# ---- pcq_pm_thold_seq ----
==> src/rtl/pcq_pm_pkg.sv <==
// Shared definitions for the pcq power-management thold sequencer:
// state encodings, counter width and wait-length limits.
package pcq_pm_pkg;

  localparam int unsigned STATE_W = 3;
  localparam int unsigned CNT_W   = 5;
  localparam int unsigned CYC_MIN = 1;
  localparam int unsigned CYC_MAX = 31;

  localparam logic [STATE_W-1:0] RUN     = 3'b000;
  localparam logic [STATE_W-1:0] QUIESCE = 3'b001;
  localparam logic [STATE_W-1:0] RAISE   = 3'b010;
  localparam logic [STATE_W-1:0] SLEEP   = 3'b011;
  localparam logic [STATE_W-1:0] LOWER   = 3'b100;

  // Counter load value for an N-cycle wait; N is clamped into the legal range.
  function automatic logic [CNT_W-1:0] cyc_load(input int unsigned cyc);
    int unsigned c;
    if (cyc < CYC_MIN) c = CYC_MIN;
    else if (cyc > CYC_MAX) c = CYC_MAX;
    else c = cyc;
    return CNT_W'(c - 1);
  endfunction

endpackage

==> src/rtl/pcq_pm_dcnt.sv <==
// Loadable saturating down-counter used for the quiesce and thold waits.
module pcq_pm_dcnt
  import pcq_pm_pkg::*;
(
  input  logic             clk,
  input  logic             rst,
  input  logic             load,
  input  logic [CNT_W-1:0] load_val,
  input  logic             dec,
  input  logic             hold,
  output logic             zero_c
);

  logic [CNT_W-1:0] count;

  // Hold wins over load so a checkstop freezes the wait exactly.
  always_ff @(posedge clk) begin
    if (rst) begin
      count <= '0;
    end else if (!hold) begin
      if (load) count <= load_val;
      else if (dec && (count != '0)) count <= count - CNT_W'(1);
    end
  end

  assign zero_c = (count == '0);

endmodule

==> src/rtl/pcq_pm_thold_seq.sv <==
// Power-management thold sequencer: quiesce, raise tholds, sleep, lower tholds.
// Drives the clock-control block's pm raise-thold and ccflush-disable inputs.
module pcq_pm_thold_seq
  import pcq_pm_pkg::*;
#(
  parameter int unsigned THREADS     = 2,
  parameter int unsigned QUIESCE_CYC = 8,
  parameter int unsigned THOLD_CYC   = 16
) (
  input  logic               clk,
  input  logic               rst,
  input  logic [THREADS-1:0] thread_pm_req,
  input  logic               pm_wake,
  input  logic               pm_quiesced,
  input  logic               cfg_pm_enable,
  input  logic               cfg_ccflush_dis,
  input  logic               rg_ck_fast_xstop,
  output logic               ct_ck_pm_raise_tholds,
  output logic               ct_ck_pm_ccflush_disable,
  output logic               pm_sleep_ack,
  output logic [2:0]         pm_state
);

  localparam logic [CNT_W-1:0] Q_LOAD = cyc_load(QUIESCE_CYC);
  localparam logic [CNT_W-1:0] T_LOAD = cyc_load(THOLD_CYC);

  logic [STATE_W-1:0] state;
  logic [STATE_W-1:0] state_nxt;
  logic               sleep_go;
  logic               cnt_load;
  logic [CNT_W-1:0]   cnt_val;
  logic               cnt_zero;
  logic               raise_nxt;

  assign sleep_go  = cfg_pm_enable & (&thread_pm_req) & ~pm_wake;
  assign raise_nxt = (state_nxt == RAISE) | (state_nxt == SLEEP);

  pcq_pm_dcnt u_dcnt (
    .clk      (clk),
    .rst      (rst),
    .load     (cnt_load),
    .load_val (cnt_val),
    .dec      (1'b1),
    .hold     (rg_ck_fast_xstop),
    .zero_c   (cnt_zero)
  );

  // State register; a fast checkstop freezes sequencing in place.
  always_ff @(posedge clk) begin
    if (rst) state <= RUN;
    else if (!rg_ck_fast_xstop) state <= state_nxt;
  end

  // Next-state and counter-load decode; RAISE and LOWER run to completion.
  always_comb begin
    state_nxt = state;
    cnt_load  = 1'b0;
    cnt_val   = '0;
    case (state)
      RUN: begin
        if (sleep_go) begin
          state_nxt = QUIESCE;
          cnt_load  = 1'b1;
          cnt_val   = Q_LOAD;
        end
      end
      QUIESCE: begin
        if (!sleep_go) begin
          state_nxt = RUN;
        end else if (!pm_quiesced) begin
          cnt_load = 1'b1;
          cnt_val  = Q_LOAD;
        end else if (cnt_zero) begin
          state_nxt = RAISE;
          cnt_load  = 1'b1;
          cnt_val   = T_LOAD;
        end
      end
      RAISE: begin
        if (cnt_zero) state_nxt = SLEEP;
      end
      SLEEP: begin
        if (!sleep_go) begin
          state_nxt = LOWER;
          cnt_load  = 1'b1;
          cnt_val   = T_LOAD;
        end
      end
      LOWER: begin
        if (cnt_zero) state_nxt = RUN;
      end
      default: state_nxt = RUN;
    endcase
  end

  // Outputs are registered from the next state so they align with the state register.
  always_ff @(posedge clk) begin
    if (rst) begin
      ct_ck_pm_raise_tholds    <= 1'b0;
      ct_ck_pm_ccflush_disable <= 1'b0;
      pm_sleep_ack             <= 1'b0;
      pm_state                 <= RUN;
    end else if (!rg_ck_fast_xstop) begin
      ct_ck_pm_raise_tholds    <= raise_nxt;
      ct_ck_pm_ccflush_disable <= cfg_ccflush_dis & raise_nxt;
      pm_sleep_ack             <= (state_nxt == SLEEP);
      pm_state                 <= state_nxt;
    end
  end

endmodule

==> config.mk <==
export PLATFORM = sky130hd
export DESIGN_NAME = pcq_pm_thold_seq
export DESIGN_NICKNAME = d
export VERILOG_FILES = /design/src/rtl/pcq_pm_pkg.sv /design/src/rtl/pcq_pm_dcnt.sv /design/src/rtl/pcq_pm_thold_seq.sv
export SDC_FILE = /design/constraint.sdc
export NUM_CORES = 1
export LEC_CHECK = 0
export ABC_AREA = 1
export ABC_CLOCK_PERIOD_IN_PS = 1700
export CORE_UTILIZATION = 48
export CTS_CLUSTER_DIAMETER = 120
export CTS_CLUSTER_SIZE = 16
export DETAILED_ROUTE_END_ITERATION = 12
export PLACE_DENSITY = 0.78
export SETUP_SLACK_MARGIN = 0.5
export SYNTH_ARGS = -nofsm -noshare
export SYNTH_HDL_FRONTEND = slang
export SYNTH_SLANG_ARGS = --single-unit
export TNS_END_PERCENT = 30
==> constraint.sdc <==
create_clock -name clk -period 1.7 [get_ports clk]
set_clock_uncertainty 0.2 [all_clocks]
set_input_delay 0.34 -clock clk [delete_from_list [all_inputs] [get_ports clk]]
set_output_delay 0.34 -clock clk [all_outputs]
set_load 0.05 [all_outputs]
Fig. 1: pcq_pm_thold_seq, PDN straps and rails
Scale bar: 10 um. Pins as bars on the die edge. Tap cells in grey.
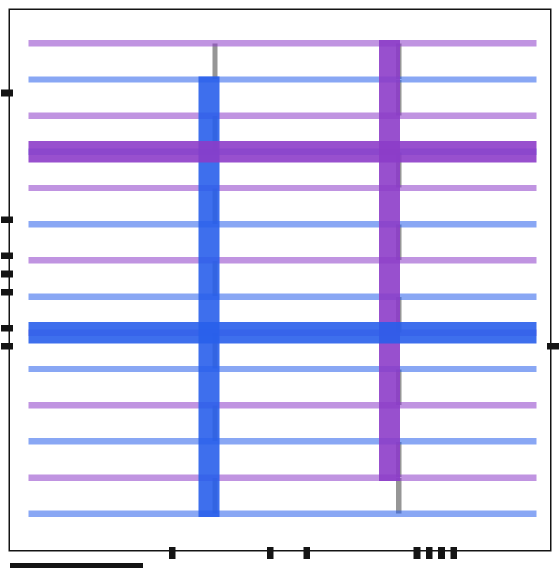
- VSS: blue
- VDD: purple
- signal pins: 15
- met1 rails: 14
- rows: 13
- met4 straps: 2
- tap cells: 15

Fig. 2: pcq_pm_thold_seq, placement by cell class
Scale bar: 10 um.
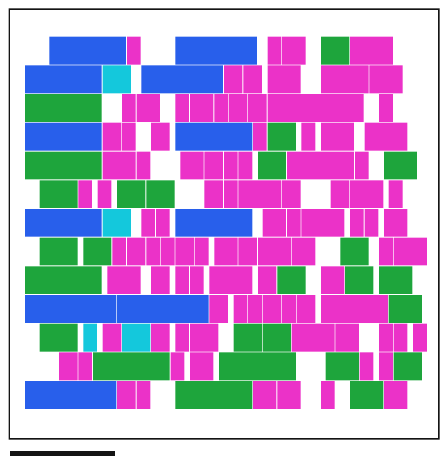
- clock drivers and dummy loads: cyan (cells 4)
- flip-flops: blue (cells 11)
- other buffers and delay cells: green (cells 26)
- all other logic: magenta (cells 97)

==> notes.md <==
yosys + openroad results -> Cells after DPL=142, Finished Core Util=84.2%, Worst Hold Class=reg -> reg, Critical Path Stages=11, Detailed Route Iter0 Violations=15, DR DRC count=0, crit-path cells=inv_2, ha_4, inv_2, nor2_4, nand2_4, inv_6, nand3_4, and2_4, nand2_2, nor2_2, nor2_1, run status=complete, no violations, ys async rst share=0%, H-Tree Depth=1, Top cell area share=30.8%, hold_sp=ct_ck_pm_ccflush_disable$_SDFFE_PP0N_, area fraction in xor and xnor cells=3.68%, Seq area share=20.6%, Avg Cell Area, Syn=6.49 um^2, P&R area growth vs syn=59.0%, TNS Setup=0 ps, Internal=853 uW, ys cells=110, Nets=150
registers in the layout (all words and copies together), names as in the netlist:
signal / cells
ct_ck_pm_ccflush_disable: 1
ct_ck_pm_raise_tholds: 1
u_dcnt.count: 5
pm_sleep_ack: 1
pm_state: 3
power groups by stage:
stage	Sequential (mW)	Combinational (mW)	Clock, mW
finish	0.387	0.995	0.176
global route	0.397	1.09	0.186
CTS	0.386	0.862	0.179
detailed placement	0.394	0.724	0
global placement	0.392	0.707	0
floorplan	0.388	0.581	0

# ---- calc_sequencer_flat ----
Fig. 3: calc_sequencer_flat, PDN straps and rails
Scale bar: 20 um. Pins as bars on the die edge. Tap cells in grey.
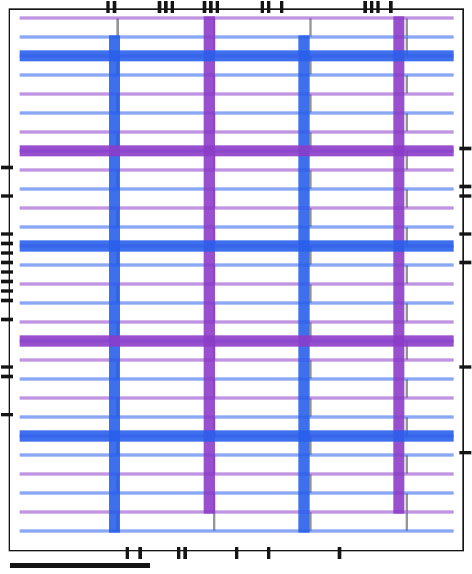
Fig. 4: calc_sequencer_flat, placement by cell class
Scale bar: 20 um.
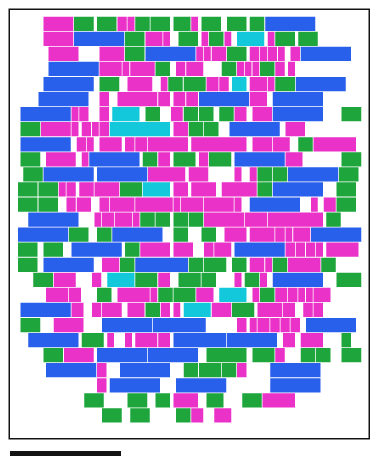
$ cat config.mk
export PLATFORM = sky130hd
export DESIGN_NAME = calc_sequencer_flat
export DESIGN_NICKNAME = d
export VERILOG_FILES = /design/src/rtl/calc_sequencer_if.sv /design/src/rtl/calc_sequencer.sv /design/src/flat_wrapper.sv
export SDC_FILE = /design/constraint.sdc
export NUM_CORES = 1
export LEC_CHECK = 0
export CAP_MARGIN = 20
export CORE_ASPECT_RATIO = 1.2
export CORE_MARGIN = 1
export CORE_UTILIZATION = 48
export CTS_BUF_LIST = sky130_fd_sc_hd__clkbuf_4 sky130_fd_sc_hd__clkbuf_8
export DETAILED_ROUTE_END_ITERATION = 12
export PLACE_DENSITY = 0.77
export SLEW_MARGIN = 15
export SYNTH_ARGS = -nofsm -noshare
export SYNTH_HDL_FRONTEND = slang
export SYNTH_SLANG_ARGS = --single-unit
$ cat constraint.sdc
create_clock -name clk -period 1.8 [get_ports clk]
set_clock_uncertainty 0.05 [all_clocks]
set_input_delay 0.36 -clock clk [delete_from_list [all_inputs] [get_ports clk]]
set_output_delay 0.36 -clock clk [all_outputs]
set_load 0.01 [all_outputs]
$ cat src/rtl/calc_sequencer_if.sv
// ALU handshake bundle between the entry sequencer (master) and the ALU (slave).
interface calc_sequencer_if #(
   parameter int unsigned WIDTH = 4
);
   logic [WIDTH-1:0]   alu_a;
   logic [WIDTH-1:0]   alu_b;
   logic [1:0]         alu_op;
   logic               alu_start;
   logic               alu_done;
   logic               alu_err;
   logic [2*WIDTH-1:0] alu_result;

   modport master (
      output alu_a, alu_b, alu_op, alu_start,
      input  alu_done, alu_err, alu_result
   );

   modport slave (
      input  alu_a, alu_b, alu_op, alu_start,
      output alu_done, alu_err, alu_result
   );
endinterface

$ cat src/rtl/calc_sequencer.sv
// Calculator entry sequencer: operand A, operator, operand B, ALU run, then
// result/error display with optional chaining of the result into operand A.
module calc_sequencer #(
   parameter int unsigned WIDTH   = 4,
   parameter int unsigned TIMEOUT = 255
) (
   input  logic               clk,
   input  logic               rst_n,
   input  logic               ena_i,
   input  logic [WIDTH-1:0]   key_val_i,
   input  logic               key_enter_i,
   input  logic               key_clear_i,
   calc_sequencer_if.master   alu,
   output logic [2*WIDTH-1:0] disp_value_o,
   output logic               disp_err_o,
   output logic               busy_o,
   output logic [2:0]         state_o
);
   localparam int unsigned RW = 2 * WIDTH;
   localparam int unsigned CW = $clog2(TIMEOUT + 1);

   typedef enum logic [2:0] {
      S_A    = 3'd0,
      S_OP   = 3'd1,
      S_B    = 3'd2,
      S_EXEC = 3'd3,
      S_SHOW = 3'd4,
      S_ERR  = 3'd5
   } state_t;

   state_t           state_q, state_d;
   logic [1:0]       ent_sync_q, clr_sync_q;
   logic             ent_last_q;
   logic             enter_evt, clear_lvl;
   logic [WIDTH-1:0] a_q, a_d, b_q, b_d;
   logic [1:0]       op_q, op_d;
   logic [RW-1:0]    res_q, res_d, disp_q, disp_d;
   logic [CW-1:0]    cnt_q, cnt_d;
   logic             start_q, start_d, busy_q, busy_d, err_q, err_d;

   // Button synchronizers run regardless of ena so edges seen while frozen are consumed.
   always_ff @(posedge clk or negedge rst_n) begin
      if (!rst_n) begin
         ent_sync_q <= '0;
         ent_last_q <= 1'b0;
         clr_sync_q <= '0;
      end else begin
         ent_sync_q <= {ent_sync_q[0], key_enter_i};
         ent_last_q <= ent_sync_q[1];
         clr_sync_q <= {clr_sync_q[0], key_clear_i};
      end
   end

   assign enter_evt = ent_sync_q[1] & ~ent_last_q;
   assign clear_lvl = clr_sync_q[1];

   always_ff @(posedge clk or negedge rst_n) begin
      if (!rst_n) state_q <= S_A;
      else        state_q <= state_d;
   end

   // Next state: clear wins over everything, enter is ignored while waiting on the ALU.
   always_comb begin
      state_d = state_q;
      if (ena_i) begin
         if (clear_lvl) begin
            state_d = S_A;
         end else begin
            case (state_q)
               S_A:    if (enter_evt) state_d = S_OP;
               S_OP:   if (enter_evt) state_d = S_B;
               S_B:    if (enter_evt) state_d = S_EXEC;
               S_EXEC: begin
                  if (alu.alu_done)                     state_d = alu.alu_err ? S_ERR : S_SHOW;
                  else if (cnt_q == CW'(TIMEOUT - 1)) state_d = S_ERR;
               end
               S_SHOW: if (enter_evt) state_d = (res_q[RW-1:WIDTH] == '0) ? S_OP : S_ERR;
               S_ERR:  if (enter_evt) state_d = S_A;
               default: state_d = S_A;
            endcase
         end
      end
   end

   // Datapath and registered-output next values.
   always_comb begin
      a_d     = a_q;
      b_d     = b_q;
      op_d    = op_q;
      res_d   = res_q;
      cnt_d   = cnt_q;
      disp_d  = disp_q;
      start_d = ena_i && (state_q == S_B) && (state_d == S_EXEC);
      busy_d  = (state_d == S_EXEC);
      err_d   = (state_d == S_ERR);
      if (ena_i) begin
         if (clear_lvl) begin
            a_d   = '0;
            b_d   = '0;
            op_d  = '0;
            res_d = '0;
            cnt_d = '0;
         end else begin
            case (state_q)
               S_A:  if (enter_evt) a_d  = key_val_i;
               S_OP: if (enter_evt) op_d = key_val_i[1:0];
               S_B:  if (enter_evt) begin
                  b_d   = key_val_i;
                  cnt_d = '0;
               end
               S_EXEC: begin
                  cnt_d = cnt_q + CW'(1);
                  if (alu.alu_done && !alu.alu_err) res_d = alu.alu_result;
               end
               S_SHOW: if (enter_evt && res_q[RW-1:WIDTH] == '0) a_d = res_q[WIDTH-1:0];
               S_ERR: if (enter_evt) begin
                  a_d   = '0;
                  b_d   = '0;
                  op_d  = '0;
                  res_d = '0;
                  cnt_d = '0;
               end
               default: ;
            endcase
         end
         case (state_d)
            S_A, S_OP, S_B: disp_d = RW'(key_val_i);
            S_EXEC:         disp_d = disp_q;
            S_SHOW:         disp_d = res_d;
            default:        disp_d = '0;
         endcase
      end
   end

   always_ff @(posedge clk or negedge rst_n) begin
      if (!rst_n) begin
         a_q     <= '0;
         b_q     <= '0;
         op_q    <= '0;
         res_q   <= '0;
         cnt_q   <= '0;
         disp_q  <= '0;
         start_q <= 1'b0;
         busy_q  <= 1'b0;
         err_q   <= 1'b0;
      end else begin
         a_q     <= a_d;
         b_q     <= b_d;
         op_q    <= op_d;
         res_q   <= res_d;
         cnt_q   <= cnt_d;
         disp_q  <= disp_d;
         start_q <= start_d;
         busy_q  <= busy_d;
         err_q   <= err_d;
      end
   end

   assign alu.alu_a     = a_q;
   assign alu.alu_b     = b_q;
   assign alu.alu_op    = op_q;
   assign alu.alu_start = start_q;
   assign disp_value_o  = disp_q;
   assign disp_err_o    = err_q;
   assign busy_o        = busy_q;
   assign state_o       = state_q;
endmodule

$ cat src/flat_wrapper.sv
// flat-port wrapper written by rule: the top's interface ports become plain ports
module calc_sequencer_flat 
#(
   parameter int unsigned WIDTH   = 4,
   parameter int unsigned TIMEOUT = 255
)
  (clk, rst_n, ena_i, key_val_i, key_enter_i, key_clear_i, disp_value_o, disp_err_o, busy_o, state_o, alu_alu_a, alu_alu_b, alu_alu_op, alu_alu_start, alu_alu_done, alu_alu_err, alu_alu_result);
  calc_sequencer_if #(.WIDTH(WIDTH)) alu_i ();
  input  logic clk;
  input  logic rst_n;
  input  logic ena_i;
  input  logic [WIDTH-1:0] key_val_i;
  input  logic key_enter_i;
  input  logic key_clear_i;
  output logic [2*WIDTH-1:0] disp_value_o;
  output logic disp_err_o;
  output logic busy_o;
  output logic [2:0] state_o;
  output wire logic [$bits(alu_i.alu_a)-1:0] alu_alu_a;
  output wire logic [$bits(alu_i.alu_b)-1:0] alu_alu_b;
  output wire logic [$bits(alu_i.alu_op)-1:0] alu_alu_op;
  output wire logic [$bits(alu_i.alu_start)-1:0] alu_alu_start;
  input wire logic [$bits(alu_i.alu_done)-1:0] alu_alu_done;
  input wire logic [$bits(alu_i.alu_err)-1:0] alu_alu_err;
  input wire logic [$bits(alu_i.alu_result)-1:0] alu_alu_result;
  assign alu_alu_a = alu_i.alu_a;
  assign alu_alu_b = alu_i.alu_b;
  assign alu_alu_op = alu_i.alu_op;
  assign alu_alu_start = alu_i.alu_start;
  assign alu_i.alu_done = alu_alu_done;
  assign alu_i.alu_err = alu_alu_err;
  assign alu_i.alu_result = alu_alu_result;
  calc_sequencer #(.WIDTH(WIDTH), .TIMEOUT(TIMEOUT)) u_core (.clk(clk), .rst_n(rst_n), .ena_i(ena_i), .key_val_i(key_val_i), .key_enter_i(key_enter_i), .key_clear_i(key_clear_i), .alu(alu_i), .disp_value_o(disp_value_o), .disp_err_o(disp_err_o), .busy_o(busy_o), .state_o(state_o));
endmodule
==> notes.md <==
yosys + openroad results -> Fin Hold WS=308 ps, Sink Count=45, DR DRC count=1, P_clk=812 uW, Min-Delay Path Depth=0, Detailed Route Iter0 Violations=239, Critical Path AT=2160 ps, Slew headroom=65.0%, Die X=64.7 um, Synth Flop Type=dfrtp_1, run status=finished, violations left, violated checks=DRC, setup timing, final setup fails=20, Main logic family=AND-OR/OR-AND gates, syn nets=240, GR Util met2=45.1%, fmax=510 MHz, clock slew at reported path FFs=90 ps, initial antenna violation count=0, tool warnings=30, period utilization=109%, Top cell excl fill/tap=buf_4, WS Path Type=reg -> reg, clk latency late pin=310 ps, number of synthesized flops with an enable pin=0, global route total overflow=0, M3 GR Usage=5.51%, first-pass iteration count of the detailed router=8, Worst Slack Setup Final=-163 ps, crit path to=u_core.alu.alu_start$_DFF_PN0_, WHS Endpoint=u_core.ent_sync_q[1]$_DFF_PN0_, Finished Core Util=77.4%, Worst Setup Start Kind=flip-flop
About Fig. 3:
- VDD: purple
- VSS: blue
- met5 straps: 5
- met4 straps: 4
- met1 rails: 28
- rows: 27
- signal pins: 43

About Fig. 4:
- flip-flops: blue (cells 45)
- all other logic: magenta (cells 166)
- clock drivers and dummy loads: cyan (cells 8)
- other buffers and delay cells: green (cells 99)

[layout make-up]
cell class                 instances  area [um^2]
clock inverter                     1         30.0
timing repair buffer              99          901
clock buffer                       7         90.1
multi-input combinational        156         1270
fill                             262         1030
tap                               58         72.6
sequential                        45         1130
inverter                          10         40.0
[worst max-delay path, cell delays in order, from the launching register on]
cell and delay (ps):
dfrtp_2 450, buf_4 160, nand2_2 100, nand3_1 190, o21ai_4 360, buf_4 180
nand2_2 80, nor2_2 140, and4_1 200

# ---- aes_uart_ctrl_flat ----
Fig. 5: aes_uart_ctrl_flat, PDN straps and rails
Scale bar: 50 um. Pins as bars on the die edge. Tap cells in grey.
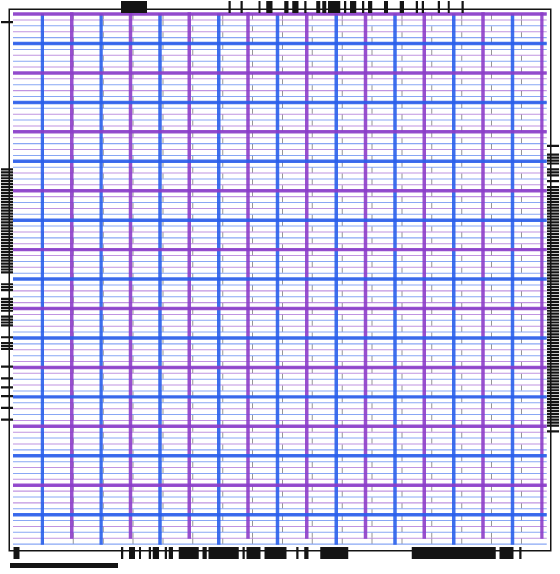
File: config.mk
export PLATFORM = sky130hd
export DESIGN_NAME = aes_uart_ctrl_flat
export DESIGN_NICKNAME = d
export VERILOG_FILES = /design/src/rtl/aes_uart_ctrl_pkg.sv /design/src/rtl/aes_uart_ctrl_if.sv /design/src/rtl/aes_uart_ctrl_block_serializer.sv /design/src/rtl/aes_uart_ctrl.sv /design/src/flat_wrapper.sv
export SDC_FILE = /design/constraint.sdc
export NUM_CORES = 1
export LEC_CHECK = 0
export CORE_MARGIN = 1
export CORE_UTILIZATION = 50
export DETAILED_ROUTE_END_ITERATION = 10
export PLACE_DENSITY = 0.72
export SLEW_MARGIN = 20
export SYNTH_ARGS = -nofsm -noshare
export SYNTH_HDL_FRONTEND = slang
export SYNTH_HIERARCHICAL = 1
export SYNTH_SLANG_ARGS = --single-unit
File: constraint.sdc
create_clock -name Clk -period 3.4 [get_ports Clk]
set_input_delay 0.51 -clock Clk [delete_from_list [all_inputs] [get_ports Clk]]
set_output_delay 0.51 -clock Clk [all_outputs]
set_load 0.05 [all_outputs]
File: src/rtl/aes_uart_ctrl_pkg.sv
// aes_uart_pkg: shared constants and types for the AES UART command controller.
//   - opcode values of the UART command frames
//   - keylen_t encoding of the KeyLen output
//   - key_bytes(): payload length of a SET_KEY frame for a given key length
//   - default ack reply bytes
package aes_uart_pkg;

  localparam logic [7:0] OP_SET_KEYLEN = 8'h01;
  localparam logic [7:0] OP_SET_KEY    = 8'h02;
  localparam logic [7:0] OP_ENC        = 8'h10;
  localparam logic [7:0] OP_DEC        = 8'h11;

  localparam logic [7:0] ACK_OK_DEFAULT  = 8'hA5;
  localparam logic [7:0] ACK_ERR_DEFAULT = 8'hEE;

  typedef enum logic [1:0] {
    KL_128 = 2'b00,
    KL_192 = 2'b01,
    KL_256 = 2'b10
  } keylen_t;

  // Number of key bytes a SET_KEY frame carries for the given key length.
  function automatic logic [5:0] key_bytes(input keylen_t kl);
    case (kl)
      KL_192:  return 6'd24;
      KL_256:  return 6'd32;
      default: return 6'd16;
    endcase
  endfunction

endpackage

File: src/rtl/aes_uart_ctrl_if.sv
// my_axis_if: minimal AXI-stream style byte/block channel.
//   tdata  W-bit payload
//   tvalid source has data
//   tready sink accepts data (transfer on tvalid & tready)
//   tlast  marks the final beat of a frame
// Modports: master drives tdata/tvalid/tlast, slave drives tready.
interface my_axis_if #(parameter int W = 8);
  logic [W-1:0] tdata;
  logic         tvalid;
  logic         tready;
  logic         tlast;

  modport master (output tdata, output tvalid, output tlast, input tready);
  modport slave  (input tdata, input tvalid, input tlast, output tready);
endinterface

File: src/rtl/aes_uart_ctrl_block_serializer.sv
// block_serializer: turns a 128-bit block into 16 bytes, MSB first.
//   Clk, Rst          clock, synchronous active-high reset
//   load, loadData    capture a new block (ignored bytes of a previous block are dropped)
//   tdata/tvalid/tlast/tready  byte stream out, tlast on byte 15
//   done              one-cycle strobe when the last byte is accepted
module block_serializer (
  input  logic         Clk,
  input  logic         Rst,
  input  logic         load,
  input  logic [127:0] loadData,
  output logic [7:0]   tdata,
  output logic         tvalid,
  output logic         tlast,
  input  logic         tready,
  output logic         done
);

  logic [127:0] shiftReg;
  logic [3:0]   byteIdx;
  logic         busy;

  assign tdata  = shiftReg[127:120];
  assign tvalid = busy;
  assign tlast  = busy && (byteIdx == 4'd15);
  assign done   = tvalid && tready && tlast;

  // Output byte only advances on a handshake, so tdata holds during a stall.
  always_ff @(posedge Clk) begin
    if (Rst) begin
      shiftReg <= '0;
      byteIdx  <= '0;
      busy     <= 1'b0;
    end else if (load) begin
      shiftReg <= loadData;
      byteIdx  <= '0;
      busy     <= 1'b1;
    end else if (tvalid && tready) begin
      shiftReg <= {shiftReg[119:0], 8'h00};
      byteIdx  <= byteIdx + 4'd1;
      if (byteIdx == 4'd15) busy <= 1'b0;
    end
  end

endmodule

File: src/rtl/aes_uart_ctrl.sv
// aes_uart_ctrl: command-frame controller between UART byte streams and AES cores.
//   Clk, Rst        clock, synchronous active-high reset
//   s_axis          UART RX bytes (command frames)
//   m_axis          UART TX bytes (ack byte or 16-byte result block)
//   enc_axis/dec_axis          plaintext/ciphertext bytes forwarded to the cores
//   enc_res_axis/dec_res_axis  128-bit result blocks from the cores
//   Key, KeyLen     key configuration (key top-aligned, unused bytes zero)
//   KeyUpdate, KeyLenUpdate    one-cycle pulses after configuration changes
//   EncEn, DecEn    core enables, dropped for one cycle to flush a core
module aes_uart_ctrl
  import aes_uart_pkg::*;
#(
  parameter int         TIMEOUT_CYCLES = 1_000_000,
  parameter logic [7:0] ACK_OK         = ACK_OK_DEFAULT,
  parameter logic [7:0] ACK_ERR        = ACK_ERR_DEFAULT
) (
  input  logic         Clk,
  input  logic         Rst,
  my_axis_if.slave     s_axis,
  my_axis_if.master    m_axis,
  my_axis_if.master    enc_axis,
  my_axis_if.slave     enc_res_axis,
  my_axis_if.master    dec_axis,
  my_axis_if.slave     dec_res_axis,
  output logic [255:0] Key,
  output logic [1:0]   KeyLen,
  output logic         KeyUpdate,
  output logic         KeyLenUpdate,
  output logic         EncEn,
  output logic         DecEn
);

  localparam int TW = $clog2(TIMEOUT_CYCLES + 1);

  localparam logic [2:0] ST_IDLE = 3'd0;
  localparam logic [2:0] ST_KLEN = 3'd1;
  localparam logic [2:0] ST_KEY  = 3'd2;
  localparam logic [2:0] ST_FWD  = 3'd3;
  localparam logic [2:0] ST_WAIT = 3'd4;
  localparam logic [2:0] ST_SEND = 3'd5;
  localparam logic [2:0] ST_ACK  = 3'd6;

  logic [2:0]    state;
  logic          isDec;
  logic [5:0]    byteCnt;
  logic [255:0]  keyStage;
  logic [255:0]  keyStageNext;
  logic [TW-1:0] idleCnt;
  logic [7:0]    ackByte;

  logic          rxHs;
  logic          inFrame;
  logic          timeout;
  logic          lastKeyByte;
  logic          resHs;
  logic [127:0]  resData;
  logic [7:0]    serData;
  logic          serValid;
  logic          serLast;
  logic          serReady;
  logic          serDone;
  logic          unusedTlast;

  assign unusedTlast = s_axis.tlast ^ enc_res_axis.tlast ^ dec_res_axis.tlast;

  assign rxHs        = s_axis.tvalid && s_axis.tready;
  assign inFrame     = (state == ST_KLEN) || (state == ST_KEY) || (state == ST_FWD);
  assign timeout     = inFrame && !rxHs && (idleCnt == TW'(TIMEOUT_CYCLES - 1));
  assign lastKeyByte = (byteCnt == key_bytes(keylen_t'(KeyLen)) - 6'd1);
  assign resHs       = isDec ? (dec_res_axis.tvalid && dec_res_axis.tready)
                             : (enc_res_axis.tvalid && enc_res_axis.tready);
  assign resData     = isDec ? dec_res_axis.tdata : enc_res_axis.tdata;
  assign serReady    = m_axis.tready && (state == ST_SEND);

  // Key bytes land in a staging copy so an aborted SET_KEY leaves Key untouched.
  always_comb begin
    keyStageNext = keyStage;
    keyStageNext[9'd255 - {byteCnt, 3'b000} -: 8] = s_axis.tdata;
  end

  // Stream routing; every valid/ready is forced low while Rst is asserted.
  always_comb begin
    s_axis.tready = 1'b0;
    case (state)
      ST_IDLE, ST_KLEN, ST_KEY: s_axis.tready = !Rst;
      ST_FWD:  s_axis.tready = !Rst && (isDec ? dec_axis.tready : enc_axis.tready);
      default: s_axis.tready = 1'b0;
    endcase

    enc_axis.tdata  = s_axis.tdata;
    enc_axis.tlast  = (byteCnt == 6'd15);
    enc_axis.tvalid = !Rst && (state == ST_FWD) && !isDec && s_axis.tvalid;
    dec_axis.tdata  = s_axis.tdata;
    dec_axis.tlast  = (byteCnt == 6'd15);
    dec_axis.tvalid = !Rst && (state == ST_FWD) && isDec && s_axis.tvalid;

    enc_res_axis.tready = !Rst && (state == ST_WAIT) && !isDec;
    dec_res_axis.tready = !Rst && (state == ST_WAIT) && isDec;

    if (state == ST_ACK) begin
      m_axis.tdata  = ackByte;
      m_axis.tvalid = !Rst;
      m_axis.tlast  = 1'b1;
    end else begin
      m_axis.tdata  = serData;
      m_axis.tvalid = !Rst && serValid;
      m_axis.tlast  = serLast;
    end
  end

  block_serializer uSer (
    .Clk      (Clk),
    .Rst      (Rst),
    .load     (resHs && (state == ST_WAIT)),
    .loadData (resData),
    .tdata    (serData),
    .tvalid   (serValid),
    .tlast    (serLast),
    .tready   (serReady),
    .done     (serDone)
  );

  // Frame FSM, configuration registers, inter-byte timeout and core flush.
  always_ff @(posedge Clk) begin
    if (Rst) begin
      state        <= ST_IDLE;
      isDec        <= 1'b0;
      byteCnt      <= '0;
      keyStage     <= '0;
      idleCnt      <= '0;
      ackByte      <= '0;
      Key          <= '0;
      KeyLen       <= KL_128;
      KeyUpdate    <= 1'b0;
      KeyLenUpdate <= 1'b0;
      EncEn        <= 1'b0;
      DecEn        <= 1'b0;
    end else begin
      KeyUpdate    <= 1'b0;
      KeyLenUpdate <= 1'b0;
      EncEn        <= 1'b1;
      DecEn        <= 1'b1;

      if (rxHs || !inFrame) idleCnt <= '0;
      else                  idleCnt <= idleCnt + TW'(1);

      if (timeout) begin
        state   <= ST_ACK;
        ackByte <= ACK_ERR;
        if (state == ST_FWD) begin
          if (isDec) DecEn <= 1'b0;
          else       EncEn <= 1'b0;
        end
      end else begin
        case (state)
          ST_IDLE: if (rxHs) begin
            byteCnt  <= '0;
            keyStage <= '0;
            case (s_axis.tdata)
              OP_SET_KEYLEN: state <= ST_KLEN;
              OP_SET_KEY:    state <= ST_KEY;
              OP_ENC: begin state <= ST_FWD; isDec <= 1'b0; end
              OP_DEC: begin state <= ST_FWD; isDec <= 1'b1; end
              default: begin state <= ST_ACK; ackByte <= ACK_ERR; end
            endcase
          end
          ST_KLEN: if (rxHs) begin
            state <= ST_ACK;
            if (s_axis.tdata[1:0] != 2'b11) begin
              KeyLen       <= s_axis.tdata[1:0];
              KeyLenUpdate <= 1'b1;
              ackByte      <= ACK_OK;
            end else begin
              ackByte <= ACK_ERR;
            end
          end
          ST_KEY: if (rxHs) begin
            keyStage <= keyStageNext;
            byteCnt  <= byteCnt + 6'd1;
            if (lastKeyByte) begin
              Key       <= keyStageNext;
              KeyUpdate <= 1'b1;
              ackByte   <= ACK_OK;
              state     <= ST_ACK;
            end
          end
          ST_FWD: if (rxHs) begin
            byteCnt <= byteCnt + 6'd1;
            if (byteCnt == 6'd15) state <= ST_WAIT;
          end
          ST_WAIT: if (resHs) state <= ST_SEND;
          ST_SEND: if (serDone) state <= ST_IDLE;
          ST_ACK:  if (m_axis.tready) state <= ST_IDLE;
          default: state <= ST_IDLE;
        endcase
      end
    end
  end

endmodule
File: src/flat_wrapper.sv
// flat-port wrapper written by rule: the top's interface ports become plain ports
module aes_uart_ctrl_flat import aes_uart_pkg::*;
#(
  parameter int         TIMEOUT_CYCLES = 1_000_000,
  parameter logic [7:0] ACK_OK         = ACK_OK_DEFAULT,
  parameter logic [7:0] ACK_ERR        = ACK_ERR_DEFAULT
)
  (Clk, Rst, Key, KeyLen, KeyUpdate, KeyLenUpdate, EncEn, DecEn, s_axis_tdata, s_axis_tvalid, s_axis_tlast, s_axis_tready, m_axis_tdata, m_axis_tvalid, m_axis_tlast, m_axis_tready, enc_axis_tdata, enc_axis_tvalid, enc_axis_tlast, enc_axis_tready, enc_res_axis_tdata, enc_res_axis_tvalid, enc_res_axis_tlast, enc_res_axis_tready, dec_axis_tdata, dec_axis_tvalid, dec_axis_tlast, dec_axis_tready, dec_res_axis_tdata, dec_res_axis_tvalid, dec_res_axis_tlast, dec_res_axis_tready);
  my_axis_if s_axis_i ();
  my_axis_if m_axis_i ();
  my_axis_if enc_axis_i ();
  my_axis_if enc_res_axis_i ();
  my_axis_if dec_axis_i ();
  my_axis_if dec_res_axis_i ();
  input  logic Clk;
  input  logic Rst;
  output logic [255:0] Key;
  output logic [1:0] KeyLen;
  output logic KeyUpdate;
  output logic KeyLenUpdate;
  output logic EncEn;
  output logic DecEn;
  input wire logic [$bits(s_axis_i.tdata)-1:0] s_axis_tdata;
  input wire logic [$bits(s_axis_i.tvalid)-1:0] s_axis_tvalid;
  input wire logic [$bits(s_axis_i.tlast)-1:0] s_axis_tlast;
  output wire logic [$bits(s_axis_i.tready)-1:0] s_axis_tready;
  output wire logic [$bits(m_axis_i.tdata)-1:0] m_axis_tdata;
  output wire logic [$bits(m_axis_i.tvalid)-1:0] m_axis_tvalid;
  output wire logic [$bits(m_axis_i.tlast)-1:0] m_axis_tlast;
  input wire logic [$bits(m_axis_i.tready)-1:0] m_axis_tready;
  output wire logic [$bits(enc_axis_i.tdata)-1:0] enc_axis_tdata;
  output wire logic [$bits(enc_axis_i.tvalid)-1:0] enc_axis_tvalid;
  output wire logic [$bits(enc_axis_i.tlast)-1:0] enc_axis_tlast;
  input wire logic [$bits(enc_axis_i.tready)-1:0] enc_axis_tready;
  input wire logic [$bits(enc_res_axis_i.tdata)-1:0] enc_res_axis_tdata;
  input wire logic [$bits(enc_res_axis_i.tvalid)-1:0] enc_res_axis_tvalid;
  input wire logic [$bits(enc_res_axis_i.tlast)-1:0] enc_res_axis_tlast;
  output wire logic [$bits(enc_res_axis_i.tready)-1:0] enc_res_axis_tready;
  output wire logic [$bits(dec_axis_i.tdata)-1:0] dec_axis_tdata;
  output wire logic [$bits(dec_axis_i.tvalid)-1:0] dec_axis_tvalid;
  output wire logic [$bits(dec_axis_i.tlast)-1:0] dec_axis_tlast;
  input wire logic [$bits(dec_axis_i.tready)-1:0] dec_axis_tready;
  input wire logic [$bits(dec_res_axis_i.tdata)-1:0] dec_res_axis_tdata;
  input wire logic [$bits(dec_res_axis_i.tvalid)-1:0] dec_res_axis_tvalid;
  input wire logic [$bits(dec_res_axis_i.tlast)-1:0] dec_res_axis_tlast;
  output wire logic [$bits(dec_res_axis_i.tready)-1:0] dec_res_axis_tready;
  assign s_axis_i.tdata = s_axis_tdata;
  assign s_axis_i.tvalid = s_axis_tvalid;
  assign s_axis_i.tlast = s_axis_tlast;
  assign s_axis_tready = s_axis_i.tready;
  assign m_axis_tdata = m_axis_i.tdata;
  assign m_axis_tvalid = m_axis_i.tvalid;
  assign m_axis_tlast = m_axis_i.tlast;
  assign m_axis_i.tready = m_axis_tready;
  assign enc_axis_tdata = enc_axis_i.tdata;
  assign enc_axis_tvalid = enc_axis_i.tvalid;
  assign enc_axis_tlast = enc_axis_i.tlast;
  assign enc_axis_i.tready = enc_axis_tready;
  assign enc_res_axis_i.tdata = enc_res_axis_tdata;
  assign enc_res_axis_i.tvalid = enc_res_axis_tvalid;
  assign enc_res_axis_i.tlast = enc_res_axis_tlast;
  assign enc_res_axis_tready = enc_res_axis_i.tready;
  assign dec_axis_tdata = dec_axis_i.tdata;
  assign dec_axis_tvalid = dec_axis_i.tvalid;
  assign dec_axis_tlast = dec_axis_i.tlast;
  assign dec_axis_i.tready = dec_axis_tready;
  assign dec_res_axis_i.tdata = dec_res_axis_tdata;
  assign dec_res_axis_i.tvalid = dec_res_axis_tvalid;
  assign dec_res_axis_i.tlast = dec_res_axis_tlast;
  assign dec_res_axis_tready = dec_res_axis_i.tready;
  aes_uart_ctrl #(.TIMEOUT_CYCLES(TIMEOUT_CYCLES), .ACK_OK(ACK_OK), .ACK_ERR(ACK_ERR)) u_core (.Clk(Clk), .Rst(Rst), .s_axis(s_axis_i), .m_axis(m_axis_i), .enc_axis(enc_axis_i), .enc_res_axis(enc_res_axis_i), .dec_axis(dec_axis_i), .dec_res_axis(dec_res_axis_i), .Key(Key), .KeyLen(KeyLen), .KeyUpdate(KeyUpdate), .KeyLenUpdate(KeyLenUpdate), .EncEn(EncEn), .DecEn(DecEn));
endmodule
==> notes.md <==
yosys + openroad results -> crit-path cells=nor2b_2, nand3_1, nand2_1, clkdlybuf4s50_1, Worst Slack Setup Final=110 ps, largest area contributor in the netlist=dfxtp_1, sw power=4.84 mW, Flop pwr share=44.8%, global-route wire length before repair=129000 um, M3 GR Usage=4.59%, Max Used Layer=met5, yosys simple share=20.9%, Area after DPL=34300 um^2, area figure in the yosys stat output=30600 um^2, FF-to-FF setup slack=480 ps, met1 wire length=38400 um, Die ar.=62200 um^2, Post-Synth AOI/OAI Area=21.9%, Internal=14.0 mW, top flop regs=u_core/Key: 256 flops, u_core/keyStage: 256 flops, u_core/uSer/shiftReg: 128 flops, # IOs=330, MUX area fraction=5.76%, run status=complete, no violations, clock power share=44.9%, LEAKAGE=12.3 nW, Cells after DPL=4305, WHS Endpoint=u_core/keyStage[248]$_SDFFE_PP0P_, fmax=304 MHz, Crit-path slowest cell=clkdlybuf4s50_1, Max VDD drop=0.000374 V, Max Slew Vio Count=0, clock slew at reported path FFs=60 ps, Top cell excl fill/tap=dfxtp_1, GR Util met2=39.2%, largest net degree at the start of global routing=171, Total Power=18.9 mW, min Tclk post-route=3290 ps, comb pwr=1.94 mW, Comb pwr share=10.3%, Rows=90, post-CTS setup buffers=0, Ys Warns=6, period utilization=96.8%, total track usage=25.8%, root buf cell=clkbuf_16, Final Hold Viols=0, Top cell area share=44.7%
Notes on Fig. 5 above:
- VDD: purple
- VSS: blue
- signal pins: 330
- met1 rails: 91
- rows: 90

final cells by class:
class / instances / area (um^2) / share of cell area, %
well taps: 782 / 978 / 2.65
clock inverters: 29 / 395 / 1.07
multi-input cells: 2441 / 15700 / 42.5
clock buffers: 108 / 2170 / 5.90
repair buffers: 387 / 3920 / 10.6
inverters: 12 / 45.0 / 0.122
flip-flops and latches: 684 / 13700 / 37.1
diodes: 1 / 2.50 / 0.00679

# ---- gbf_stream_loader ----
Fig. 6: gbf_stream_loader, PDN straps and rails
Scale bar: 50 um. Pins as bars on the die edge. Tap cells in grey.
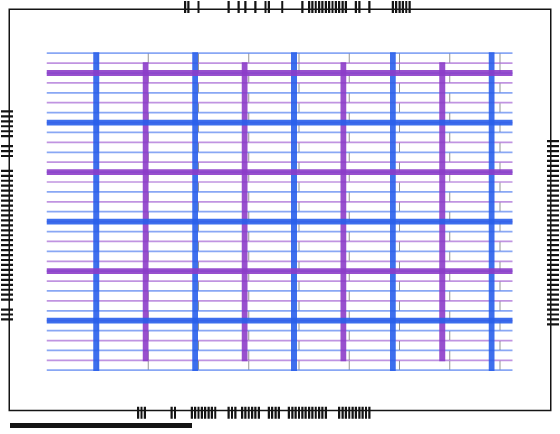
Fig. 7: gbf_stream_loader, placement by cell class
Scale bar: 50 um.
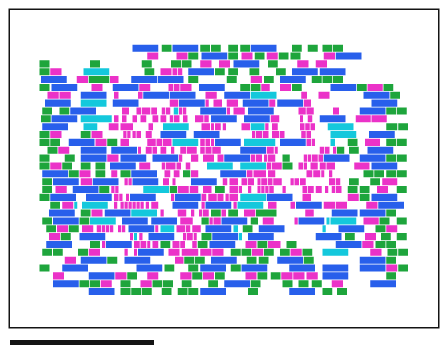
File: config.mk
export PLATFORM = sky130hd
export DESIGN_NAME = gbf_stream_loader
export DESIGN_NICKNAME = d
export VERILOG_FILES = /design/src/rtl/gbf_stream_loader.sv
export SDC_FILE = /design/constraint.sdc
export NUM_CORES = 1
export LEC_CHECK = 0
export ABC_AREA = 0
export CAP_MARGIN = 0
export CORE_ASPECT_RATIO = 0.7
export CORE_MARGIN = 10
export CORE_UTILIZATION = 45
export CTS_CLUSTER_DIAMETER = 30
export DETAILED_ROUTE_END_ITERATION = 10
export MAX_ROUTING_LAYER = met4
export PLACE_DENSITY = 0.77
export SLEW_MARGIN = 25
export SYNTH_ARGS = -nofsm -noshare
export SYNTH_HDL_FRONTEND = slang
export SYNTH_SLANG_ARGS = --single-unit
export TNS_END_PERCENT = 10
File: constraint.sdc
create_clock -name clk -period 3.5 [get_ports clk]
set_input_delay 0.7 -clock clk [delete_from_list [all_inputs] [get_ports clk]]
set_output_delay 0.7 -clock clk [all_outputs]
set_load 0.02 [all_outputs]
File: src/rtl/gbf_stream_loader.sv
// gbf_stream_loader: header + payload stream steered into one of
// NUM_CH global-buffer write ports at incrementing addresses.
module gbf_stream_loader #(
    parameter int NUM_CH     = 5,
    parameter int DATA_WIDTH = 64,
    parameter int ADDR_WIDTH = 12,
    parameter int LEN_WIDTH  = 12
) (
    input  logic                  clk,
    input  logic                  rst_n,
    input  logic                  IN_Val,
    output logic                  IN_Rdy,
    input  logic [DATA_WIDTH-1:0] IN_Dat,
    input  logic [NUM_CH-1:0]     GBF_Val,
    output logic [NUM_CH-1:0]     GBF_EnWr,
    output logic [ADDR_WIDTH-1:0] GBF_AddrWr,
    output logic [DATA_WIDTH-1:0] GBF_DatWr,
    output logic                  Busy,
    output logic                  Done,
    output logic                  Err
);

    typedef enum logic [1:0] {
        IDLE,
        LOAD,
        DRAIN,
        DONE
    } state_t;

    state_t state;
    state_t stateNext;

    logic [7:0]            chReg;
    logic [ADDR_WIDTH-1:0] addrReg;
    logic [LEN_WIDTH-1:0]  remReg;

    logic [7:0]            hdrCh;
    logic [ADDR_WIDTH-1:0] hdrBase;
    logic [LEN_WIDTH-1:0]  hdrLen;
    logic                  hdrLegal;
    logic [NUM_CH-1:0]     chHot;
    logic                  chOk;
    logic                  accept;
    logic                  lastWord;

    assign hdrCh    = IN_Dat[7:0];
    assign hdrBase  = IN_Dat[8 +: ADDR_WIDTH];
    assign hdrLen   = IN_Dat[32 +: LEN_WIDTH];
    assign hdrLegal = ({24'd0, hdrCh} < 32'(NUM_CH));

    // Shifting past NUM_CH yields zero, so an illegal id never selects a port.
    assign chHot    = NUM_CH'(1) << chReg;
    assign chOk     = |(GBF_Val & chHot);
    assign accept   = IN_Val && IN_Rdy;
    assign lastWord = (remReg == LEN_WIDTH'(1));

    assign Busy = (state != IDLE);
    assign Done = (state == DONE);

    // State register.
    always_ff @(posedge clk or negedge rst_n) begin
        if (!rst_n) begin
            state <= IDLE;
        end else begin
            state <= stateNext;
        end
    end

    // Next-state and stream-ready decode.
    always_comb begin
        stateNext = state;
        IN_Rdy    = 1'b0;
        unique case (state)
            IDLE: begin
                IN_Rdy = 1'b1;
                if (IN_Val) begin
                    if (!hdrLegal) begin
                        // An empty discarded transfer has nothing to drain.
                        stateNext = (hdrLen == '0) ? IDLE : DRAIN;
                    end else if (hdrLen == '0) begin
                        stateNext = DONE;
                    end else begin
                        stateNext = LOAD;
                    end
                end
            end
            LOAD: begin
                IN_Rdy = chOk;
                if (IN_Val && chOk && lastWord) begin
                    stateNext = DONE;
                end
            end
            DRAIN: begin
                IN_Rdy = 1'b1;
                if (IN_Val && lastWord) begin
                    stateNext = IDLE;
                end
            end
            DONE: begin
                stateNext = IDLE;
            end
            default: begin
                stateNext = IDLE;
            end
        endcase
    end

    // Transfer context: channel, running address and remaining count.
    always_ff @(posedge clk or negedge rst_n) begin
        if (!rst_n) begin
            chReg   <= '0;
            addrReg <= '0;
            remReg  <= '0;
        end else if (accept) begin
            if (state == IDLE) begin
                chReg   <= hdrCh;
                addrReg <= hdrBase;
                remReg  <= hdrLen;
            end else begin
                remReg <= remReg - LEN_WIDTH'(1);
                if (state == LOAD) begin
                    addrReg <= addrReg + ADDR_WIDTH'(1);
                end
            end
        end
    end

    // Registered write port and error pulse.
    always_ff @(posedge clk or negedge rst_n) begin
        if (!rst_n) begin
            GBF_EnWr   <= '0;
            GBF_AddrWr <= '0;
            GBF_DatWr  <= '0;
            Err        <= 1'b0;
        end else begin
            Err <= accept && (state == IDLE) && !hdrLegal;
            if (accept && (state == LOAD)) begin
                GBF_EnWr   <= chHot;
                GBF_AddrWr <= addrReg;
                GBF_DatWr  <= IN_Dat;
            end else begin
                GBF_EnWr <= '0;
            end
        end
    end

endmodule

==> notes.md <==
yosys + openroad results -> Main logic family=multiplexers, clock slew at reported path FFs=50 ps, RSZ-0062 raised after global routing=no, antenna cells=0, Worst path top cell family by delay=buffers and inverters, Crit Path Max Fanout=4, post-CTS setup buffers=0, fraction of layout cells with a size suffix above 1=19.2%, Die X=148 um, min Tclk post-route=3310 ps, Max clock buf depth=2, Max-area cell class=flip-flops and latches, Place WS=193 ps, most numerous logic cells after layout=155 x clkdlybuf4s50_1, 116 x dfrtp_1, 70 x mux2_2, fa+ha+maj area frac=0.724%, Crit-path slowest cell=clkdlybuf4s50_1, Max Used Layer=met4, area figure in the yosys stat output=5180 um^2, initial antenna violation count=0, TritonCTS Buffers=17, Slew headroom=46.5%, MI comb area=2150 um^2, fillers=869, Met3 Wirelength=1040 um, MUX area fraction=17.8%, crit-path cells=clkdlybuf4s50_1, nand4b_1, a21o_1, a21oi_1, inv_1, o21ai_0, clkdlybuf4s50_1, clock buf count=25, Fin Hold WS=323 ps, CP startpoint=GBF_Val[3], Detailed Route Iter0 Violations=234, Post-Route WL=14900 um, run status=complete, no violations, global-route wire length before repair=23600 um, Placer Congestion=0.796, synthesized cell area=5180 um^2, Non-Filler Instances=761, first-pass iteration count of the detailed router=5, TNS Setup=0 ps, FF-to-FF setup slack=1130 ps
## Picture notes: Fig. 6
- VSS: blue
- VDD: purple
- tap cells: 153
- rows: 32
- met1 rails: 33
- met4 straps: 9
- signal pins: 157

## Picture notes: Fig. 7
- flip-flops: blue (cells 116)
- clock drivers and dummy loads: cyan (cells 30)
- other buffers and delay cells: green (cells 164)
- all other logic: magenta (cells 298)

-- cells in the mapped netlist, types with 6 or more instances --
library cell,number
a21oi_1,21
a31oi_1,11
buf_2,9
clkbuf_1,12
dfrtp_1,116
inv_1,6
mux2_2,70
mux2_4,7
nand2_1,38
nand3_1,13
nor2_1,32
nor3_1,9
nor4_1,9
o211ai_1,6
o22a_1,9
o22ai_1,6
-- report_power, final --
group / leakage [nW] / switching [mW] / total, mW / internal [mW]
sequential: 1.54 / 0.219 / 1.73 / 1.51
clock: 0.277 / 0.563 / 1.65 / 1.09
combinational: 1.56 / 0.379 / 0.712 / 0.333

# ---- msi_cache_ctrl_flat ----
==> src/rtl/msi_pkg.sv <==
// rtl/msi_pkg.sv - shared line-state, bus-message and FSM encodings for the MSI cache controller
package msi_pkg;

    typedef enum logic [1:0] {
        LS_I = 2'b00,
        LS_S = 2'b01,
        LS_M = 2'b10
    } line_state_t;

    typedef enum logic [1:0] {
        BUS_NONE   = 2'b00,
        BUS_RDMISS = 2'b01,
        BUS_INVAL  = 2'b10,
        BUS_WB     = 2'b11
    } bus_msg_t;

    typedef enum logic [2:0] {
        IDLE      = 3'd0,
        LOOKUP    = 3'd1,
        ARB_WB    = 3'd2,
        ARB_MISS  = 3'd3,
        WAIT_FILL = 3'd4,
        RESP      = 3'd5
    } fsm_state_t;

endpackage

==> src/rtl/msi_cache_ctrl_if.sv <==
// rtl/msi_cache_ctrl_if.sv - processor, bus, snoop and flush signals of one MSI cache controller
interface msi_cache_ctrl_if #(
    parameter int ADDR_W = 5,
    parameter int DATA_W = 4
);
    logic              cpu_req_valid;
    logic              cpu_req_we;
    logic [ADDR_W-1:0] cpu_req_addr;
    logic [DATA_W-1:0] cpu_req_wdata;
    logic              cpu_req_ready;
    logic              cpu_resp_valid;
    logic [DATA_W-1:0] cpu_resp_rdata;
    logic              cpu_resp_hit;
    logic              bus_req;
    logic              bus_gnt;
    logic              bus_out_valid;
    logic [1:0]        bus_out_type;
    logic [ADDR_W-1:0] bus_out_addr;
    logic [DATA_W-1:0] bus_out_data;
    logic              fill_valid;
    logic [DATA_W-1:0] fill_data;
    logic              snp_valid;
    logic [1:0]        snp_type;
    logic [ADDR_W-1:0] snp_addr;
    logic [1:0]        snp_src;
    logic              flush_valid;
    logic [ADDR_W-1:0] flush_addr;
    logic [DATA_W-1:0] flush_data;

    modport slave (
        input  cpu_req_valid, cpu_req_we, cpu_req_addr, cpu_req_wdata,
        output cpu_req_ready, cpu_resp_valid, cpu_resp_rdata, cpu_resp_hit,
        output bus_req, bus_out_valid, bus_out_type, bus_out_addr, bus_out_data,
        input  bus_gnt, fill_valid, fill_data,
        input  snp_valid, snp_type, snp_addr, snp_src,
        output flush_valid, flush_addr, flush_data
    );

    modport master (
        output cpu_req_valid, cpu_req_we, cpu_req_addr, cpu_req_wdata,
        input  cpu_req_ready, cpu_resp_valid, cpu_resp_rdata, cpu_resp_hit,
        input  bus_req, bus_out_valid, bus_out_type, bus_out_addr, bus_out_data,
        output bus_gnt, fill_valid, fill_data,
        output snp_valid, snp_type, snp_addr, snp_src,
        input  flush_valid, flush_addr, flush_data
    );
endinterface

==> src/rtl/msi_line_array.sv <==
// rtl/msi_line_array.sv - direct-mapped line storage with an FSM port and a snoop state port
module msi_line_array
    import msi_pkg::*;
#(
    parameter int NUM_LINES = 4,
    parameter int INDEX_W   = 2,
    parameter int TAG_W     = 3,
    parameter int DATA_W    = 4
) (
    input  logic               clock,
    input  logic               reset,
    input  logic [INDEX_W-1:0] i_fsm_idx,
    output line_state_t        o_fsm_state,
    output logic [TAG_W-1:0]   o_fsm_tag,
    output logic [DATA_W-1:0]  o_fsm_data,
    input  logic               i_fsm_we,
    input  line_state_t        i_fsm_wstate,
    input  logic [TAG_W-1:0]   i_fsm_wtag,
    input  logic [DATA_W-1:0]  i_fsm_wdata,
    input  logic [INDEX_W-1:0] i_snp_idx,
    output line_state_t        o_snp_state,
    output logic [TAG_W-1:0]   o_snp_tag,
    output logic [DATA_W-1:0]  o_snp_data,
    input  logic               i_snp_we,
    input  line_state_t        i_snp_wstate
);
    line_state_t       r_state [NUM_LINES];
    logic [TAG_W-1:0]  r_tag   [NUM_LINES];
    logic [DATA_W-1:0] r_data  [NUM_LINES];

    assign o_fsm_state = r_state[i_fsm_idx];
    assign o_fsm_tag   = r_tag[i_fsm_idx];
    assign o_fsm_data  = r_data[i_fsm_idx];
    assign o_snp_state = r_state[i_snp_idx];
    assign o_snp_tag   = r_tag[i_snp_idx];
    assign o_snp_data  = r_data[i_snp_idx];

    // Snoop state update first; an FSM install to the same index replaces the whole line after it
    always_ff @(posedge clock) begin
        if (reset) begin
            for (int i = 0; i < NUM_LINES; i++) begin
                r_state[i] <= LS_I;
                r_tag[i]   <= '0;
                r_data[i]  <= '0;
            end
        end else begin
            if (i_snp_we) begin
                r_state[i_snp_idx] <= i_snp_wstate;
            end
            if (i_fsm_we) begin
                r_state[i_fsm_idx] <= i_fsm_wstate;
                r_tag[i_fsm_idx]   <= i_fsm_wtag;
                r_data[i_fsm_idx]  <= i_fsm_wdata;
            end
        end
    end
endmodule

==> src/rtl/msi_cache_ctrl.sv <==
// rtl/msi_cache_ctrl.sv - clocked MSI snooping cache controller with arbitrated bus port
module msi_cache_ctrl
    import msi_pkg::*;
#(
    parameter logic [1:0] PROC_ID   = 2'd0,
    parameter int         NUM_LINES = 4,
    parameter int         ADDR_W    = 5,
    parameter int         DATA_W    = 4
) (
    input  logic            clock,
    input  logic            reset,
    msi_cache_ctrl_if.slave cc
);
    localparam int INDEX_W = $clog2(NUM_LINES);
    localparam int TAG_W   = ADDR_W - INDEX_W;

    fsm_state_t        r_fsm_state, w_next_state;
    logic [ADDR_W-1:0] r_addr;
    logic              r_we;
    logic [DATA_W-1:0] r_wdata;
    logic              r_gnt_seen, w_gnt_seen_n;
    logic [DATA_W-1:0] r_resp_data, w_resp_data_n;
    logic              r_resp_hit, w_resp_hit_n, w_resp_load;
    logic              r_flush_valid, w_flush;
    logic [ADDR_W-1:0] r_flush_addr;
    logic [DATA_W-1:0] r_flush_data;

    line_state_t       w_line_state, w_snp_state, w_fsm_wstate, w_snp_wstate;
    logic [TAG_W-1:0]  w_line_tag, w_snp_tag;
    logic [DATA_W-1:0] w_line_data, w_snp_data, w_fsm_wdata;
    logic              w_fsm_we, w_snp_we, w_lookup_hit, w_snp_match;
    logic              w_bus_req, w_out_valid;
    bus_msg_t          w_out_type;
    logic [ADDR_W-1:0] w_out_addr;
    logic [DATA_W-1:0] w_out_data;

    wire [INDEX_W-1:0] w_idx     = r_addr[INDEX_W-1:0];
    wire [TAG_W-1:0]   w_tag     = r_addr[ADDR_W-1:INDEX_W];
    wire [INDEX_W-1:0] w_snp_idx = cc.snp_addr[INDEX_W-1:0];
    wire [TAG_W-1:0]   w_snp_adr_tag = cc.snp_addr[ADDR_W-1:INDEX_W];

    msi_line_array #(
        .NUM_LINES(NUM_LINES), .INDEX_W(INDEX_W), .TAG_W(TAG_W), .DATA_W(DATA_W)
    ) u_lines (
        .clock(clock), .reset(reset),
        .i_fsm_idx(w_idx), .o_fsm_state(w_line_state), .o_fsm_tag(w_line_tag), .o_fsm_data(w_line_data),
        .i_fsm_we(w_fsm_we), .i_fsm_wstate(w_fsm_wstate), .i_fsm_wtag(w_tag), .i_fsm_wdata(w_fsm_wdata),
        .i_snp_idx(w_snp_idx), .o_snp_state(w_snp_state), .o_snp_tag(w_snp_tag), .o_snp_data(w_snp_data),
        .i_snp_we(w_snp_we), .i_snp_wstate(w_snp_wstate)
    );

    assign w_lookup_hit = (w_line_state != LS_I) && (w_line_tag == w_tag);
    assign w_snp_match  = cc.snp_valid && (cc.snp_src != PROC_ID) &&
                          (w_snp_state != LS_I) && (w_snp_tag == w_snp_adr_tag);

    // Snoop reaction: demote or invalidate a matching line, owner data flushed the next cycle
    always_comb begin
        w_snp_we     = 1'b0;
        w_snp_wstate = LS_I;
        w_flush      = 1'b0;
        if (w_snp_match) begin
            if (cc.snp_type == BUS_RDMISS && w_snp_state == LS_M) begin
                w_snp_we     = 1'b1;
                w_snp_wstate = LS_S;
                w_flush      = 1'b1;
            end else if (cc.snp_type == BUS_INVAL) begin
                w_snp_we     = 1'b1;
                w_snp_wstate = LS_I;
                w_flush      = (w_snp_state == LS_M);
            end
        end
    end

    // Next-state, bus message and line-install decode; each grant carries one message the cycle after
    always_comb begin
        w_next_state  = r_fsm_state;
        w_gnt_seen_n  = r_gnt_seen;
        w_resp_load   = 1'b0;
        w_resp_data_n = r_resp_data;
        w_resp_hit_n  = r_resp_hit;
        w_fsm_we      = 1'b0;
        w_fsm_wstate  = LS_I;
        w_fsm_wdata   = r_wdata;
        w_bus_req     = 1'b0;
        w_out_valid   = 1'b0;
        w_out_type    = BUS_NONE;
        w_out_addr    = '0;
        w_out_data    = '0;
        case (r_fsm_state)
            IDLE: if (cc.cpu_req_valid) w_next_state = LOOKUP;
            LOOKUP: begin
                if (w_lookup_hit && !r_we) begin
                    w_resp_load   = 1'b1;
                    w_resp_data_n = w_line_data;
                    w_resp_hit_n  = 1'b1;
                    w_next_state  = RESP;
                end else if (w_lookup_hit && w_line_state == LS_M) begin
                    w_fsm_we      = 1'b1;
                    w_fsm_wstate  = LS_M;
                    w_resp_load   = 1'b1;
                    w_resp_data_n = r_wdata;
                    w_resp_hit_n  = 1'b1;
                    w_next_state  = RESP;
                end else if (!w_lookup_hit && w_line_state == LS_M) begin
                    w_next_state = ARB_WB;
                end else begin
                    w_next_state = ARB_MISS;
                end
            end
            ARB_WB: begin
                if (!r_gnt_seen) begin
                    w_bus_req = 1'b1;
                    if (cc.bus_gnt) w_gnt_seen_n = 1'b1;
                end else begin
                    // Victim may have been snooped away while waiting; then the slot goes unused
                    w_gnt_seen_n = 1'b0;
                    if (w_line_state == LS_M) begin
                        w_out_valid = 1'b1;
                        w_out_type  = BUS_WB;
                        w_out_addr  = {w_line_tag, w_idx};
                        w_out_data  = w_line_data;
                    end
                    w_next_state = ARB_MISS;
                end
            end
            ARB_MISS: begin
                if (!r_gnt_seen) begin
                    w_bus_req = 1'b1;
                    if (cc.bus_gnt) w_gnt_seen_n = 1'b1;
                end else begin
                    w_gnt_seen_n = 1'b0;
                    w_out_valid  = 1'b1;
                    w_out_addr   = r_addr;
                    if (r_we) begin
                        w_out_type    = BUS_INVAL;
                        w_fsm_we      = 1'b1;
                        w_fsm_wstate  = LS_M;
                        w_resp_load   = 1'b1;
                        w_resp_data_n = r_wdata;
                        w_resp_hit_n  = 1'b0;
                        w_next_state  = RESP;
                    end else begin
                        w_out_type   = BUS_RDMISS;
                        w_next_state = WAIT_FILL;
                    end
                end
            end
            WAIT_FILL: begin
                if (cc.fill_valid) begin
                    w_fsm_we      = 1'b1;
                    w_fsm_wstate  = LS_S;
                    w_fsm_wdata   = cc.fill_data;
                    w_resp_load   = 1'b1;
                    w_resp_data_n = cc.fill_data;
                    w_resp_hit_n  = 1'b0;
                    w_next_state  = RESP;
                end
            end
            RESP:    w_next_state = IDLE;
            default: w_next_state = IDLE;
        endcase
    end

    // FSM state register
    always_ff @(posedge clock) begin
        if (reset) r_fsm_state <= IDLE;
        else       r_fsm_state <= w_next_state;
    end

    // Request latch, grant flag, response and flush registers
    always_ff @(posedge clock) begin
        if (reset) begin
            r_addr        <= '0;
            r_we          <= 1'b0;
            r_wdata       <= '0;
            r_gnt_seen    <= 1'b0;
            r_resp_data   <= '0;
            r_resp_hit    <= 1'b0;
            r_flush_valid <= 1'b0;
            r_flush_addr  <= '0;
            r_flush_data  <= '0;
        end else begin
            if (r_fsm_state == IDLE && cc.cpu_req_valid) begin
                r_addr  <= cc.cpu_req_addr;
                r_we    <= cc.cpu_req_we;
                r_wdata <= cc.cpu_req_wdata;
            end
            r_gnt_seen <= w_gnt_seen_n;
            if (w_resp_load) begin
                r_resp_data <= w_resp_data_n;
                r_resp_hit  <= w_resp_hit_n;
            end
            r_flush_valid <= w_flush;
            if (w_flush) begin
                r_flush_addr <= cc.snp_addr;
                r_flush_data <= w_snp_data;
            end
        end
    end

    assign cc.cpu_req_ready  = (r_fsm_state == IDLE) && !reset;
    assign cc.cpu_resp_valid = (r_fsm_state == RESP);
    assign cc.cpu_resp_rdata = (r_fsm_state == RESP) ? r_resp_data : '0;
    assign cc.cpu_resp_hit   = (r_fsm_state == RESP) && r_resp_hit;
    assign cc.bus_req        = w_bus_req;
    assign cc.bus_out_valid  = w_out_valid;
    assign cc.bus_out_type   = w_out_type;
    assign cc.bus_out_addr   = w_out_addr;
    assign cc.bus_out_data   = w_out_data;
    assign cc.flush_valid    = r_flush_valid;
    assign cc.flush_addr     = r_flush_valid ? r_flush_addr : '0;
    assign cc.flush_data     = r_flush_valid ? r_flush_data : '0;
endmodule

==> src/flat_wrapper.sv <==
// flat-port wrapper written by rule: the top's interface ports become plain ports
module msi_cache_ctrl_flat import msi_pkg::*;
#(
    parameter logic [1:0] PROC_ID   = 2'd0,
    parameter int         NUM_LINES = 4,
    parameter int         ADDR_W    = 5,
    parameter int         DATA_W    = 4
)
  (clock, reset, cc_cpu_req_valid, cc_cpu_req_we, cc_cpu_req_addr, cc_cpu_req_wdata, cc_cpu_req_ready, cc_cpu_resp_valid, cc_cpu_resp_rdata, cc_cpu_resp_hit, cc_bus_req, cc_bus_out_valid, cc_bus_out_type, cc_bus_out_addr, cc_bus_out_data, cc_bus_gnt, cc_fill_valid, cc_fill_data, cc_snp_valid, cc_snp_type, cc_snp_addr, cc_snp_src, cc_flush_valid, cc_flush_addr, cc_flush_data);
  msi_cache_ctrl_if #(.ADDR_W(ADDR_W), .DATA_W(DATA_W)) cc_i ();
  input  logic clock;
  input  logic reset;
  input wire logic [$bits(cc_i.cpu_req_valid)-1:0] cc_cpu_req_valid;
  input wire logic [$bits(cc_i.cpu_req_we)-1:0] cc_cpu_req_we;
  input wire logic [$bits(cc_i.cpu_req_addr)-1:0] cc_cpu_req_addr;
  input wire logic [$bits(cc_i.cpu_req_wdata)-1:0] cc_cpu_req_wdata;
  output wire logic [$bits(cc_i.cpu_req_ready)-1:0] cc_cpu_req_ready;
  output wire logic [$bits(cc_i.cpu_resp_valid)-1:0] cc_cpu_resp_valid;
  output wire logic [$bits(cc_i.cpu_resp_rdata)-1:0] cc_cpu_resp_rdata;
  output wire logic [$bits(cc_i.cpu_resp_hit)-1:0] cc_cpu_resp_hit;
  output wire logic [$bits(cc_i.bus_req)-1:0] cc_bus_req;
  output wire logic [$bits(cc_i.bus_out_valid)-1:0] cc_bus_out_valid;
  output wire logic [$bits(cc_i.bus_out_type)-1:0] cc_bus_out_type;
  output wire logic [$bits(cc_i.bus_out_addr)-1:0] cc_bus_out_addr;
  output wire logic [$bits(cc_i.bus_out_data)-1:0] cc_bus_out_data;
  input wire logic [$bits(cc_i.bus_gnt)-1:0] cc_bus_gnt;
  input wire logic [$bits(cc_i.fill_valid)-1:0] cc_fill_valid;
  input wire logic [$bits(cc_i.fill_data)-1:0] cc_fill_data;
  input wire logic [$bits(cc_i.snp_valid)-1:0] cc_snp_valid;
  input wire logic [$bits(cc_i.snp_type)-1:0] cc_snp_type;
  input wire logic [$bits(cc_i.snp_addr)-1:0] cc_snp_addr;
  input wire logic [$bits(cc_i.snp_src)-1:0] cc_snp_src;
  output wire logic [$bits(cc_i.flush_valid)-1:0] cc_flush_valid;
  output wire logic [$bits(cc_i.flush_addr)-1:0] cc_flush_addr;
  output wire logic [$bits(cc_i.flush_data)-1:0] cc_flush_data;
  assign cc_i.cpu_req_valid = cc_cpu_req_valid;
  assign cc_i.cpu_req_we = cc_cpu_req_we;
  assign cc_i.cpu_req_addr = cc_cpu_req_addr;
  assign cc_i.cpu_req_wdata = cc_cpu_req_wdata;
  assign cc_cpu_req_ready = cc_i.cpu_req_ready;
  assign cc_cpu_resp_valid = cc_i.cpu_resp_valid;
  assign cc_cpu_resp_rdata = cc_i.cpu_resp_rdata;
  assign cc_cpu_resp_hit = cc_i.cpu_resp_hit;
  assign cc_bus_req = cc_i.bus_req;
  assign cc_bus_out_valid = cc_i.bus_out_valid;
  assign cc_bus_out_type = cc_i.bus_out_type;
  assign cc_bus_out_addr = cc_i.bus_out_addr;
  assign cc_bus_out_data = cc_i.bus_out_data;
  assign cc_i.bus_gnt = cc_bus_gnt;
  assign cc_i.fill_valid = cc_fill_valid;
  assign cc_i.fill_data = cc_fill_data;
  assign cc_i.snp_valid = cc_snp_valid;
  assign cc_i.snp_type = cc_snp_type;
  assign cc_i.snp_addr = cc_snp_addr;
  assign cc_i.snp_src = cc_snp_src;
  assign cc_flush_valid = cc_i.flush_valid;
  assign cc_flush_addr = cc_i.flush_addr;
  assign cc_flush_data = cc_i.flush_data;
  msi_cache_ctrl #(.PROC_ID(PROC_ID), .NUM_LINES(NUM_LINES), .ADDR_W(ADDR_W), .DATA_W(DATA_W)) u_core (.clock(clock), .reset(reset), .cc(cc_i));
endmodule
==> config.mk <==
export PLATFORM = sky130hd
export DESIGN_NAME = msi_cache_ctrl_flat
export DESIGN_NICKNAME = d
export VERILOG_FILES = /design/src/rtl/msi_pkg.sv /design/src/rtl/msi_cache_ctrl_if.sv /design/src/rtl/msi_line_array.sv /design/src/rtl/msi_cache_ctrl.sv /design/src/flat_wrapper.sv
export SDC_FILE = /design/constraint.sdc
export NUM_CORES = 1
export LEC_CHECK = 0
export CAP_MARGIN = 25
export CORE_ASPECT_RATIO = 0.6
export CORE_MARGIN = 2
export CORE_UTILIZATION = 59
export DETAILED_ROUTE_END_ITERATION = 7
export PLACE_DENSITY = 0.86
export SETUP_SLACK_MARGIN = 0.1
export SYNTH_ARGS = -nofsm -noshare
export SYNTH_HDL_FRONTEND = slang
export SYNTH_HIERARCHICAL = 1
export SYNTH_SLANG_ARGS = --single-unit
==> constraint.sdc <==
create_clock -name clock -period 5.26 [get_ports clock]
set_input_delay 0.789 -clock clock [delete_from_list [all_inputs] [get_ports clock]]
set_output_delay 0.789 -clock clock [all_outputs]
set_load 0.01 [all_outputs]
Fig. 8: msi_cache_ctrl_flat, PDN straps and rails
Scale bar: 20 um. Pins as bars on the die edge. Tap cells in grey.
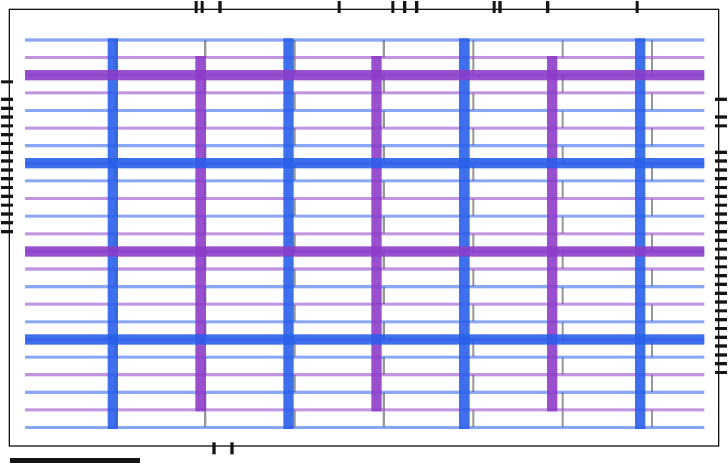
- VDD: purple
- VSS: blue
- met4 straps: 7
- signal pins: 59
- tap cells: 84
- met5 straps: 4

Fig. 9: msi_cache_ctrl_flat, placement by cell class
Scale bar: 20 um.
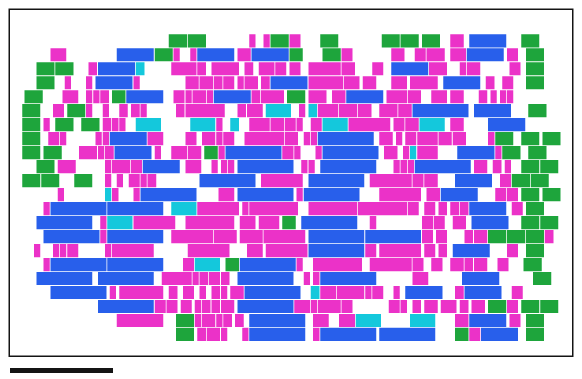
- flip-flops: blue (cells 65)
- all other logic: magenta (cells 279)
- clock drivers and dummy loads: cyan (cells 16)
- other buffers and delay cells: green (cells 64)

==> notes.md <==
yosys + openroad results -> Crit Path Max Fanout=17, MaxCap Viol Count=0, Synth Flop Type=edfxtp_1, run status=complete, no violations, synthesized instance count=366, H-Tree Depth=3, Worst Slack Setup Final=705 ps, Cells after DPL=491, synthesized cell area=3930 um^2, Comb area share=44.1%, seq pwr=602 uW, Non-Filler Instances=508, min Tclk post-route=4550 ps, Comb pwr share=20.9%, Die Ht=67.2 um, met1 wire length=4150 um, total track usage=28.6%, Nets=448, hold_sp=u_core/r_resp_hit$_SDFFE_PP0P_, clk latency late pin=340 ps, Largest register FFs=16, Max Used Layer=met4, comb pwr=253 uW, fraction of layout cells with a size suffix above 1=14.9%, worst r2r src=u_core/r_addr[0]$_SDFFE_PP0P_, number of synthesized flops with an enable pin=36, Max VDD drop=0.000170 V, fillers=435, power density over the cells=260 nW/um^2, DRT antenna net count=0, period utilization=86.6%, P_clk=360 uW, crit-path cells=mux4_2, nand2b_1, nor4_2, nor2_1, nor2b_1, clkdlybuf4s50_1, core footprint=6280 um^2, global-route wire length before repair=15300 um, required time worst endpoint=4470 ps, Yosys reg bits=65, area figure in the yosys stat output=3930 um^2, Post-CTS Resized=0, Final clock-cell share=3.53%, Internal=854 uW
-- cell families after synthesis --
kind of cell | count (synthesis) | share of synthesized area (%)
compound gates | 79 | 14.7
flops | 65 | 42.3
buf+inv | 39 | 5.32
mux | 26 | 13.0
xor+xnor | 8 | 1.78
simple gates | 148 | 22.8
other cells | 1 | 0.0955
-- stage by stage --
stage | hold WS [ps] | util [%]
floorplan | 432 | -
global placement | 447 | 71.8
detailed placement | 451 | 71.8
CTS | 467 | 74.4
global route | 491 | 74.5
finish | 462 | 74.5

# ---- alu_arbiter ----
==> src/rtl/alu_arbiter.sv <==
// alu_arbiter: shares one 8-bit ALU between NREQ requesters with round-robin grant, one op in flight.
// Latency: accept at cycle T, alu_en at T+1, rsp_valid at T+2; back-to-back accepts 3 cycles apart.
// Backpressure: response held in RESP until the owner's rsp_ready; req_ready stays 0 until back in IDLE.
// Ports: clk/rst_n; req_valid/req_ready/req_op1/req_op2/req_mode per requester (flattened);
//        rsp_valid/rsp_ready per requester, shared rsp_data/rsp_flags {Z,C,S,O};
//        alu_op1/alu_op2/alu_mode/alu_en/alu_cflags to the ALU, alu_out/alu_flags back;
//        status = per-requester {Z,C,S,O} registers, requester i at [4i+3:4i].
module alu_arbiter #(
  parameter int NREQ = 2,
  parameter int IDW  = (NREQ > 2) ? $clog2(NREQ) : 1
) (
  input  logic              clk,
  input  logic              rst_n,
  input  logic [NREQ-1:0]   req_valid,
  output logic [NREQ-1:0]   req_ready,
  input  logic [NREQ*8-1:0] req_op1,
  input  logic [NREQ*8-1:0] req_op2,
  input  logic [NREQ*4-1:0] req_mode,
  output logic [NREQ-1:0]   rsp_valid,
  input  logic [NREQ-1:0]   rsp_ready,
  output logic [7:0]        rsp_data,
  output logic [3:0]        rsp_flags,
  output logic [7:0]        alu_op1,
  output logic [7:0]        alu_op2,
  output logic [3:0]        alu_mode,
  output logic              alu_en,
  output logic [3:0]        alu_cflags,
  input  logic [7:0]        alu_out,
  input  logic [3:0]        alu_flags,
  output logic [NREQ*4-1:0] status
);

  localparam logic [1:0] S_IDLE = 2'd0;
  localparam logic [1:0] S_EXEC = 2'd1;
  localparam logic [1:0] S_RESP = 2'd2;

  logic [1:0]     state;
  logic [IDW-1:0] ptr;
  logic [IDW-1:0] owner;
  logic [IDW-1:0] grant;
  logic [IDW-1:0] ptr_next;
  logic           grant_vld;
  logic [7:0]     op1_q;
  logic [7:0]     op2_q;
  logic [3:0]     mode_q;
  logic [3:0]     stat [NREQ];
  int             arb_idx;

  // Round-robin search. Offsets are walked from the farthest down to ptr itself,
  // so the last hit written is the first valid requester at or after ptr.
  always_comb begin
    grant     = '0;
    grant_vld = 1'b0;
    arb_idx   = 0;
    for (int k = NREQ - 1; k >= 0; k--) begin
      arb_idx = int'(ptr) + k;
      if (arb_idx >= NREQ) arb_idx = arb_idx - NREQ;
      if (req_valid[arb_idx]) begin
        grant     = IDW'(arb_idx);
        grant_vld = 1'b1;
      end
    end
  end

  assign ptr_next = (grant == IDW'(NREQ - 1)) ? '0 : grant + IDW'(1);

  always_comb begin
    req_ready = '0;
    if (state == S_IDLE && grant_vld) req_ready[grant] = 1'b1;
  end

  always_comb begin
    rsp_valid = '0;
    if (state == S_RESP) rsp_valid[owner] = 1'b1;
  end

  // ALU operand ports hold the last accepted op; only alu_en marks the live cycle.
  assign alu_op1    = op1_q;
  assign alu_op2    = op2_q;
  assign alu_mode   = mode_q;
  assign alu_en     = (state == S_EXEC);
  assign alu_cflags = stat[owner];

  for (genvar i = 0; i < NREQ; i++) begin : g_status
    assign status[4*i+3:4*i] = stat[i];
  end

  always_ff @(posedge clk or negedge rst_n) begin
    if (!rst_n) begin
      state     <= S_IDLE;
      ptr       <= '0;
      owner     <= '0;
      op1_q     <= '0;
      op2_q     <= '0;
      mode_q    <= '0;
      rsp_data  <= '0;
      rsp_flags <= '0;
      for (int i = 0; i < NREQ; i++) stat[i] <= '0;
    end else begin
      case (state)
        S_IDLE: begin
          if (grant_vld) begin
            op1_q  <= req_op1[8*grant +: 8];
            op2_q  <= req_op2[8*grant +: 8];
            mode_q <= req_mode[4*grant +: 4];
            owner  <= grant;
            ptr    <= ptr_next;
            state  <= S_EXEC;
          end
        end
        S_EXEC: begin
          rsp_data    <= alu_out;
          rsp_flags   <= alu_flags;
          stat[owner] <= alu_flags;
          state       <= S_RESP;
        end
        S_RESP: begin
          // Only the owner's consume bit matters; other rsp_ready bits are ignored.
          if (rsp_ready[owner]) state <= S_IDLE;
        end
        default: state <= S_IDLE;
      endcase
    end
  end

endmodule

==> config.mk <==
export PLATFORM = sky130hd
export DESIGN_NAME = alu_arbiter
export DESIGN_NICKNAME = d
export VERILOG_FILES = /design/src/rtl/alu_arbiter.sv
export SDC_FILE = /design/constraint.sdc
export NUM_CORES = 1
export LEC_CHECK = 0
export CORE_MARGIN = 8
export CORE_UTILIZATION = 41
export DETAILED_ROUTE_END_ITERATION = 8
export GPL_ROUTABILITY_DRIVEN = 0
export PLACE_DENSITY = 0.95
export SLEW_MARGIN = 20
export SYNTH_ARGS = -nofsm -noshare
export SYNTH_HDL_FRONTEND = slang
export SYNTH_SLANG_ARGS = --single-unit
==> constraint.sdc <==
create_clock -name clk -period 3.8 [get_ports clk]
set_input_delay 1.14 -clock clk [delete_from_list [all_inputs] [get_ports clk]]
set_output_delay 1.14 -clock clk [all_outputs]
set_load 0.02 [all_outputs]
Fig. 10: alu_arbiter, PDN straps and rails
Scale bar: 20 um. Pins as bars on the die edge. Tap cells in grey.
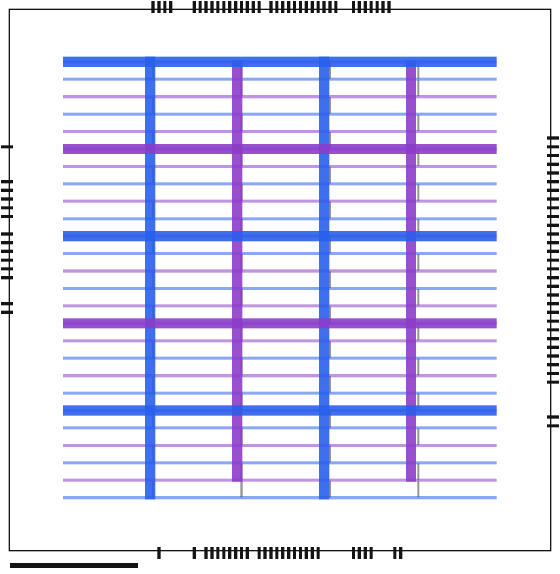
- VSS: blue
- VDD: purple
- signal pins: 107
- met5 straps: 5
- met1 rails: 26
- tap cells: 54
- met4 straps: 4

==> notes.md <==
yosys + openroad results -> Cells after DPL=316, sw frac=39.3%, Die Ht=84.2 um, routed wl met2=3040 um, WHS Endpoint=rsp_data[4]$_DFFE_PN0P_, comb pwr=1.57 mW, via count=1688, Worst Hold Class=reg -> reg, yosys simple share=11.5%, H-Tree Depth=2, run status=complete, no violations, fmax=275 MHz, sw power=1.07 mW, multi-input gates=107, P_clk=293 uW, synthesized instance count=164, clock slew at reported path FFs=70 ps, Met3 Wirelength=384 um, Place WS=183 ps, Post-CTS Resized=0, Seq area share=35.8%, Top cell excl fill/tap=clkdlybuf4s50_1, Post-Route WL=5940 um, fa+ha+maj area frac=0%, crit path to=req_ready[1], area fraction in xor and xnor cells=0%
Fig. 11: alu_arbiter, placement by cell class
Scale bar: 20 um.
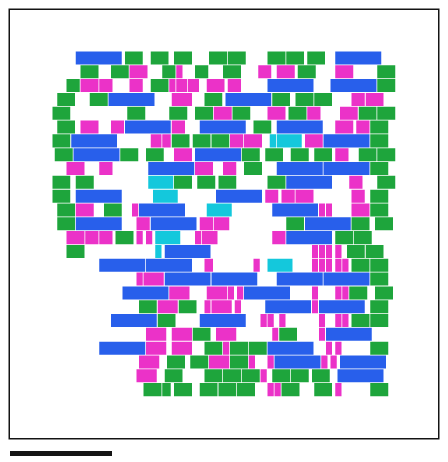
- clock drivers and dummy loads: cyan (cells 8)
- all other logic: magenta (cells 109)
- other buffers and delay cells: green (cells 109)
- flip-flops: blue (cells 44)

## Yosys cell counts (all sizes together)
cell type / number / area (um^2)
and3: 2 / 17.5
a221o: 20 / 200
buf: 10 / 62.6
nand2b: 3 / 21.3
or2b: 1 / 7.51
nand2: 38 / 143
o21ai: 2 / 10.0
clkbuf: 1 / 3.75
o21bai: 1 / 7.51
or2: 1 / 8.76
inv: 2 / 7.51
dfrtp: 44 / 1100
nor2: 6 / 22.5
o21a: 20 / 150
mux2: 13 / 146
## worst max-delay path, delay by kind of cell
family,cells,cell delay (ps)
buffers and inverters,2,1070
and+or+nand+nor,2,290

# ---- bank_queue_ctrl ----
Fig. 12: bank_queue_ctrl, PDN straps and rails
Scale bar: 10 um. Pins as bars on the die edge. Tap cells in grey.
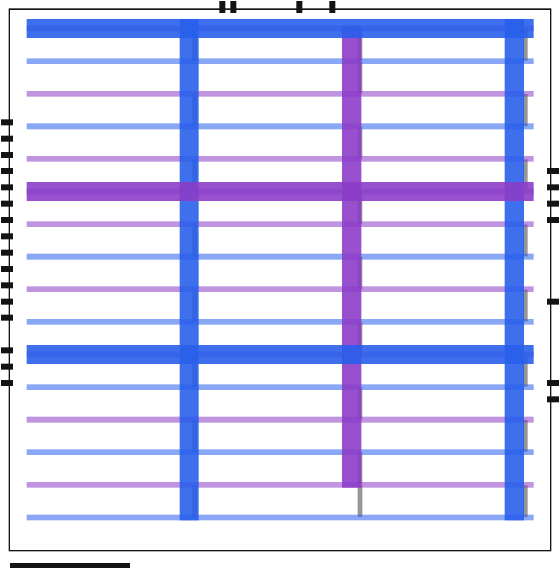
Fig. 13: bank_queue_ctrl, placement by cell class
Scale bar: 10 um.
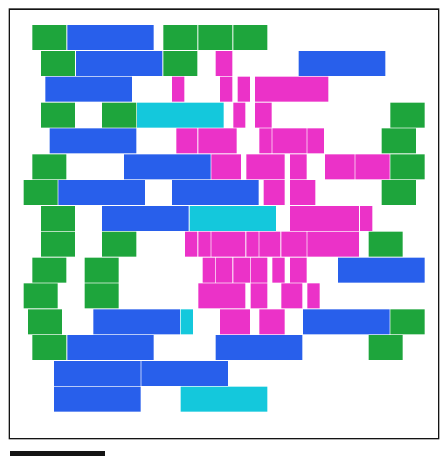
`config.mk`:
```
export PLATFORM = sky130hd
export DESIGN_NAME = bank_queue_ctrl
export DESIGN_NICKNAME = d
export VERILOG_FILES = /design/src/rtl/bank_queue_ctrl.sv
export SDC_FILE = /design/constraint.sdc
export NUM_CORES = 1
export LEC_CHECK = 0
export CAP_MARGIN = 20
export CORE_UTILIZATION = 40
export CTS_BUF_LIST = sky130_fd_sc_hd__clkbuf_16
export CTS_CLUSTER_SIZE = 12
export DETAILED_ROUTE_END_ITERATION = 8
export PLACE_DENSITY = 0.73
export SYNTH_ARGS = -nofsm -noshare
export SYNTH_HDL_FRONTEND = slang
export SYNTH_SLANG_ARGS = --single-unit
```
`constraint.sdc`:
```
create_clock -name clk -period 3.25 [get_ports clk]
set_input_delay 0.4875 -clock clk [delete_from_list [all_inputs] [get_ports clk]]
set_output_delay 0.4875 -clock clk [all_outputs]
set_load 0.02 [all_outputs]
```
`src/rtl/bank_queue_ctrl.sv`:
```
// Bank queue sequencer: synchronizes and edge-detects the entry/exit photocells,
// tracks queue occupancy and registers the wait time looked up from the ROM.
module bank_queue_ctrl #(
  parameter int CNT_W       = 3,
  parameter int SYNC_STAGES = 2
) (
  input  logic             clk,
  input  logic             rst,
  input  logic             entry_sensor,
  input  logic             exit_sensor,
  input  logic [1:0]       tellers,
  input  logic [CNT_W+1:0] rom_data,
  output logic [CNT_W+1:0] rom_addr,
  output logic [CNT_W-1:0] pcount,
  output logic             full,
  output logic             empty,
  output logic [CNT_W+1:0] wtime,
  output logic             reject
);

  localparam logic [CNT_W-1:0] CAP = {CNT_W{1'b1}};

  // Index 0 is the entry channel, index 1 the exit channel.
  logic [1:0] sens_in;
  logic [1:0] evt;

  assign sens_in = {exit_sensor, entry_sensor};

  for (genvar gi = 0; gi < 2; gi++) begin : gen_sens
    logic [SYNC_STAGES-1:0] sync_q;
    logic [SYNC_STAGES-1:0] sync_d;
    logic                   hist_q;
    logic                   hist_d;

    always_comb begin
      sync_d = {sync_q[SYNC_STAGES-2:0], sens_in[gi]};
      hist_d = sync_q[SYNC_STAGES-1];
    end

    always_ff @(posedge clk or negedge rst) begin
      if (!rst) begin
        sync_q <= '0;
        hist_q <= 1'b0;
      end else begin
        sync_q <= sync_d;
        hist_q <= hist_d;
      end
    end

    // One pulse per rising edge of the synchronized beam signal.
    assign evt[gi] = sync_q[SYNC_STAGES-1] & ~hist_q;
  end

  logic [CNT_W-1:0] pcount_q, pcount_d;
  logic             reject_q, reject_d;
  logic [1:0]       tellers_q, tellers_d;
  logic [CNT_W+1:0] wtime_q, wtime_d;

  logic ent;
  logic ext;
  logic closed;
  logic is_full;
  logic is_empty;

  assign ent      = evt[0];
  assign ext      = evt[1];
  assign closed   = (tellers_q == 2'd0);
  assign is_full  = (pcount_q == CAP);
  assign is_empty = (pcount_q == '0);

  always_comb begin
    pcount_d  = pcount_q;
    reject_d  = 1'b0;
    tellers_d = tellers;
    wtime_d   = rom_data;
    unique case ({ent, ext})
      2'b10: begin
        if (is_full || closed) reject_d = 1'b1;
        else                   pcount_d = pcount_q + CNT_W'(1);
      end
      2'b01: begin
        if (!is_empty) pcount_d = pcount_q - CNT_W'(1);
      end
      2'b11: begin
        // A simultaneous exit frees the slot the entrant takes, even when full.
        if (is_empty) begin
          if (closed) reject_d = 1'b1;
          else        pcount_d = CNT_W'(1);
        end
      end
      default: ;
    endcase
  end

  always_ff @(posedge clk or negedge rst) begin
    if (!rst) begin
      pcount_q  <= '0;
      reject_q  <= 1'b0;
      tellers_q <= 2'd0;
      wtime_q   <= '0;
    end else begin
      pcount_q  <= pcount_d;
      reject_q  <= reject_d;
      tellers_q <= tellers_d;
      wtime_q   <= wtime_d;
    end
  end

  assign rom_addr = {tellers_q, pcount_q};
  assign pcount   = pcount_q;
  assign full     = is_full;
  assign empty    = is_empty;
  assign wtime    = wtime_q;
  assign reject   = reject_q;

endmodule

```
==> notes.md <==
yosys + openroad results -> clock power share=28.1%, DR DRC count=0, Rows=15, Non-Filler Instances=112, fmax=456 MHz, final setup fails=0, TNS Setup=0 ps, Critical Path AT=1710 ps, Port Buffers=26, Synth Flop Type=dfrtp_1, Post-Route WL=1470 um, final non-filler cell area=1080 um^2, fraction of layout cells with a size suffix above 1=13.8%, seq pwr=294 uW, ys cells=61, Placer Congestion=0.814, Area after DPL=1000 um^2, P_clk=239 uW, Total Power=852 uW, run status=complete, no violations, Comb pwr share=37.3%, Crit-path slowest cell=dfrtp_1, core footprint=1730 um^2, Seq/Total Area, Yosys=57.3%, Post-CTS Resized=0, Yosys reg bits=17, Initial Util=43.0%, Flop pwr share=34.6%, root buf cell=clkbuf_16, MUX area fraction=0%, global route total overflow=0, initial antenna violation count=0, actual slew at the worst max-slew pin=745 ps
About Fig. 12:
- VSS: blue
- VDD: purple
- met5 straps: 3
- met1 rails: 16
- tap cells: 25
- met4 straps: 3
- rows: 15

About Fig. 13:
- clock drivers and dummy loads: cyan (cells 4)
- flip-flops: blue (cells 17)
- all other logic: magenta (cells 40)
- other buffers and delay cells: green (cells 26)

metal layers:
metal	vias to the layer above	GRT usage [%]	routed length, um
met2	32	28.1	738
met1	280	21.5	623
met4	0	7.27	22
met5	-	0	0
li1	259	-	-
met3	2	4.80	84
layout make-up:
type	instances	area [um^2]	area share, %
Inverter	3	11.3	1.04
Clock inverter	1	3.75	0.347
Sequential cell	17	425	39.3
Clock buffer	3	75.1	6.94
Multi-Input combinational cell	37	275	25.4
Tap cell	25	31.3	2.89
Timing Repair Buffer	26	260	24.0

# ---- ext_arbiter ----
Fig. 14: ext_arbiter, PDN straps and rails
Scale bar: 20 um. Pins as bars on the die edge. Tap cells in grey.
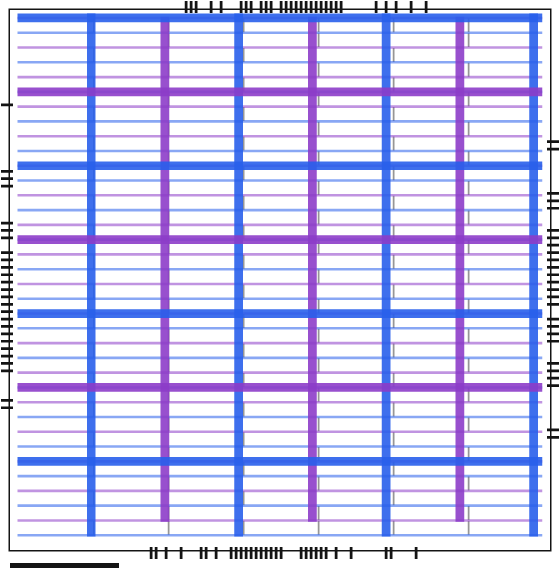
Fig. 15: ext_arbiter, placement by cell class
Scale bar: 20 um.
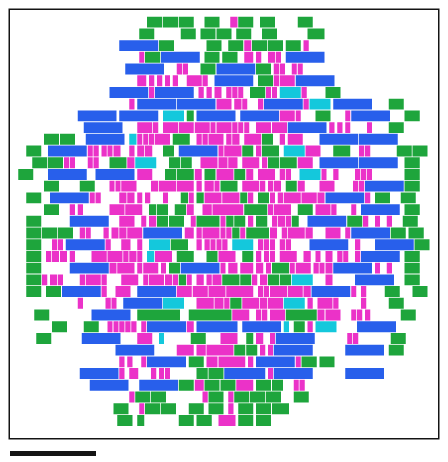
Fig. 16: ext_arbiter, clock network drawn from the DEF
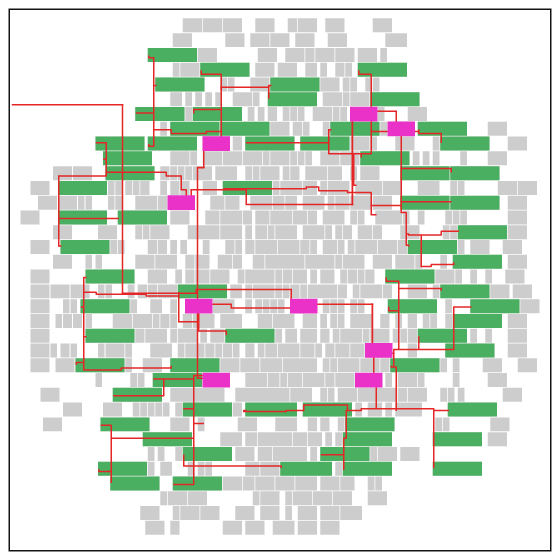
`src/rtl/my_types_pkg.sv`:
```
// Shared types for the dual-core decode path: word and extension-code types,
// plus the core identifier used by the immediate-extender arbiter.
package my_types_pkg;

    typedef logic [31:0] word_t;

    typedef enum logic [1:0] {
        ZERO_EXT = 2'b00,
        SIGN_EXT = 2'b01,
        LUI_EXT  = 2'b10
    } ext_code_t;

    typedef logic core_id_t;

    localparam int EXT_NUM_REQ = 2;

endpackage

```
`src/rtl/sign_extender.sv`:
```
// Shared immediate extender: widens a 16-bit immediate to a 32-bit word
// according to the extension code. Code 2'b11 replicates the immediate.
module sign_extender
    import my_types_pkg::*;
(
    input  logic [15:0] imm,
    input  ext_code_t   code,
    output word_t       ext
);

    // Extension selection
    always_comb begin
        ext = 32'h0000_0000;
        case (code)
            ZERO_EXT: ext = {16'h0000, imm};
            SIGN_EXT: ext = {{16{imm[15]}}, imm};
            LUI_EXT:  ext = {imm, 16'h0000};
            default:  ext = {imm, imm};
        endcase
    end

endmodule

```
`src/rtl/ext_arbiter.sv`:
```
// Arbitrates the shared sign_extender between two cores with one-entry result
// registers. Define EXT_ARB_FIXED_PRIO_EN for fixed core-0 priority instead of round-robin.
module ext_arbiter
    import my_types_pkg::*;
(
    input  logic        CLK,
    input  logic        RST,
    input  logic        req0,
    input  logic        req1,
    input  logic [15:0] imm0,
    input  logic [15:0] imm1,
    input  logic [1:0]  code0,
    input  logic [1:0]  code1,
    output logic        gnt0,
    output logic        gnt1,
    output logic        rvalid0,
    output logic        rvalid1,
    output logic [31:0] rdata0,
    output logic [31:0] rdata1,
    input  logic        rready0,
    input  logic        rready1
);

    logic [EXT_NUM_REQ-1:0] elig_s;
    logic [EXT_NUM_REQ-1:0] gnt_s;
    logic                   rvalid0_r;
    logic                   rvalid1_r;
    word_t                  rdata0_r;
    word_t                  rdata1_r;
    core_id_t               sel_s;
    logic [15:0]            ext_imm_s;
    ext_code_t              ext_code_s;
    word_t                  ext_out_s;

`ifndef EXT_ARB_FIXED_PRIO_EN
    core_id_t               last_r;
`endif

    // A slot draining this cycle can take a new result in the same cycle
    assign elig_s[0] = req0 & (~rvalid0_r | rready0);
    assign elig_s[1] = req1 & (~rvalid1_r | rready1);

    // Grant selection; forced idle while reset is asserted
    always_comb begin
        gnt_s = 2'b00;
        if (RST) begin
            gnt_s = 2'b00;
        end else if (elig_s == 2'b11) begin
`ifdef EXT_ARB_FIXED_PRIO_EN
            gnt_s = 2'b01;
`else
            if (last_r == 1'b1) begin
                gnt_s = 2'b01;
            end else begin
                gnt_s = 2'b10;
            end
`endif
        end else begin
            gnt_s = elig_s;
        end
    end

    assign gnt0 = gnt_s[0];
    assign gnt1 = gnt_s[1];

    assign sel_s      = gnt_s[1];
    assign ext_imm_s  = (sel_s == 1'b1) ? imm1 : imm0;
    assign ext_code_s = (sel_s == 1'b1) ? ext_code_t'(code1) : ext_code_t'(code0);

    sign_extender u_sign_extender (
        .imm  (ext_imm_s),
        .code (ext_code_s),
        .ext  (ext_out_s)
    );

    // Core 0 result register: a new grant wins over a same-cycle drain
    always_ff @(posedge CLK or posedge RST) begin
        if (RST) begin
            rvalid0_r <= 1'b0;
            rdata0_r  <= 32'h0000_0000;
        end else if (gnt_s[0]) begin
            rvalid0_r <= 1'b1;
            rdata0_r  <= ext_out_s;
        end else if (rready0) begin
            rvalid0_r <= 1'b0;
        end else begin
            rvalid0_r <= rvalid0_r;
        end
    end

    // Core 1 result register
    always_ff @(posedge CLK or posedge RST) begin
        if (RST) begin
            rvalid1_r <= 1'b0;
            rdata1_r  <= 32'h0000_0000;
        end else if (gnt_s[1]) begin
            rvalid1_r <= 1'b1;
            rdata1_r  <= ext_out_s;
        end else if (rready1) begin
            rvalid1_r <= 1'b0;
        end else begin
            rvalid1_r <= rvalid1_r;
        end
    end

`ifndef EXT_ARB_FIXED_PRIO_EN
    // Most recently granted core; reset value lets core 0 win the first tie
    always_ff @(posedge CLK or posedge RST) begin
        if (RST) begin
            last_r <= 1'b1;
        end else if (gnt_s != 2'b00) begin
            last_r <= sel_s;
        end else begin
            last_r <= last_r;
        end
    end
`endif

    assign rvalid0 = rvalid0_r;
    assign rvalid1 = rvalid1_r;
    assign rdata0  = rdata0_r;
    assign rdata1  = rdata1_r;

endmodule

```
`config.mk`:
```
export PLATFORM = sky130hd
export DESIGN_NAME = ext_arbiter
export DESIGN_NICKNAME = d
export VERILOG_FILES = /design/src/rtl/my_types_pkg.sv /design/src/rtl/sign_extender.sv /design/src/rtl/ext_arbiter.sv
export SDC_FILE = /design/constraint.sdc
export NUM_CORES = 1
export LEC_CHECK = 0
export ABC_AREA = 1
export CORE_UTILIZATION = 35
export DETAILED_ROUTE_END_ITERATION = 10
export GPL_TIMING_DRIVEN = 0
export PLACE_DENSITY = 0.71
export SLEW_MARGIN = 40
export SYNTH_ARGS = -nofsm -noshare
export SYNTH_HDL_FRONTEND = slang
export SYNTH_HIERARCHICAL = 1
export SYNTH_SLANG_ARGS = --single-unit
```
`constraint.sdc`:
```
create_clock -name CLK -period 1.8 [get_ports CLK]
set_input_delay 0.18 -clock CLK [delete_from_list [all_inputs] [get_ports CLK]]
set_output_delay 0.18 -clock CLK [all_outputs]
set_load 0.02 [all_outputs]
```
==> notes.md <==
yosys + openroad results -> run status=finished, violations left, violated checks=setup timing, M3 GR Usage=6.32%, synthesized instance count=427, Max Used Layer=met4, root buf cell=clkbuf_8, global-route wire length before repair=17200 um, Setup crit end kind=flip-flop, Worst Slack Setup Final=-110 ps, Crit Path Max Fanout=7, Cells after DPL=650, Die X=99.4 um, fillers=768, WS Path Type=reg -> reg, seq pwr=2.10 mW, gr busiest metal=met2, Worst path top cell family by delay=simple AND/OR/NAND/NOR gates, crit-path cells=nand2_4, nand2_4, nor2_4, nand2_4, buf_6, nand2_4, nand2_4, nor2_4, buf_8, nor2_4, nand3_2, nand2_1, M1 GR Usage=27.8%, Internal=3.59 mW, area fraction in xor and xnor cells=0%, first-pass iteration count of the detailed router=5, largest area contributor in the netlist=dfrtp_1, global route total overflow=0, Total Power=5.75 mW, Seq/Total Area, Yosys=50.5%, Area after DPL=4630 um^2, final setup fails=49, hold_buf cts=0, FF-to-FF path depth=12, min Tclk post-route=1910 ps, Final Hold Viols=0, ys cells=427
## Picture notes: Fig. 14
- VSS: blue
- VDD: purple
- met4 straps: 7
- met1 rails: 36
- rows: 35
- met5 straps: 7
- tap cells: 111

## Picture notes: Fig. 15
- clock drivers and dummy loads: cyan (cells 16)
- all other logic: magenta (cells 332)
- flip-flops: blue (cells 67)
- other buffers and delay cells: green (cells 165)

## Picture notes: Fig. 16
- flip-flops: green (count 67)
- clock wires: red (length 885 um)
- cells driving clock nets: magenta (count 9)
- flops lie: widely spread
- routed clock nets: 10

[worst register-to-register path: stages, from the launching register on]
cell	delay, ps
dfrtp_2	430
nand2_4	90
nand2_4	50
nor2_4	220
nand2_4	120
buf_6	150
nand2_4	50
nand2_4	70
nor2_4	240
buf_8	200
nor2_4	70
nand3_2	80
nand2_1	50
[cells in the mapped netlist (all sizes together)]
master / instances
inv: 23
nor2: 21
o21ai: 1
dfstp: 1
nand3: 85
nand2: 202
buf: 28
dfrtp: 66
[cell families after synthesis]
group	Yosys count
flops	67
compound gates	1
buf+inv	51
simple gates	308

# ---- exc_ctrl ----
Fig. 17: exc_ctrl, PDN straps and rails
Scale bar: 20 um. Pins as bars on the die edge. Tap cells in grey.
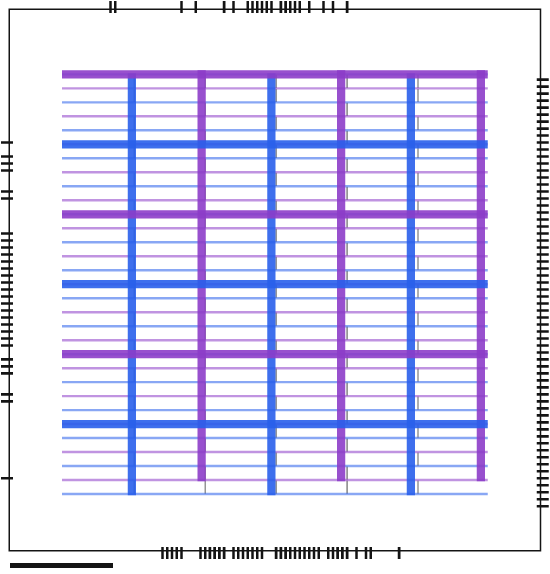
--- src/rtl/exc_ctrl_pkg.sv ---
// -----------------------------------------------------------------------------
// exc_ctrl_pkg
// Shared definitions for the exception controller and its priority encoder:
// FSM state encoding, cause field layout and default handler vectors.
// -----------------------------------------------------------------------------
package exc_ctrl_pkg;

   // Controller state: USER runs normal code, HANDLER runs an exception handler.
   typedef enum logic [0:0] {
      ST_USER    = 1'b0,
      ST_HANDLER = 1'b1
   } excState_t;

   // Cause field: bit 4 flags an overflow, bits 3:0 carry the serviced IRQ index.
   localparam int CAUSE_W       = 5;
   localparam int IDX_W         = 4;

   localparam logic [31:0]        DEF_IRQ_VEC = 32'h8000_0004;
   localparam logic [31:0]        DEF_EXC_VEC = 32'h8000_0008;
   localparam logic [CAUSE_W-1:0] CAUSE_RST   = 5'h00;

   // Build a cause word from the overflow flag and an IRQ index.
   function automatic logic [CAUSE_W-1:0] packCause(input logic isOvf,
                                                    input logic [IDX_W-1:0] idx);
      packCause = {isOvf, idx};
   endfunction

endpackage

--- src/rtl/exc_ctrl_irq_prio_enc.sv ---
// -----------------------------------------------------------------------------
// irq_prio_enc
// Lowest-index-wins priority encoder.
// Ports:
//   iReq   [N]     request vector
//   oIdx   [IDX_W] index of the lowest set request (0 when none)
//   oValid         1 when any request is set
// -----------------------------------------------------------------------------
module irq_prio_enc
   import exc_ctrl_pkg::*;
#(
   parameter int N = 4
) (
   input  logic [N-1:0]     iReq,
   output logic [IDX_W-1:0] oIdx,
   output logic             oValid
);

   // Scan from the top down so the lowest set index is the last one written.
   always_comb begin
      oIdx   = {IDX_W{1'b0}};
      oValid = 1'b0;
      for (int i = N - 1; i >= 0; i--) begin
         oIdx   = iReq[i] ? IDX_W'(i) : oIdx;
         oValid = oValid | iReq[i];
      end
   end

endmodule

--- src/rtl/exc_ctrl.sv ---
// -----------------------------------------------------------------------------
// exc_ctrl
// Exception/interrupt controller for a single-issue core. Detects rising edges
// on the IRQ lines, keeps them pending, and redirects the core either to the
// overflow handler or the interrupt handler. One level of handler, no nesting.
// Ports:
//   clk, reset          clock, asynchronous active-low reset
//   iIrq[NUM_IRQ]       level IRQ lines (edge detected internally)
//   iOverflow           ALU overflow of the executing instruction
//   iPC, iPCNext        current / sequential-next instruction address
//   iEret               handler-return instruction
//   iMaskWe, iMaskData  mask register write (1 = channel enabled)
//   oTake, oVector      redirect strobe and target (combinational)
//   oEPC, oCause        saved resume address and cause
//   oKernel             1 while in the handler
//   oDoubleFault        sticky: overflow raised inside the handler
// -----------------------------------------------------------------------------
module exc_ctrl
   import exc_ctrl_pkg::*;
#(
   parameter int                 NUM_IRQ  = 4,
   parameter logic [31:0]        IRQ_VEC  = DEF_IRQ_VEC,
   parameter logic [31:0]        EXC_VEC  = DEF_EXC_VEC,
   parameter logic [NUM_IRQ-1:0] MASK_RST = {NUM_IRQ{1'b1}}
) (
   input  logic               clk,
   input  logic               reset,
   input  logic [NUM_IRQ-1:0] iIrq,
   input  logic               iOverflow,
   input  logic [31:0]        iPC,
   input  logic [31:0]        iPCNext,
   input  logic               iEret,
   input  logic               iMaskWe,
   input  logic [NUM_IRQ-1:0] iMaskData,
   output logic               oTake,
   output logic [31:0]        oVector,
   output logic [31:0]        oEPC,
   output logic [CAUSE_W-1:0] oCause,
   output logic               oKernel,
   output logic               oDoubleFault
);

   excState_t            state_r, stateNext_s;
   logic [NUM_IRQ-1:0]   irqPrev_r, pending_r, mask_r;
   logic [NUM_IRQ-1:0]   rise_s, eligible_s, clear_s, pendingNext_s;
   logic [31:0]          epc_r, epcNext_s;
   logic [CAUSE_W-1:0]   cause_r, causeNext_s;
   logic                 dblFault_r, dblFaultNext_s;
   logic [IDX_W-1:0]     winIdx_s;
   logic                 winValid_s;
   logic                 take_s, takeIrq_s;
   logic [31:0]          vector_s;

   assign rise_s     = iIrq & ~irqPrev_r;
   assign eligible_s = pending_r & mask_r;

   irq_prio_enc #(.N(NUM_IRQ)) uPrioEnc (
      .iReq   (eligible_s),
      .oIdx   (winIdx_s),
      .oValid (winValid_s)
   );

   // An IRQ is only serviced when overflow does not pre-empt it.
   assign takeIrq_s = (state_r == ST_USER) & ~iOverflow & winValid_s;

   // One-hot clear of the winning pending bit; a same-cycle new edge still sets it.
   always_comb begin
      clear_s = {NUM_IRQ{1'b0}};
      for (int i = 0; i < NUM_IRQ; i++) begin
         clear_s[i] = takeIrq_s & (winIdx_s == IDX_W'(i));
      end
      pendingNext_s = (pending_r & ~clear_s) | rise_s;
   end

   // FSM next-state, redirect decision and handler-entry bookkeeping.
   always_comb begin
      stateNext_s    = state_r;
      epcNext_s      = epc_r;
      causeNext_s    = cause_r;
      dblFaultNext_s = dblFault_r;
      take_s         = 1'b0;
      vector_s       = IRQ_VEC;
      case (state_r)
         ST_USER: begin
            take_s   = iOverflow | winValid_s;
            vector_s = iOverflow ? EXC_VEC : IRQ_VEC;
            if (iOverflow) begin
               stateNext_s = ST_HANDLER;
               epcNext_s   = iPC;
               causeNext_s = packCause(1'b1, 4'h0);
            end else if (winValid_s) begin
               stateNext_s = ST_HANDLER;
               epcNext_s   = iPCNext;
               causeNext_s = packCause(1'b0, winIdx_s);
            end else begin
               stateNext_s = ST_USER;
            end
         end
         ST_HANDLER: begin
            if (iOverflow) begin
               dblFaultNext_s = 1'b1;
            end else begin
               dblFaultNext_s = dblFault_r;
            end
            if (iEret) begin
               stateNext_s = ST_USER;
            end else begin
               stateNext_s = ST_HANDLER;
            end
         end
         default: begin
            stateNext_s = ST_USER;
         end
      endcase
   end

   // FSM state register.
   always_ff @(posedge clk or negedge reset) begin
      if (!reset) begin
         state_r <= ST_USER;
      end else begin
         state_r <= stateNext_s;
      end
   end

   // Edge history, pending, mask and saved-context registers.
   always_ff @(posedge clk or negedge reset) begin
      if (!reset) begin
         irqPrev_r  <= {NUM_IRQ{1'b0}};
         pending_r  <= {NUM_IRQ{1'b0}};
         mask_r     <= MASK_RST;
         epc_r      <= 32'h0000_0000;
         cause_r    <= CAUSE_RST;
         dblFault_r <= 1'b0;
      end else begin
         irqPrev_r  <= iIrq;
         pending_r  <= pendingNext_s;
         mask_r     <= iMaskWe ? iMaskData : mask_r;
         epc_r      <= epcNext_s;
         cause_r    <= causeNext_s;
         dblFault_r <= dblFaultNext_s;
      end
   end

   // The redirect must never fire while the core is held in reset.
   assign oTake        = take_s & reset;
   assign oVector      = vector_s;
   assign oEPC         = epc_r;
   assign oCause       = cause_r;
   assign oKernel      = (state_r == ST_HANDLER);
   assign oDoubleFault = dblFault_r;

endmodule
--- config.mk ---
export PLATFORM = sky130hd
export DESIGN_NAME = exc_ctrl
export DESIGN_NICKNAME = d
export VERILOG_FILES = /design/src/rtl/exc_ctrl_pkg.sv /design/src/rtl/exc_ctrl_irq_prio_enc.sv /design/src/rtl/exc_ctrl.sv
export SDC_FILE = /design/constraint.sdc
export NUM_CORES = 1
export LEC_CHECK = 0
export CORE_AREA = 10 10 93 95
export DETAILED_ROUTE_END_ITERATION = 6
export DIE_AREA = 0 0 103 105
export GPL_ROUTABILITY_DRIVEN = 0
export PLACE_DENSITY = 0.87
export REMOVE_ABC_BUFFERS = 1
export SKIP_CTS_REPAIR_TIMING = 1
export SKIP_LAST_GASP = 1
export SLEW_MARGIN = 20
export SYNTH_ARGS = -nofsm -noshare
export SYNTH_HDL_FRONTEND = slang
export SYNTH_SLANG_ARGS = --single-unit
--- constraint.sdc ---
create_clock -name clk -period 3.4 [get_ports clk]
set_input_delay 0.68 -clock clk [delete_from_list [all_inputs] [get_ports clk]]
set_output_delay 0.68 -clock clk [all_outputs]
set_load 0.02 [all_outputs]
==> notes.md <==
yosys + openroad results -> fmax=387 MHz, total track usage=16.6%, synthesized cell area=2830 um^2, Total Power=2.19 mW, clock power share=23.1%, WS Path Type=in -> out, number of synthesized flops with an enable pin=0, ys async rst share=100%, Crit-path slowest cell=clkdlybuf4s50_1, Internal=1.40 mW, run status=complete, no violations, final non-filler cell area=3960 um^2, M1 GR Usage=20.2%, most numerous logic cells after layout=114 x clkdlybuf4s50_1, 45 x dfrtp_1, 33 x nor4_1, Initial Util=41.8%, fraction of layout cells with a size suffix above 1=8.12%, Seq/Total Area, Yosys=43.6%, power density over the cells=554 nW/um^2, top-count cell post-synth=dfrtp_1, MaxCap Viol Count=0, Ys Warns=0
Notes on Fig. 17 above:
- VSS: blue
- VDD: purple
- met5 straps: 6
- signal pins: 149
- rows: 30
- tap cells: 80

[layout make-up]
type / count / area [um^2] / share of cell area, %
Timing Repair Buffer: 125 / 1220 / 30.8
Tap cell: 80 / 100 / 2.53
Sequential cell: 49 / 1230 / 31.1
Multi-Input combinational cell: 193 / 1250 / 31.5
Clock buffer: 5 / 68.8 / 1.74
Clock inverter: 3 / 65.1 / 1.64
Inverter: 7 / 26.3 / 0.664
[registers in the layout, indices dropped and copies added, names as in the netlist]
signal        count
irqPrev_r         4
mask_r            4
oCause            3
oDoubleFault      1
oEPC             32
oKernel           1
pending_r         4

# ---- cache_rd_arbiter ----
Fig. 18: cache_rd_arbiter, track usage over the die
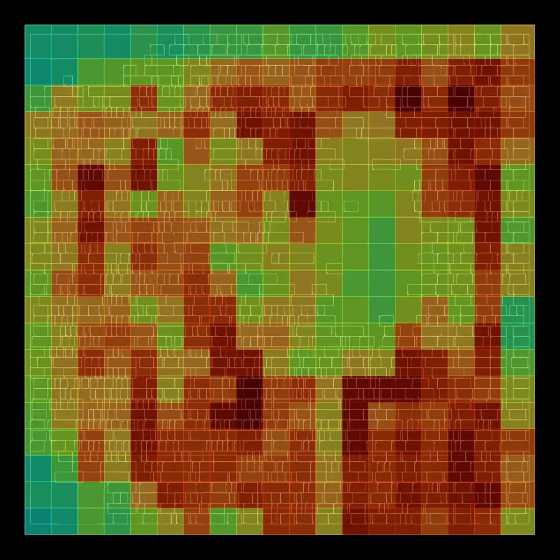
==> config.mk <==
export PLATFORM = sky130hd
export DESIGN_NAME = cache_rd_arbiter
export DESIGN_NICKNAME = d
export VERILOG_FILES = /design/src/rtl/cache_rd_arbiter.sv
export SDC_FILE = /design/constraint.sdc
export NUM_CORES = 1
export LEC_CHECK = 0
export ABC_AREA = 1
export CORE_UTILIZATION = 36
export DETAILED_ROUTE_END_ITERATION = 10
export PLACE_DENSITY = 0.87
export SLEW_MARGIN = 15
export SYNTH_ARGS = -nofsm -noshare
export SYNTH_HDL_FRONTEND = slang
export SYNTH_SLANG_ARGS = --single-unit
==> constraint.sdc <==
create_clock -name clock -period 1.89 [get_ports clock]
set_input_delay 0.567 -clock clock [delete_from_list [all_inputs] [get_ports clock]]
set_output_delay 0.567 -clock clock [all_outputs]
set_load 0.01 [all_outputs]
==> src/rtl/cache_rd_arbiter.sv <==
// Shares one AXI4 read channel between I-cache and D-cache refills; request-to-arvalid is one cycle, R beats are forwarded with zero latency.
// Each requester has a 1-deep pending slot (rd_rdy drops while it is full or the requester owns the bus); CACHE_RD_ARB_RR_EN selects round-robin over D-first ties.
module cache_rd_arbiter #(
  parameter int ADDR_W     = 32,
  parameter int DATA_W     = 64,
  parameter int LINE_BEATS = 2
) (
  input  logic              clock,
  input  logic              reset,
  input  logic              i_rd_req,
  input  logic [2:0]        i_rd_type,
  input  logic [ADDR_W-1:0] i_rd_addr,
  output logic              i_rd_rdy,
  output logic              i_ret_valid,
  output logic              i_ret_last,
  output logic [DATA_W-1:0] i_ret_data,
  input  logic              d_rd_req,
  input  logic [2:0]        d_rd_type,
  input  logic [ADDR_W-1:0] d_rd_addr,
  output logic              d_rd_rdy,
  output logic              d_ret_valid,
  output logic              d_ret_last,
  output logic [DATA_W-1:0] d_ret_data,
  output logic              arvalid,
  input  logic              arready,
  output logic [ADDR_W-1:0] araddr,
  output logic              arid,
  output logic [7:0]        arlen,
  output logic [2:0]        arsize,
  output logic [1:0]        arburst,
  input  logic              rvalid,
  output logic              rready,
  input  logic [DATA_W-1:0] rdata,
  input  logic              rlast,
  input  logic              rid,
  input  logic [1:0]        rresp,
  output logic              rd_err
);

  typedef enum logic [1:0] {IDLE, ADDR, DATA} state_t;

  localparam logic [7:0] LINE_LEN = 8'(LINE_BEATS - 1);

  state_t            state, state_nxt;
  logic              owner;
  logic              pend_i, pend_d;
  logic [2:0]        pend_i_type, pend_d_type;
  logic [ADDR_W-1:0] pend_i_addr, pend_d_addr;
  logic              cap_i, cap_d, want_i, want_d;
  logic              grant, grant_d, beat;
  logic [2:0]        sel_type;
  logic [ADDR_W-1:0] sel_addr;
`ifdef CACHE_RD_ARB_RR_EN
  logic              last_d;
`endif

  assign i_rd_rdy = ~pend_i & ~((state != IDLE) & ~owner);
  assign d_rd_rdy = ~pend_d & ~((state != IDLE) & owner);
  assign cap_i    = i_rd_req & i_rd_rdy;
  assign cap_d    = d_rd_req & d_rd_rdy;
  // A fresh pulse competes in the same cycle so an idle bus issues AR one cycle after the request.
  assign want_i   = pend_i | cap_i;
  assign want_d   = pend_d | cap_d;
  assign beat     = (state == DATA) & rvalid & rready;
  assign arid     = owner;
  assign arburst  = 2'b01;

  assign i_ret_valid = beat & ~owner;
  assign i_ret_last  = i_ret_valid & rlast;
  assign i_ret_data  = i_ret_valid ? rdata : '0;
  assign d_ret_valid = beat & owner;
  assign d_ret_last  = d_ret_valid & rlast;
  assign d_ret_data  = d_ret_valid ? rdata : '0;

  always_ff @(posedge clock) begin
    if (!reset) state <= IDLE;
    else        state <= state_nxt;
  end

  always_comb begin
    state_nxt = state;
    grant     = 1'b0;
    grant_d   = 1'b0;
    case (state)
      IDLE: begin
        if (want_i | want_d) begin
          grant     = 1'b1;
`ifdef CACHE_RD_ARB_RR_EN
          grant_d   = want_d & (~want_i | ~last_d);
`else
          grant_d   = want_d;
`endif
          state_nxt = ADDR;
        end
      end
      ADDR:    if (arvalid & arready) state_nxt = DATA;
      DATA:    if (beat & rlast)      state_nxt = IDLE;
      default: state_nxt = IDLE;
    endcase
  end

  always_comb begin
    sel_type = 3'b000;
    sel_addr = '0;
    if (grant_d) begin
      sel_type = pend_d ? pend_d_type : d_rd_type;
      sel_addr = pend_d ? pend_d_addr : d_rd_addr;
    end else begin
      sel_type = pend_i ? pend_i_type : i_rd_type;
      sel_addr = pend_i ? pend_i_addr : i_rd_addr;
    end
  end

`ifdef CACHE_RD_ARB_RR_EN
  // Only contested grants move the pointer; an uncontested grant leaves tie priority alone.
  always_ff @(posedge clock) begin
    if (!reset)                          last_d <= 1'b0;
    else if (grant & want_i & want_d)    last_d <= grant_d;
  end
`endif

  always_ff @(posedge clock) begin
    if (!reset) begin
      pend_i      <= 1'b0;
      pend_d      <= 1'b0;
      pend_i_type <= 3'b000;
      pend_d_type <= 3'b000;
      pend_i_addr <= '0;
      pend_d_addr <= '0;
      arvalid     <= 1'b0;
      araddr      <= '0;
      arlen       <= 8'd0;
      arsize      <= 3'd0;
      owner       <= 1'b0;
      rready      <= 1'b0;
      rd_err      <= 1'b0;
    end else begin
      if (grant & ~grant_d) pend_i <= 1'b0;
      else if (cap_i)       pend_i <= 1'b1;
      if (grant & grant_d)  pend_d <= 1'b0;
      else if (cap_d)       pend_d <= 1'b1;
      if (cap_i) begin
        pend_i_type <= i_rd_type;
        pend_i_addr <= i_rd_addr;
      end
      if (cap_d) begin
        pend_d_type <= d_rd_type;
        pend_d_addr <= d_rd_addr;
      end
      // Types 101..111 fall into the line branch since only bit 2 is tested.
      if (grant) begin
        arvalid <= 1'b1;
        owner   <= grant_d;
        if (sel_type[2]) begin
          araddr <= {sel_addr[ADDR_W-1:4], 4'b0000};
          arlen  <= LINE_LEN;
          arsize <= 3'd3;
        end else begin
          araddr <= sel_addr;
          arlen  <= 8'd0;
          arsize <= {1'b0, sel_type[1:0]};
        end
      end
      if ((state == ADDR) & arvalid & arready) begin
        arvalid <= 1'b0;
        rready  <= 1'b1;
      end
      if (beat) begin
        if ((rresp != 2'b00) | (rid != owner)) rd_err <= 1'b1;
        if (rlast) rready <= 1'b0;
      end
    end
  end

endmodule

==> notes.md <==
yosys + openroad results -> Place WS=-999 ps, largest net degree at the start of global routing=49, registers=113, top flop regs=araddr: 32 flops, pend_d_addr: 32 flops, pend_i_addr: 32 flops, run status=finished, violations left, TNS Setup=-55550 ps, slowest stage delay, CP=350 ps, area figure in the yosys stat output=6170 um^2, violated checks=setup timing, Top cell excl fill/tap=nand2_1, Vias/cell=5.21, Post-Route WL=30500 um, number of synthesized flops with an enable pin=0, Worst Slack Setup Final=-513 ps, Max-area cell class=buffers, clk latency late pin=420 ps, biggest area cells=dfxtp_1 37%, nand2_1 16%, nor2_1 13%, LEAKAGE=5.64 nW, Worst path top cell family by delay=simple AND/OR/NAND/NOR gates, Fin Hold WS=448 ps, Routed WL per cell=18.7 um, Largest Pwr Group=combinational logic, Netlist cell types=28, final setup fails=176
## Picture notes: Fig. 18
M1 GR Usage: 32.5%
total track usage: 30.6%
Finished Core Util: 75.4%

[cells by family after synthesis]
kind of cell           share of synthesized area, %
buffers and inverters                          12.6
multiplexers                                  0.648
AND/OR/NAND/NOR                                35.3
AND-OR/OR-AND                                  14.7
other                                         0.122
flip-flops                                     36.6
[layer usage]
layer | vias to the layer above | global-route usage (%) | share of wire, %
met5 | - | 0 | 0.049
met4 | 2 | 15.5 | 5.6
met3 | 120 | 8.43 | 8.4
met2 | 498 | 55.1 | 52
met1 | 3977 | 32.5 | 34
li1 | 3923 | - | -

# ---- bilbo_reg_flat ----
Fig. 19: bilbo_reg_flat, track usage over the die
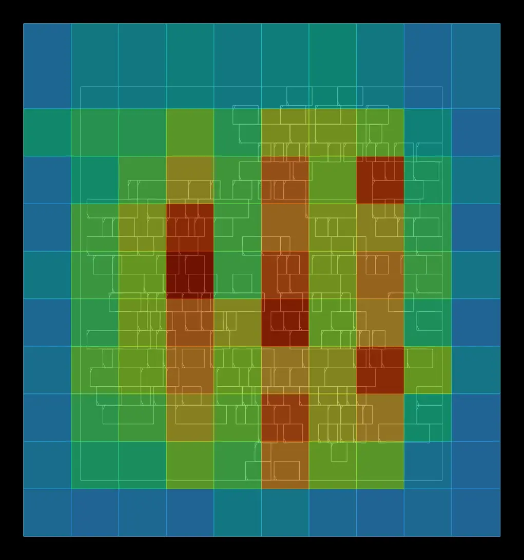
[src/rtl/bist_pkg.sv]
// bist_pkg: mode encodings, default polynomial and the shared Galois step function.
package bist_pkg;
  typedef enum logic [1:0] {
    MODE_HOLD = 2'b00,
    MODE_LOAD = 2'b01,
    MODE_SCAN = 2'b10,
    MODE_MISR = 2'b11
  } mode_e;
  localparam logic [7:0] POLY8 = 8'h71;
  // One Galois shift of a w-bit register (w <= 64) with data folded in; bits above w are masked.
  function automatic logic [63:0] galois_step(input logic [63:0] s, input logic [63:0] poly,
                                              input logic [63:0] din, input int w);
    logic [63:0] m;
    m = (w >= 64) ? '1 : (64'd1 << w) - 64'd1;
    return ((s << 1) ^ (s[w-1] ? poly : 64'd0) ^ din) & m;
  endfunction
endpackage

[src/rtl/bilbo_reg_if.sv]
// bilbo_reg_if: control, data and status signals of a BILBO register.
interface bilbo_reg_if import bist_pkg::*; #(parameter int WIDTH = 8);
  logic             en;
  mode_e            mode;
  logic [WIDTH-1:0] si;
  logic             scan_in;
  logic [WIDTH-1:0] so;
  logic             scan_out;
  logic             done;
  modport master (output en, mode, si, scan_in, input so, scan_out, done);
  modport slave  (input en, mode, si, scan_in, output so, scan_out, done);
endinterface

[src/rtl/bist_step_cnt.sv]
// bist_step_cnt: saturating MISR step counter with clear and done flag.
module bist_step_cnt #(
  parameter int NSTEP = 255,
  localparam int CW = $clog2(NSTEP + 1)
) (
  input  logic clk,
  input  logic rst,
  input  logic en_i,
  input  logic misr_i,
  output logic done_o
);
  logic [CW-1:0] cnt_q, cnt_d, cnt_inc;
  logic          done_q, done_d, clr, adv;
  assign cnt_inc = cnt_q + CW'(1);
  assign clr     = en_i && !misr_i;
  assign adv     = en_i && misr_i && !done_q;
  always_comb begin
    cnt_d  = clr ? '0 : adv ? cnt_inc : cnt_q;
    done_d = clr ? 1'b0 : adv ? (cnt_inc == CW'(NSTEP)) : done_q;
  end
  always_ff @(posedge clk) begin
    if (rst) begin
      cnt_q  <= '0;
      done_q <= 1'b0;
    end else begin
      cnt_q  <= cnt_d;
      done_q <= done_d;
    end
  end
  assign done_o = done_q;
endmodule

[src/rtl/bilbo_reg.sv]
// bilbo_reg: built-in logic block observer (hold / parallel load / scan / MISR compaction).
module bilbo_reg import bist_pkg::*; #(
  parameter int               WIDTH = 8,
  parameter logic [WIDTH-1:0] POLY  = POLY8,
  parameter int               NSTEP = 255
) (
  input logic        clk,
  input logic        rst,
  bilbo_reg_if.slave bus
);
  logic [WIDTH-1:0] so_q, so_d, misr_nxt;
  logic             done, is_misr;
  assign is_misr  = bus.mode == MODE_MISR;
  assign misr_nxt = WIDTH'(galois_step(64'(so_q), 64'(POLY), 64'(bus.si), WIDTH));
  // Once the signature is complete, further MISR steps leave it frozen.
  always_comb
    so_d = !bus.en                  ? so_q :
           bus.mode == MODE_LOAD    ? bus.si :
           bus.mode == MODE_SCAN    ? {so_q[WIDTH-2:0], bus.scan_in} :
           (is_misr && !done)       ? misr_nxt : so_q;
  always_ff @(posedge clk) begin
    if (rst) so_q <= '0;
    else     so_q <= so_d;
  end
  bist_step_cnt #(.NSTEP(NSTEP)) u_cnt (
    .clk    (clk),
    .rst    (rst),
    .en_i   (bus.en),
    .misr_i (is_misr),
    .done_o (done)
  );
  assign bus.so       = so_q;
  assign bus.scan_out = so_q[WIDTH-1];
  assign bus.done     = done;
endmodule

[src/flat_wrapper.sv]
// flat-port wrapper written by rule: the top's interface ports become plain ports
module bilbo_reg_flat import bist_pkg::*;
#(
  parameter int               WIDTH = 8,
  parameter logic [WIDTH-1:0] POLY  = POLY8,
  parameter int               NSTEP = 255
)
  (clk, rst, bus_en, bus_mode, bus_si, bus_scan_in, bus_so, bus_scan_out, bus_done);
  bilbo_reg_if #(.WIDTH(WIDTH)) bus_i ();
  input logic clk;
  input logic rst;
  input wire logic [$bits(bus_i.en)-1:0] bus_en;
  input wire logic [$bits(bus_i.mode)-1:0] bus_mode;
  input wire logic [$bits(bus_i.si)-1:0] bus_si;
  input wire logic [$bits(bus_i.scan_in)-1:0] bus_scan_in;
  output wire logic [$bits(bus_i.so)-1:0] bus_so;
  output wire logic [$bits(bus_i.scan_out)-1:0] bus_scan_out;
  output wire logic [$bits(bus_i.done)-1:0] bus_done;
  assign bus_i.en = bus_en;
  assign bus_i.mode = bus_mode;
  assign bus_i.si = bus_si;
  assign bus_i.scan_in = bus_scan_in;
  assign bus_so = bus_i.so;
  assign bus_scan_out = bus_i.scan_out;
  assign bus_done = bus_i.done;
  bilbo_reg #(.WIDTH(WIDTH), .POLY(POLY), .NSTEP(NSTEP)) u_core (.clk(clk), .rst(rst), .bus(bus_i));
endmodule
[config.mk]
export PLATFORM = sky130hd
export DESIGN_NAME = bilbo_reg_flat
export DESIGN_NICKNAME = d
export VERILOG_FILES = /design/src/rtl/bist_pkg.sv /design/src/rtl/bilbo_reg_if.sv /design/src/rtl/bist_step_cnt.sv /design/src/rtl/bilbo_reg.sv /design/src/flat_wrapper.sv
export SDC_FILE = /design/constraint.sdc
export NUM_CORES = 1
export LEC_CHECK = 0
export CAP_MARGIN = 25
export CORE_ASPECT_RATIO = 1.1
export CORE_MARGIN = 8
export CORE_UTILIZATION = 35
export DETAILED_ROUTE_END_ITERATION = 10
export SLEW_MARGIN = 20
export SYNTH_ARGS = -nofsm -noshare
export SYNTH_HDL_FRONTEND = slang
export SYNTH_SLANG_ARGS = --single-unit
[constraint.sdc]
create_clock -name clk -period 1.98 [get_ports clk]
set_input_delay 0.198 -clock clk [delete_from_list [all_inputs] [get_ports clk]]
set_output_delay 0.198 -clock clk [all_outputs]
set_load 0.02 [all_outputs]
==> notes.md <==
yosys + openroad results -> post-CTS setup buffers=0, Synth Flop Type=dfxtp_1, Rows=21, required time worst endpoint=1780 ps, Top cell area share=31.3%, fraction of layout cells with a size suffix above 1=8.24%, Min-Delay Path Depth=2, clk latency late pin=290 ps, Critical Path Stages=1, Setup crit end kind=primary output, TritonCTS Buffers=3, registers=17, Internal=519 uW, WHS Endpoint=u_core.bus.so[0]$_SDFFE_PP0P_, tool warnings=27, run status=complete, no violations, LEAKAGE=0.491 nW, Seq area share=24.6%, seq pwr=372 uW, fmax=548 MHz, FF/Latch Area=340 um^2
About Fig. 19:
M3 GR Usage: 3.07%
gr busiest metal: met2
Finished Core Util: 46.2%

cells by family after synthesis:
family	Yosys count	synth area share [%]
flops	17	31.3
compound gates	41	25.1
buf+inv	14	6.79
simple gates	64	28.1
fa+ha+maj	2	2.30
xor+xnor	8	6.44
worst reg2reg max path, cell delays in order, from the launching register on:
cell,delay [ps]
dfxtp_1,430
ha_1,200
nand2_1,80
or3_1,350
a211o_1,290
o31ai_1,200
metal layers:
layer  track usage [%]  share of wire (%)  wire [um]
met5                 0                  0          0
met4              5.01               0.78         22
met3              3.07                6.1        172
met2              19.7                 48       1340
met1              12.2                 45       1270


==> gallery <==
Placement by cell class.
panel A
Scale bar: 20 um.
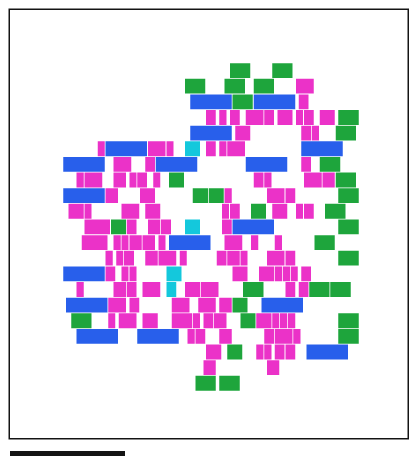
panel B
Scale bar: 20 um.
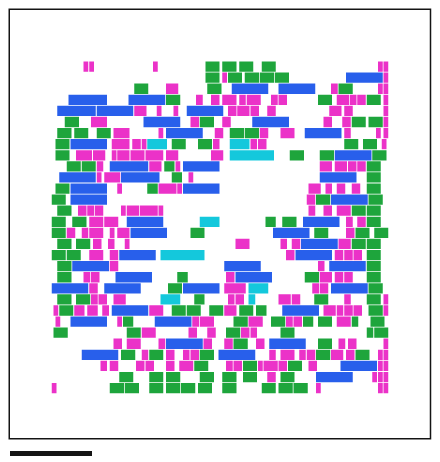
panel C
Scale bar: 50 um.
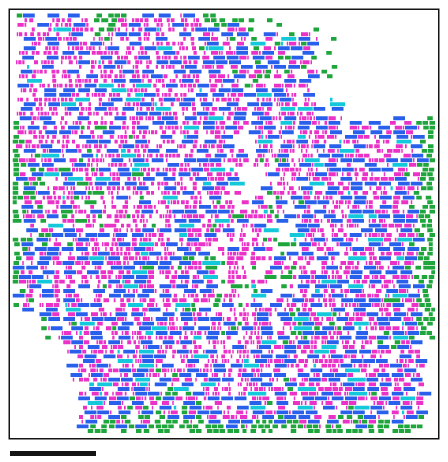
panel D
Scale bar: 50 um.
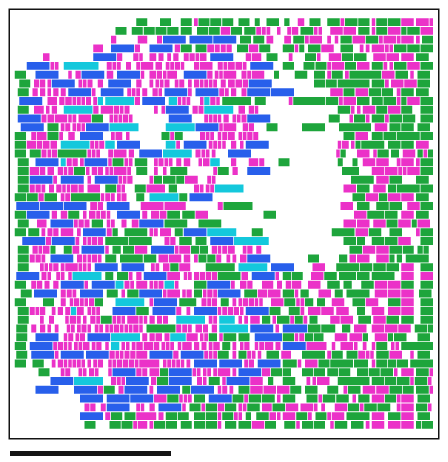
exc_ctrl -> panel B
cache_rd_arbiter -> panel D
aes_uart_ctrl_flat -> panel C
bilbo_reg_flat -> panel A
- smallest die: panel A
- largest die: panel C


==> layout pictures side by side <==
Track usage over the die.
Plate I
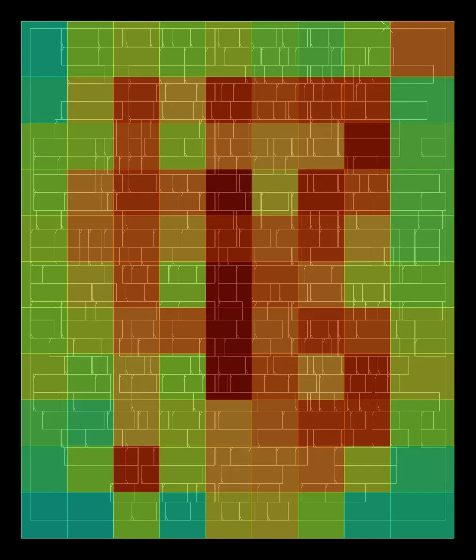
Plate II
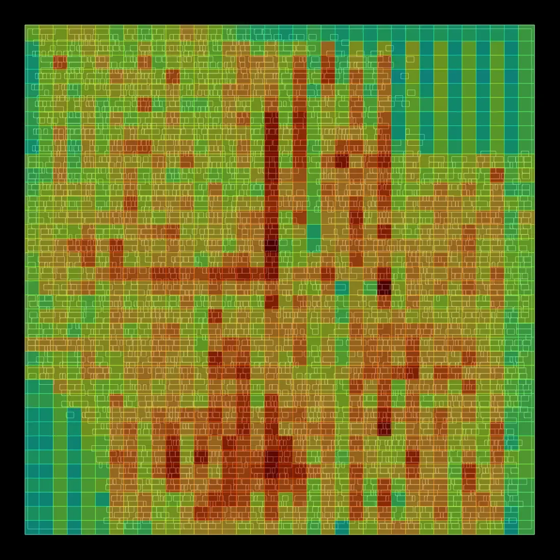
Plate III
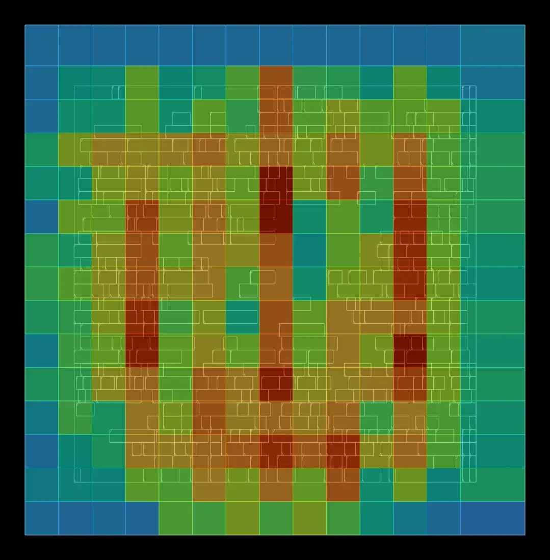
Plate IV
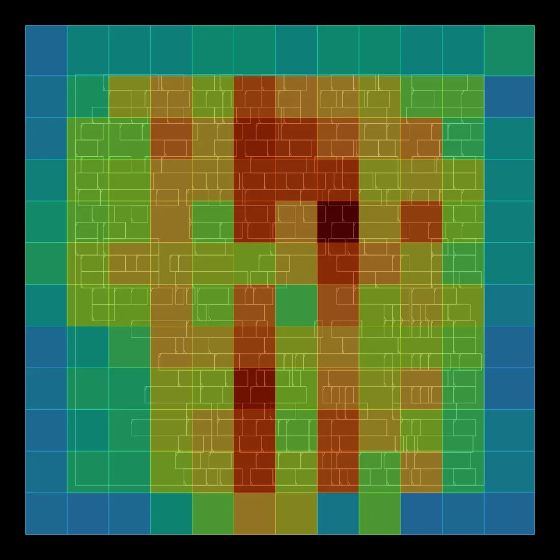
Plate V
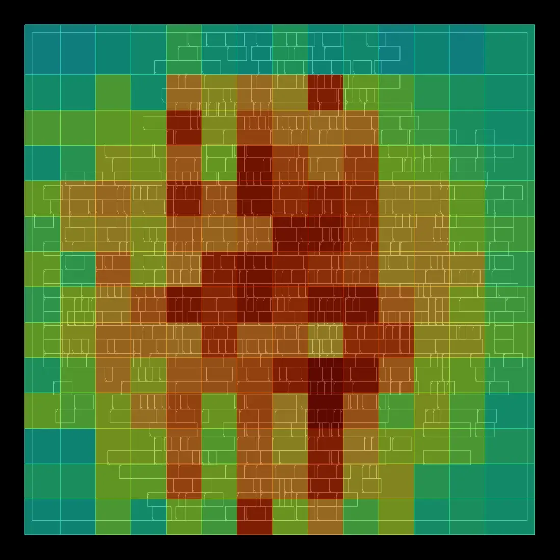
Plate VI
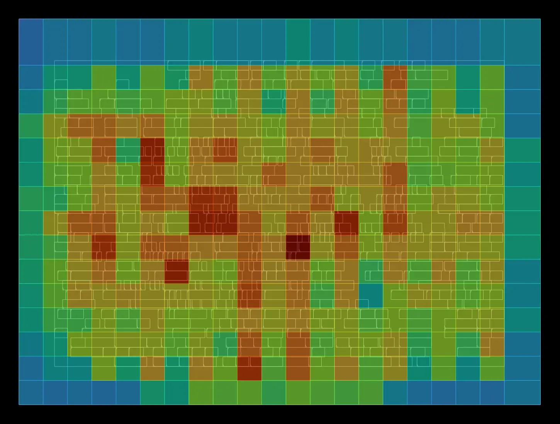
- Plate IV = alu_arbiter
- Plate V = ext_arbiter
- Plate VI = gbf_stream_loader
- Plate II = aes_uart_ctrl_flat
- Plate I = calc_sequencer_flat
- Plate III = exc_ctrl

Power and IR drop assume default switching activity.
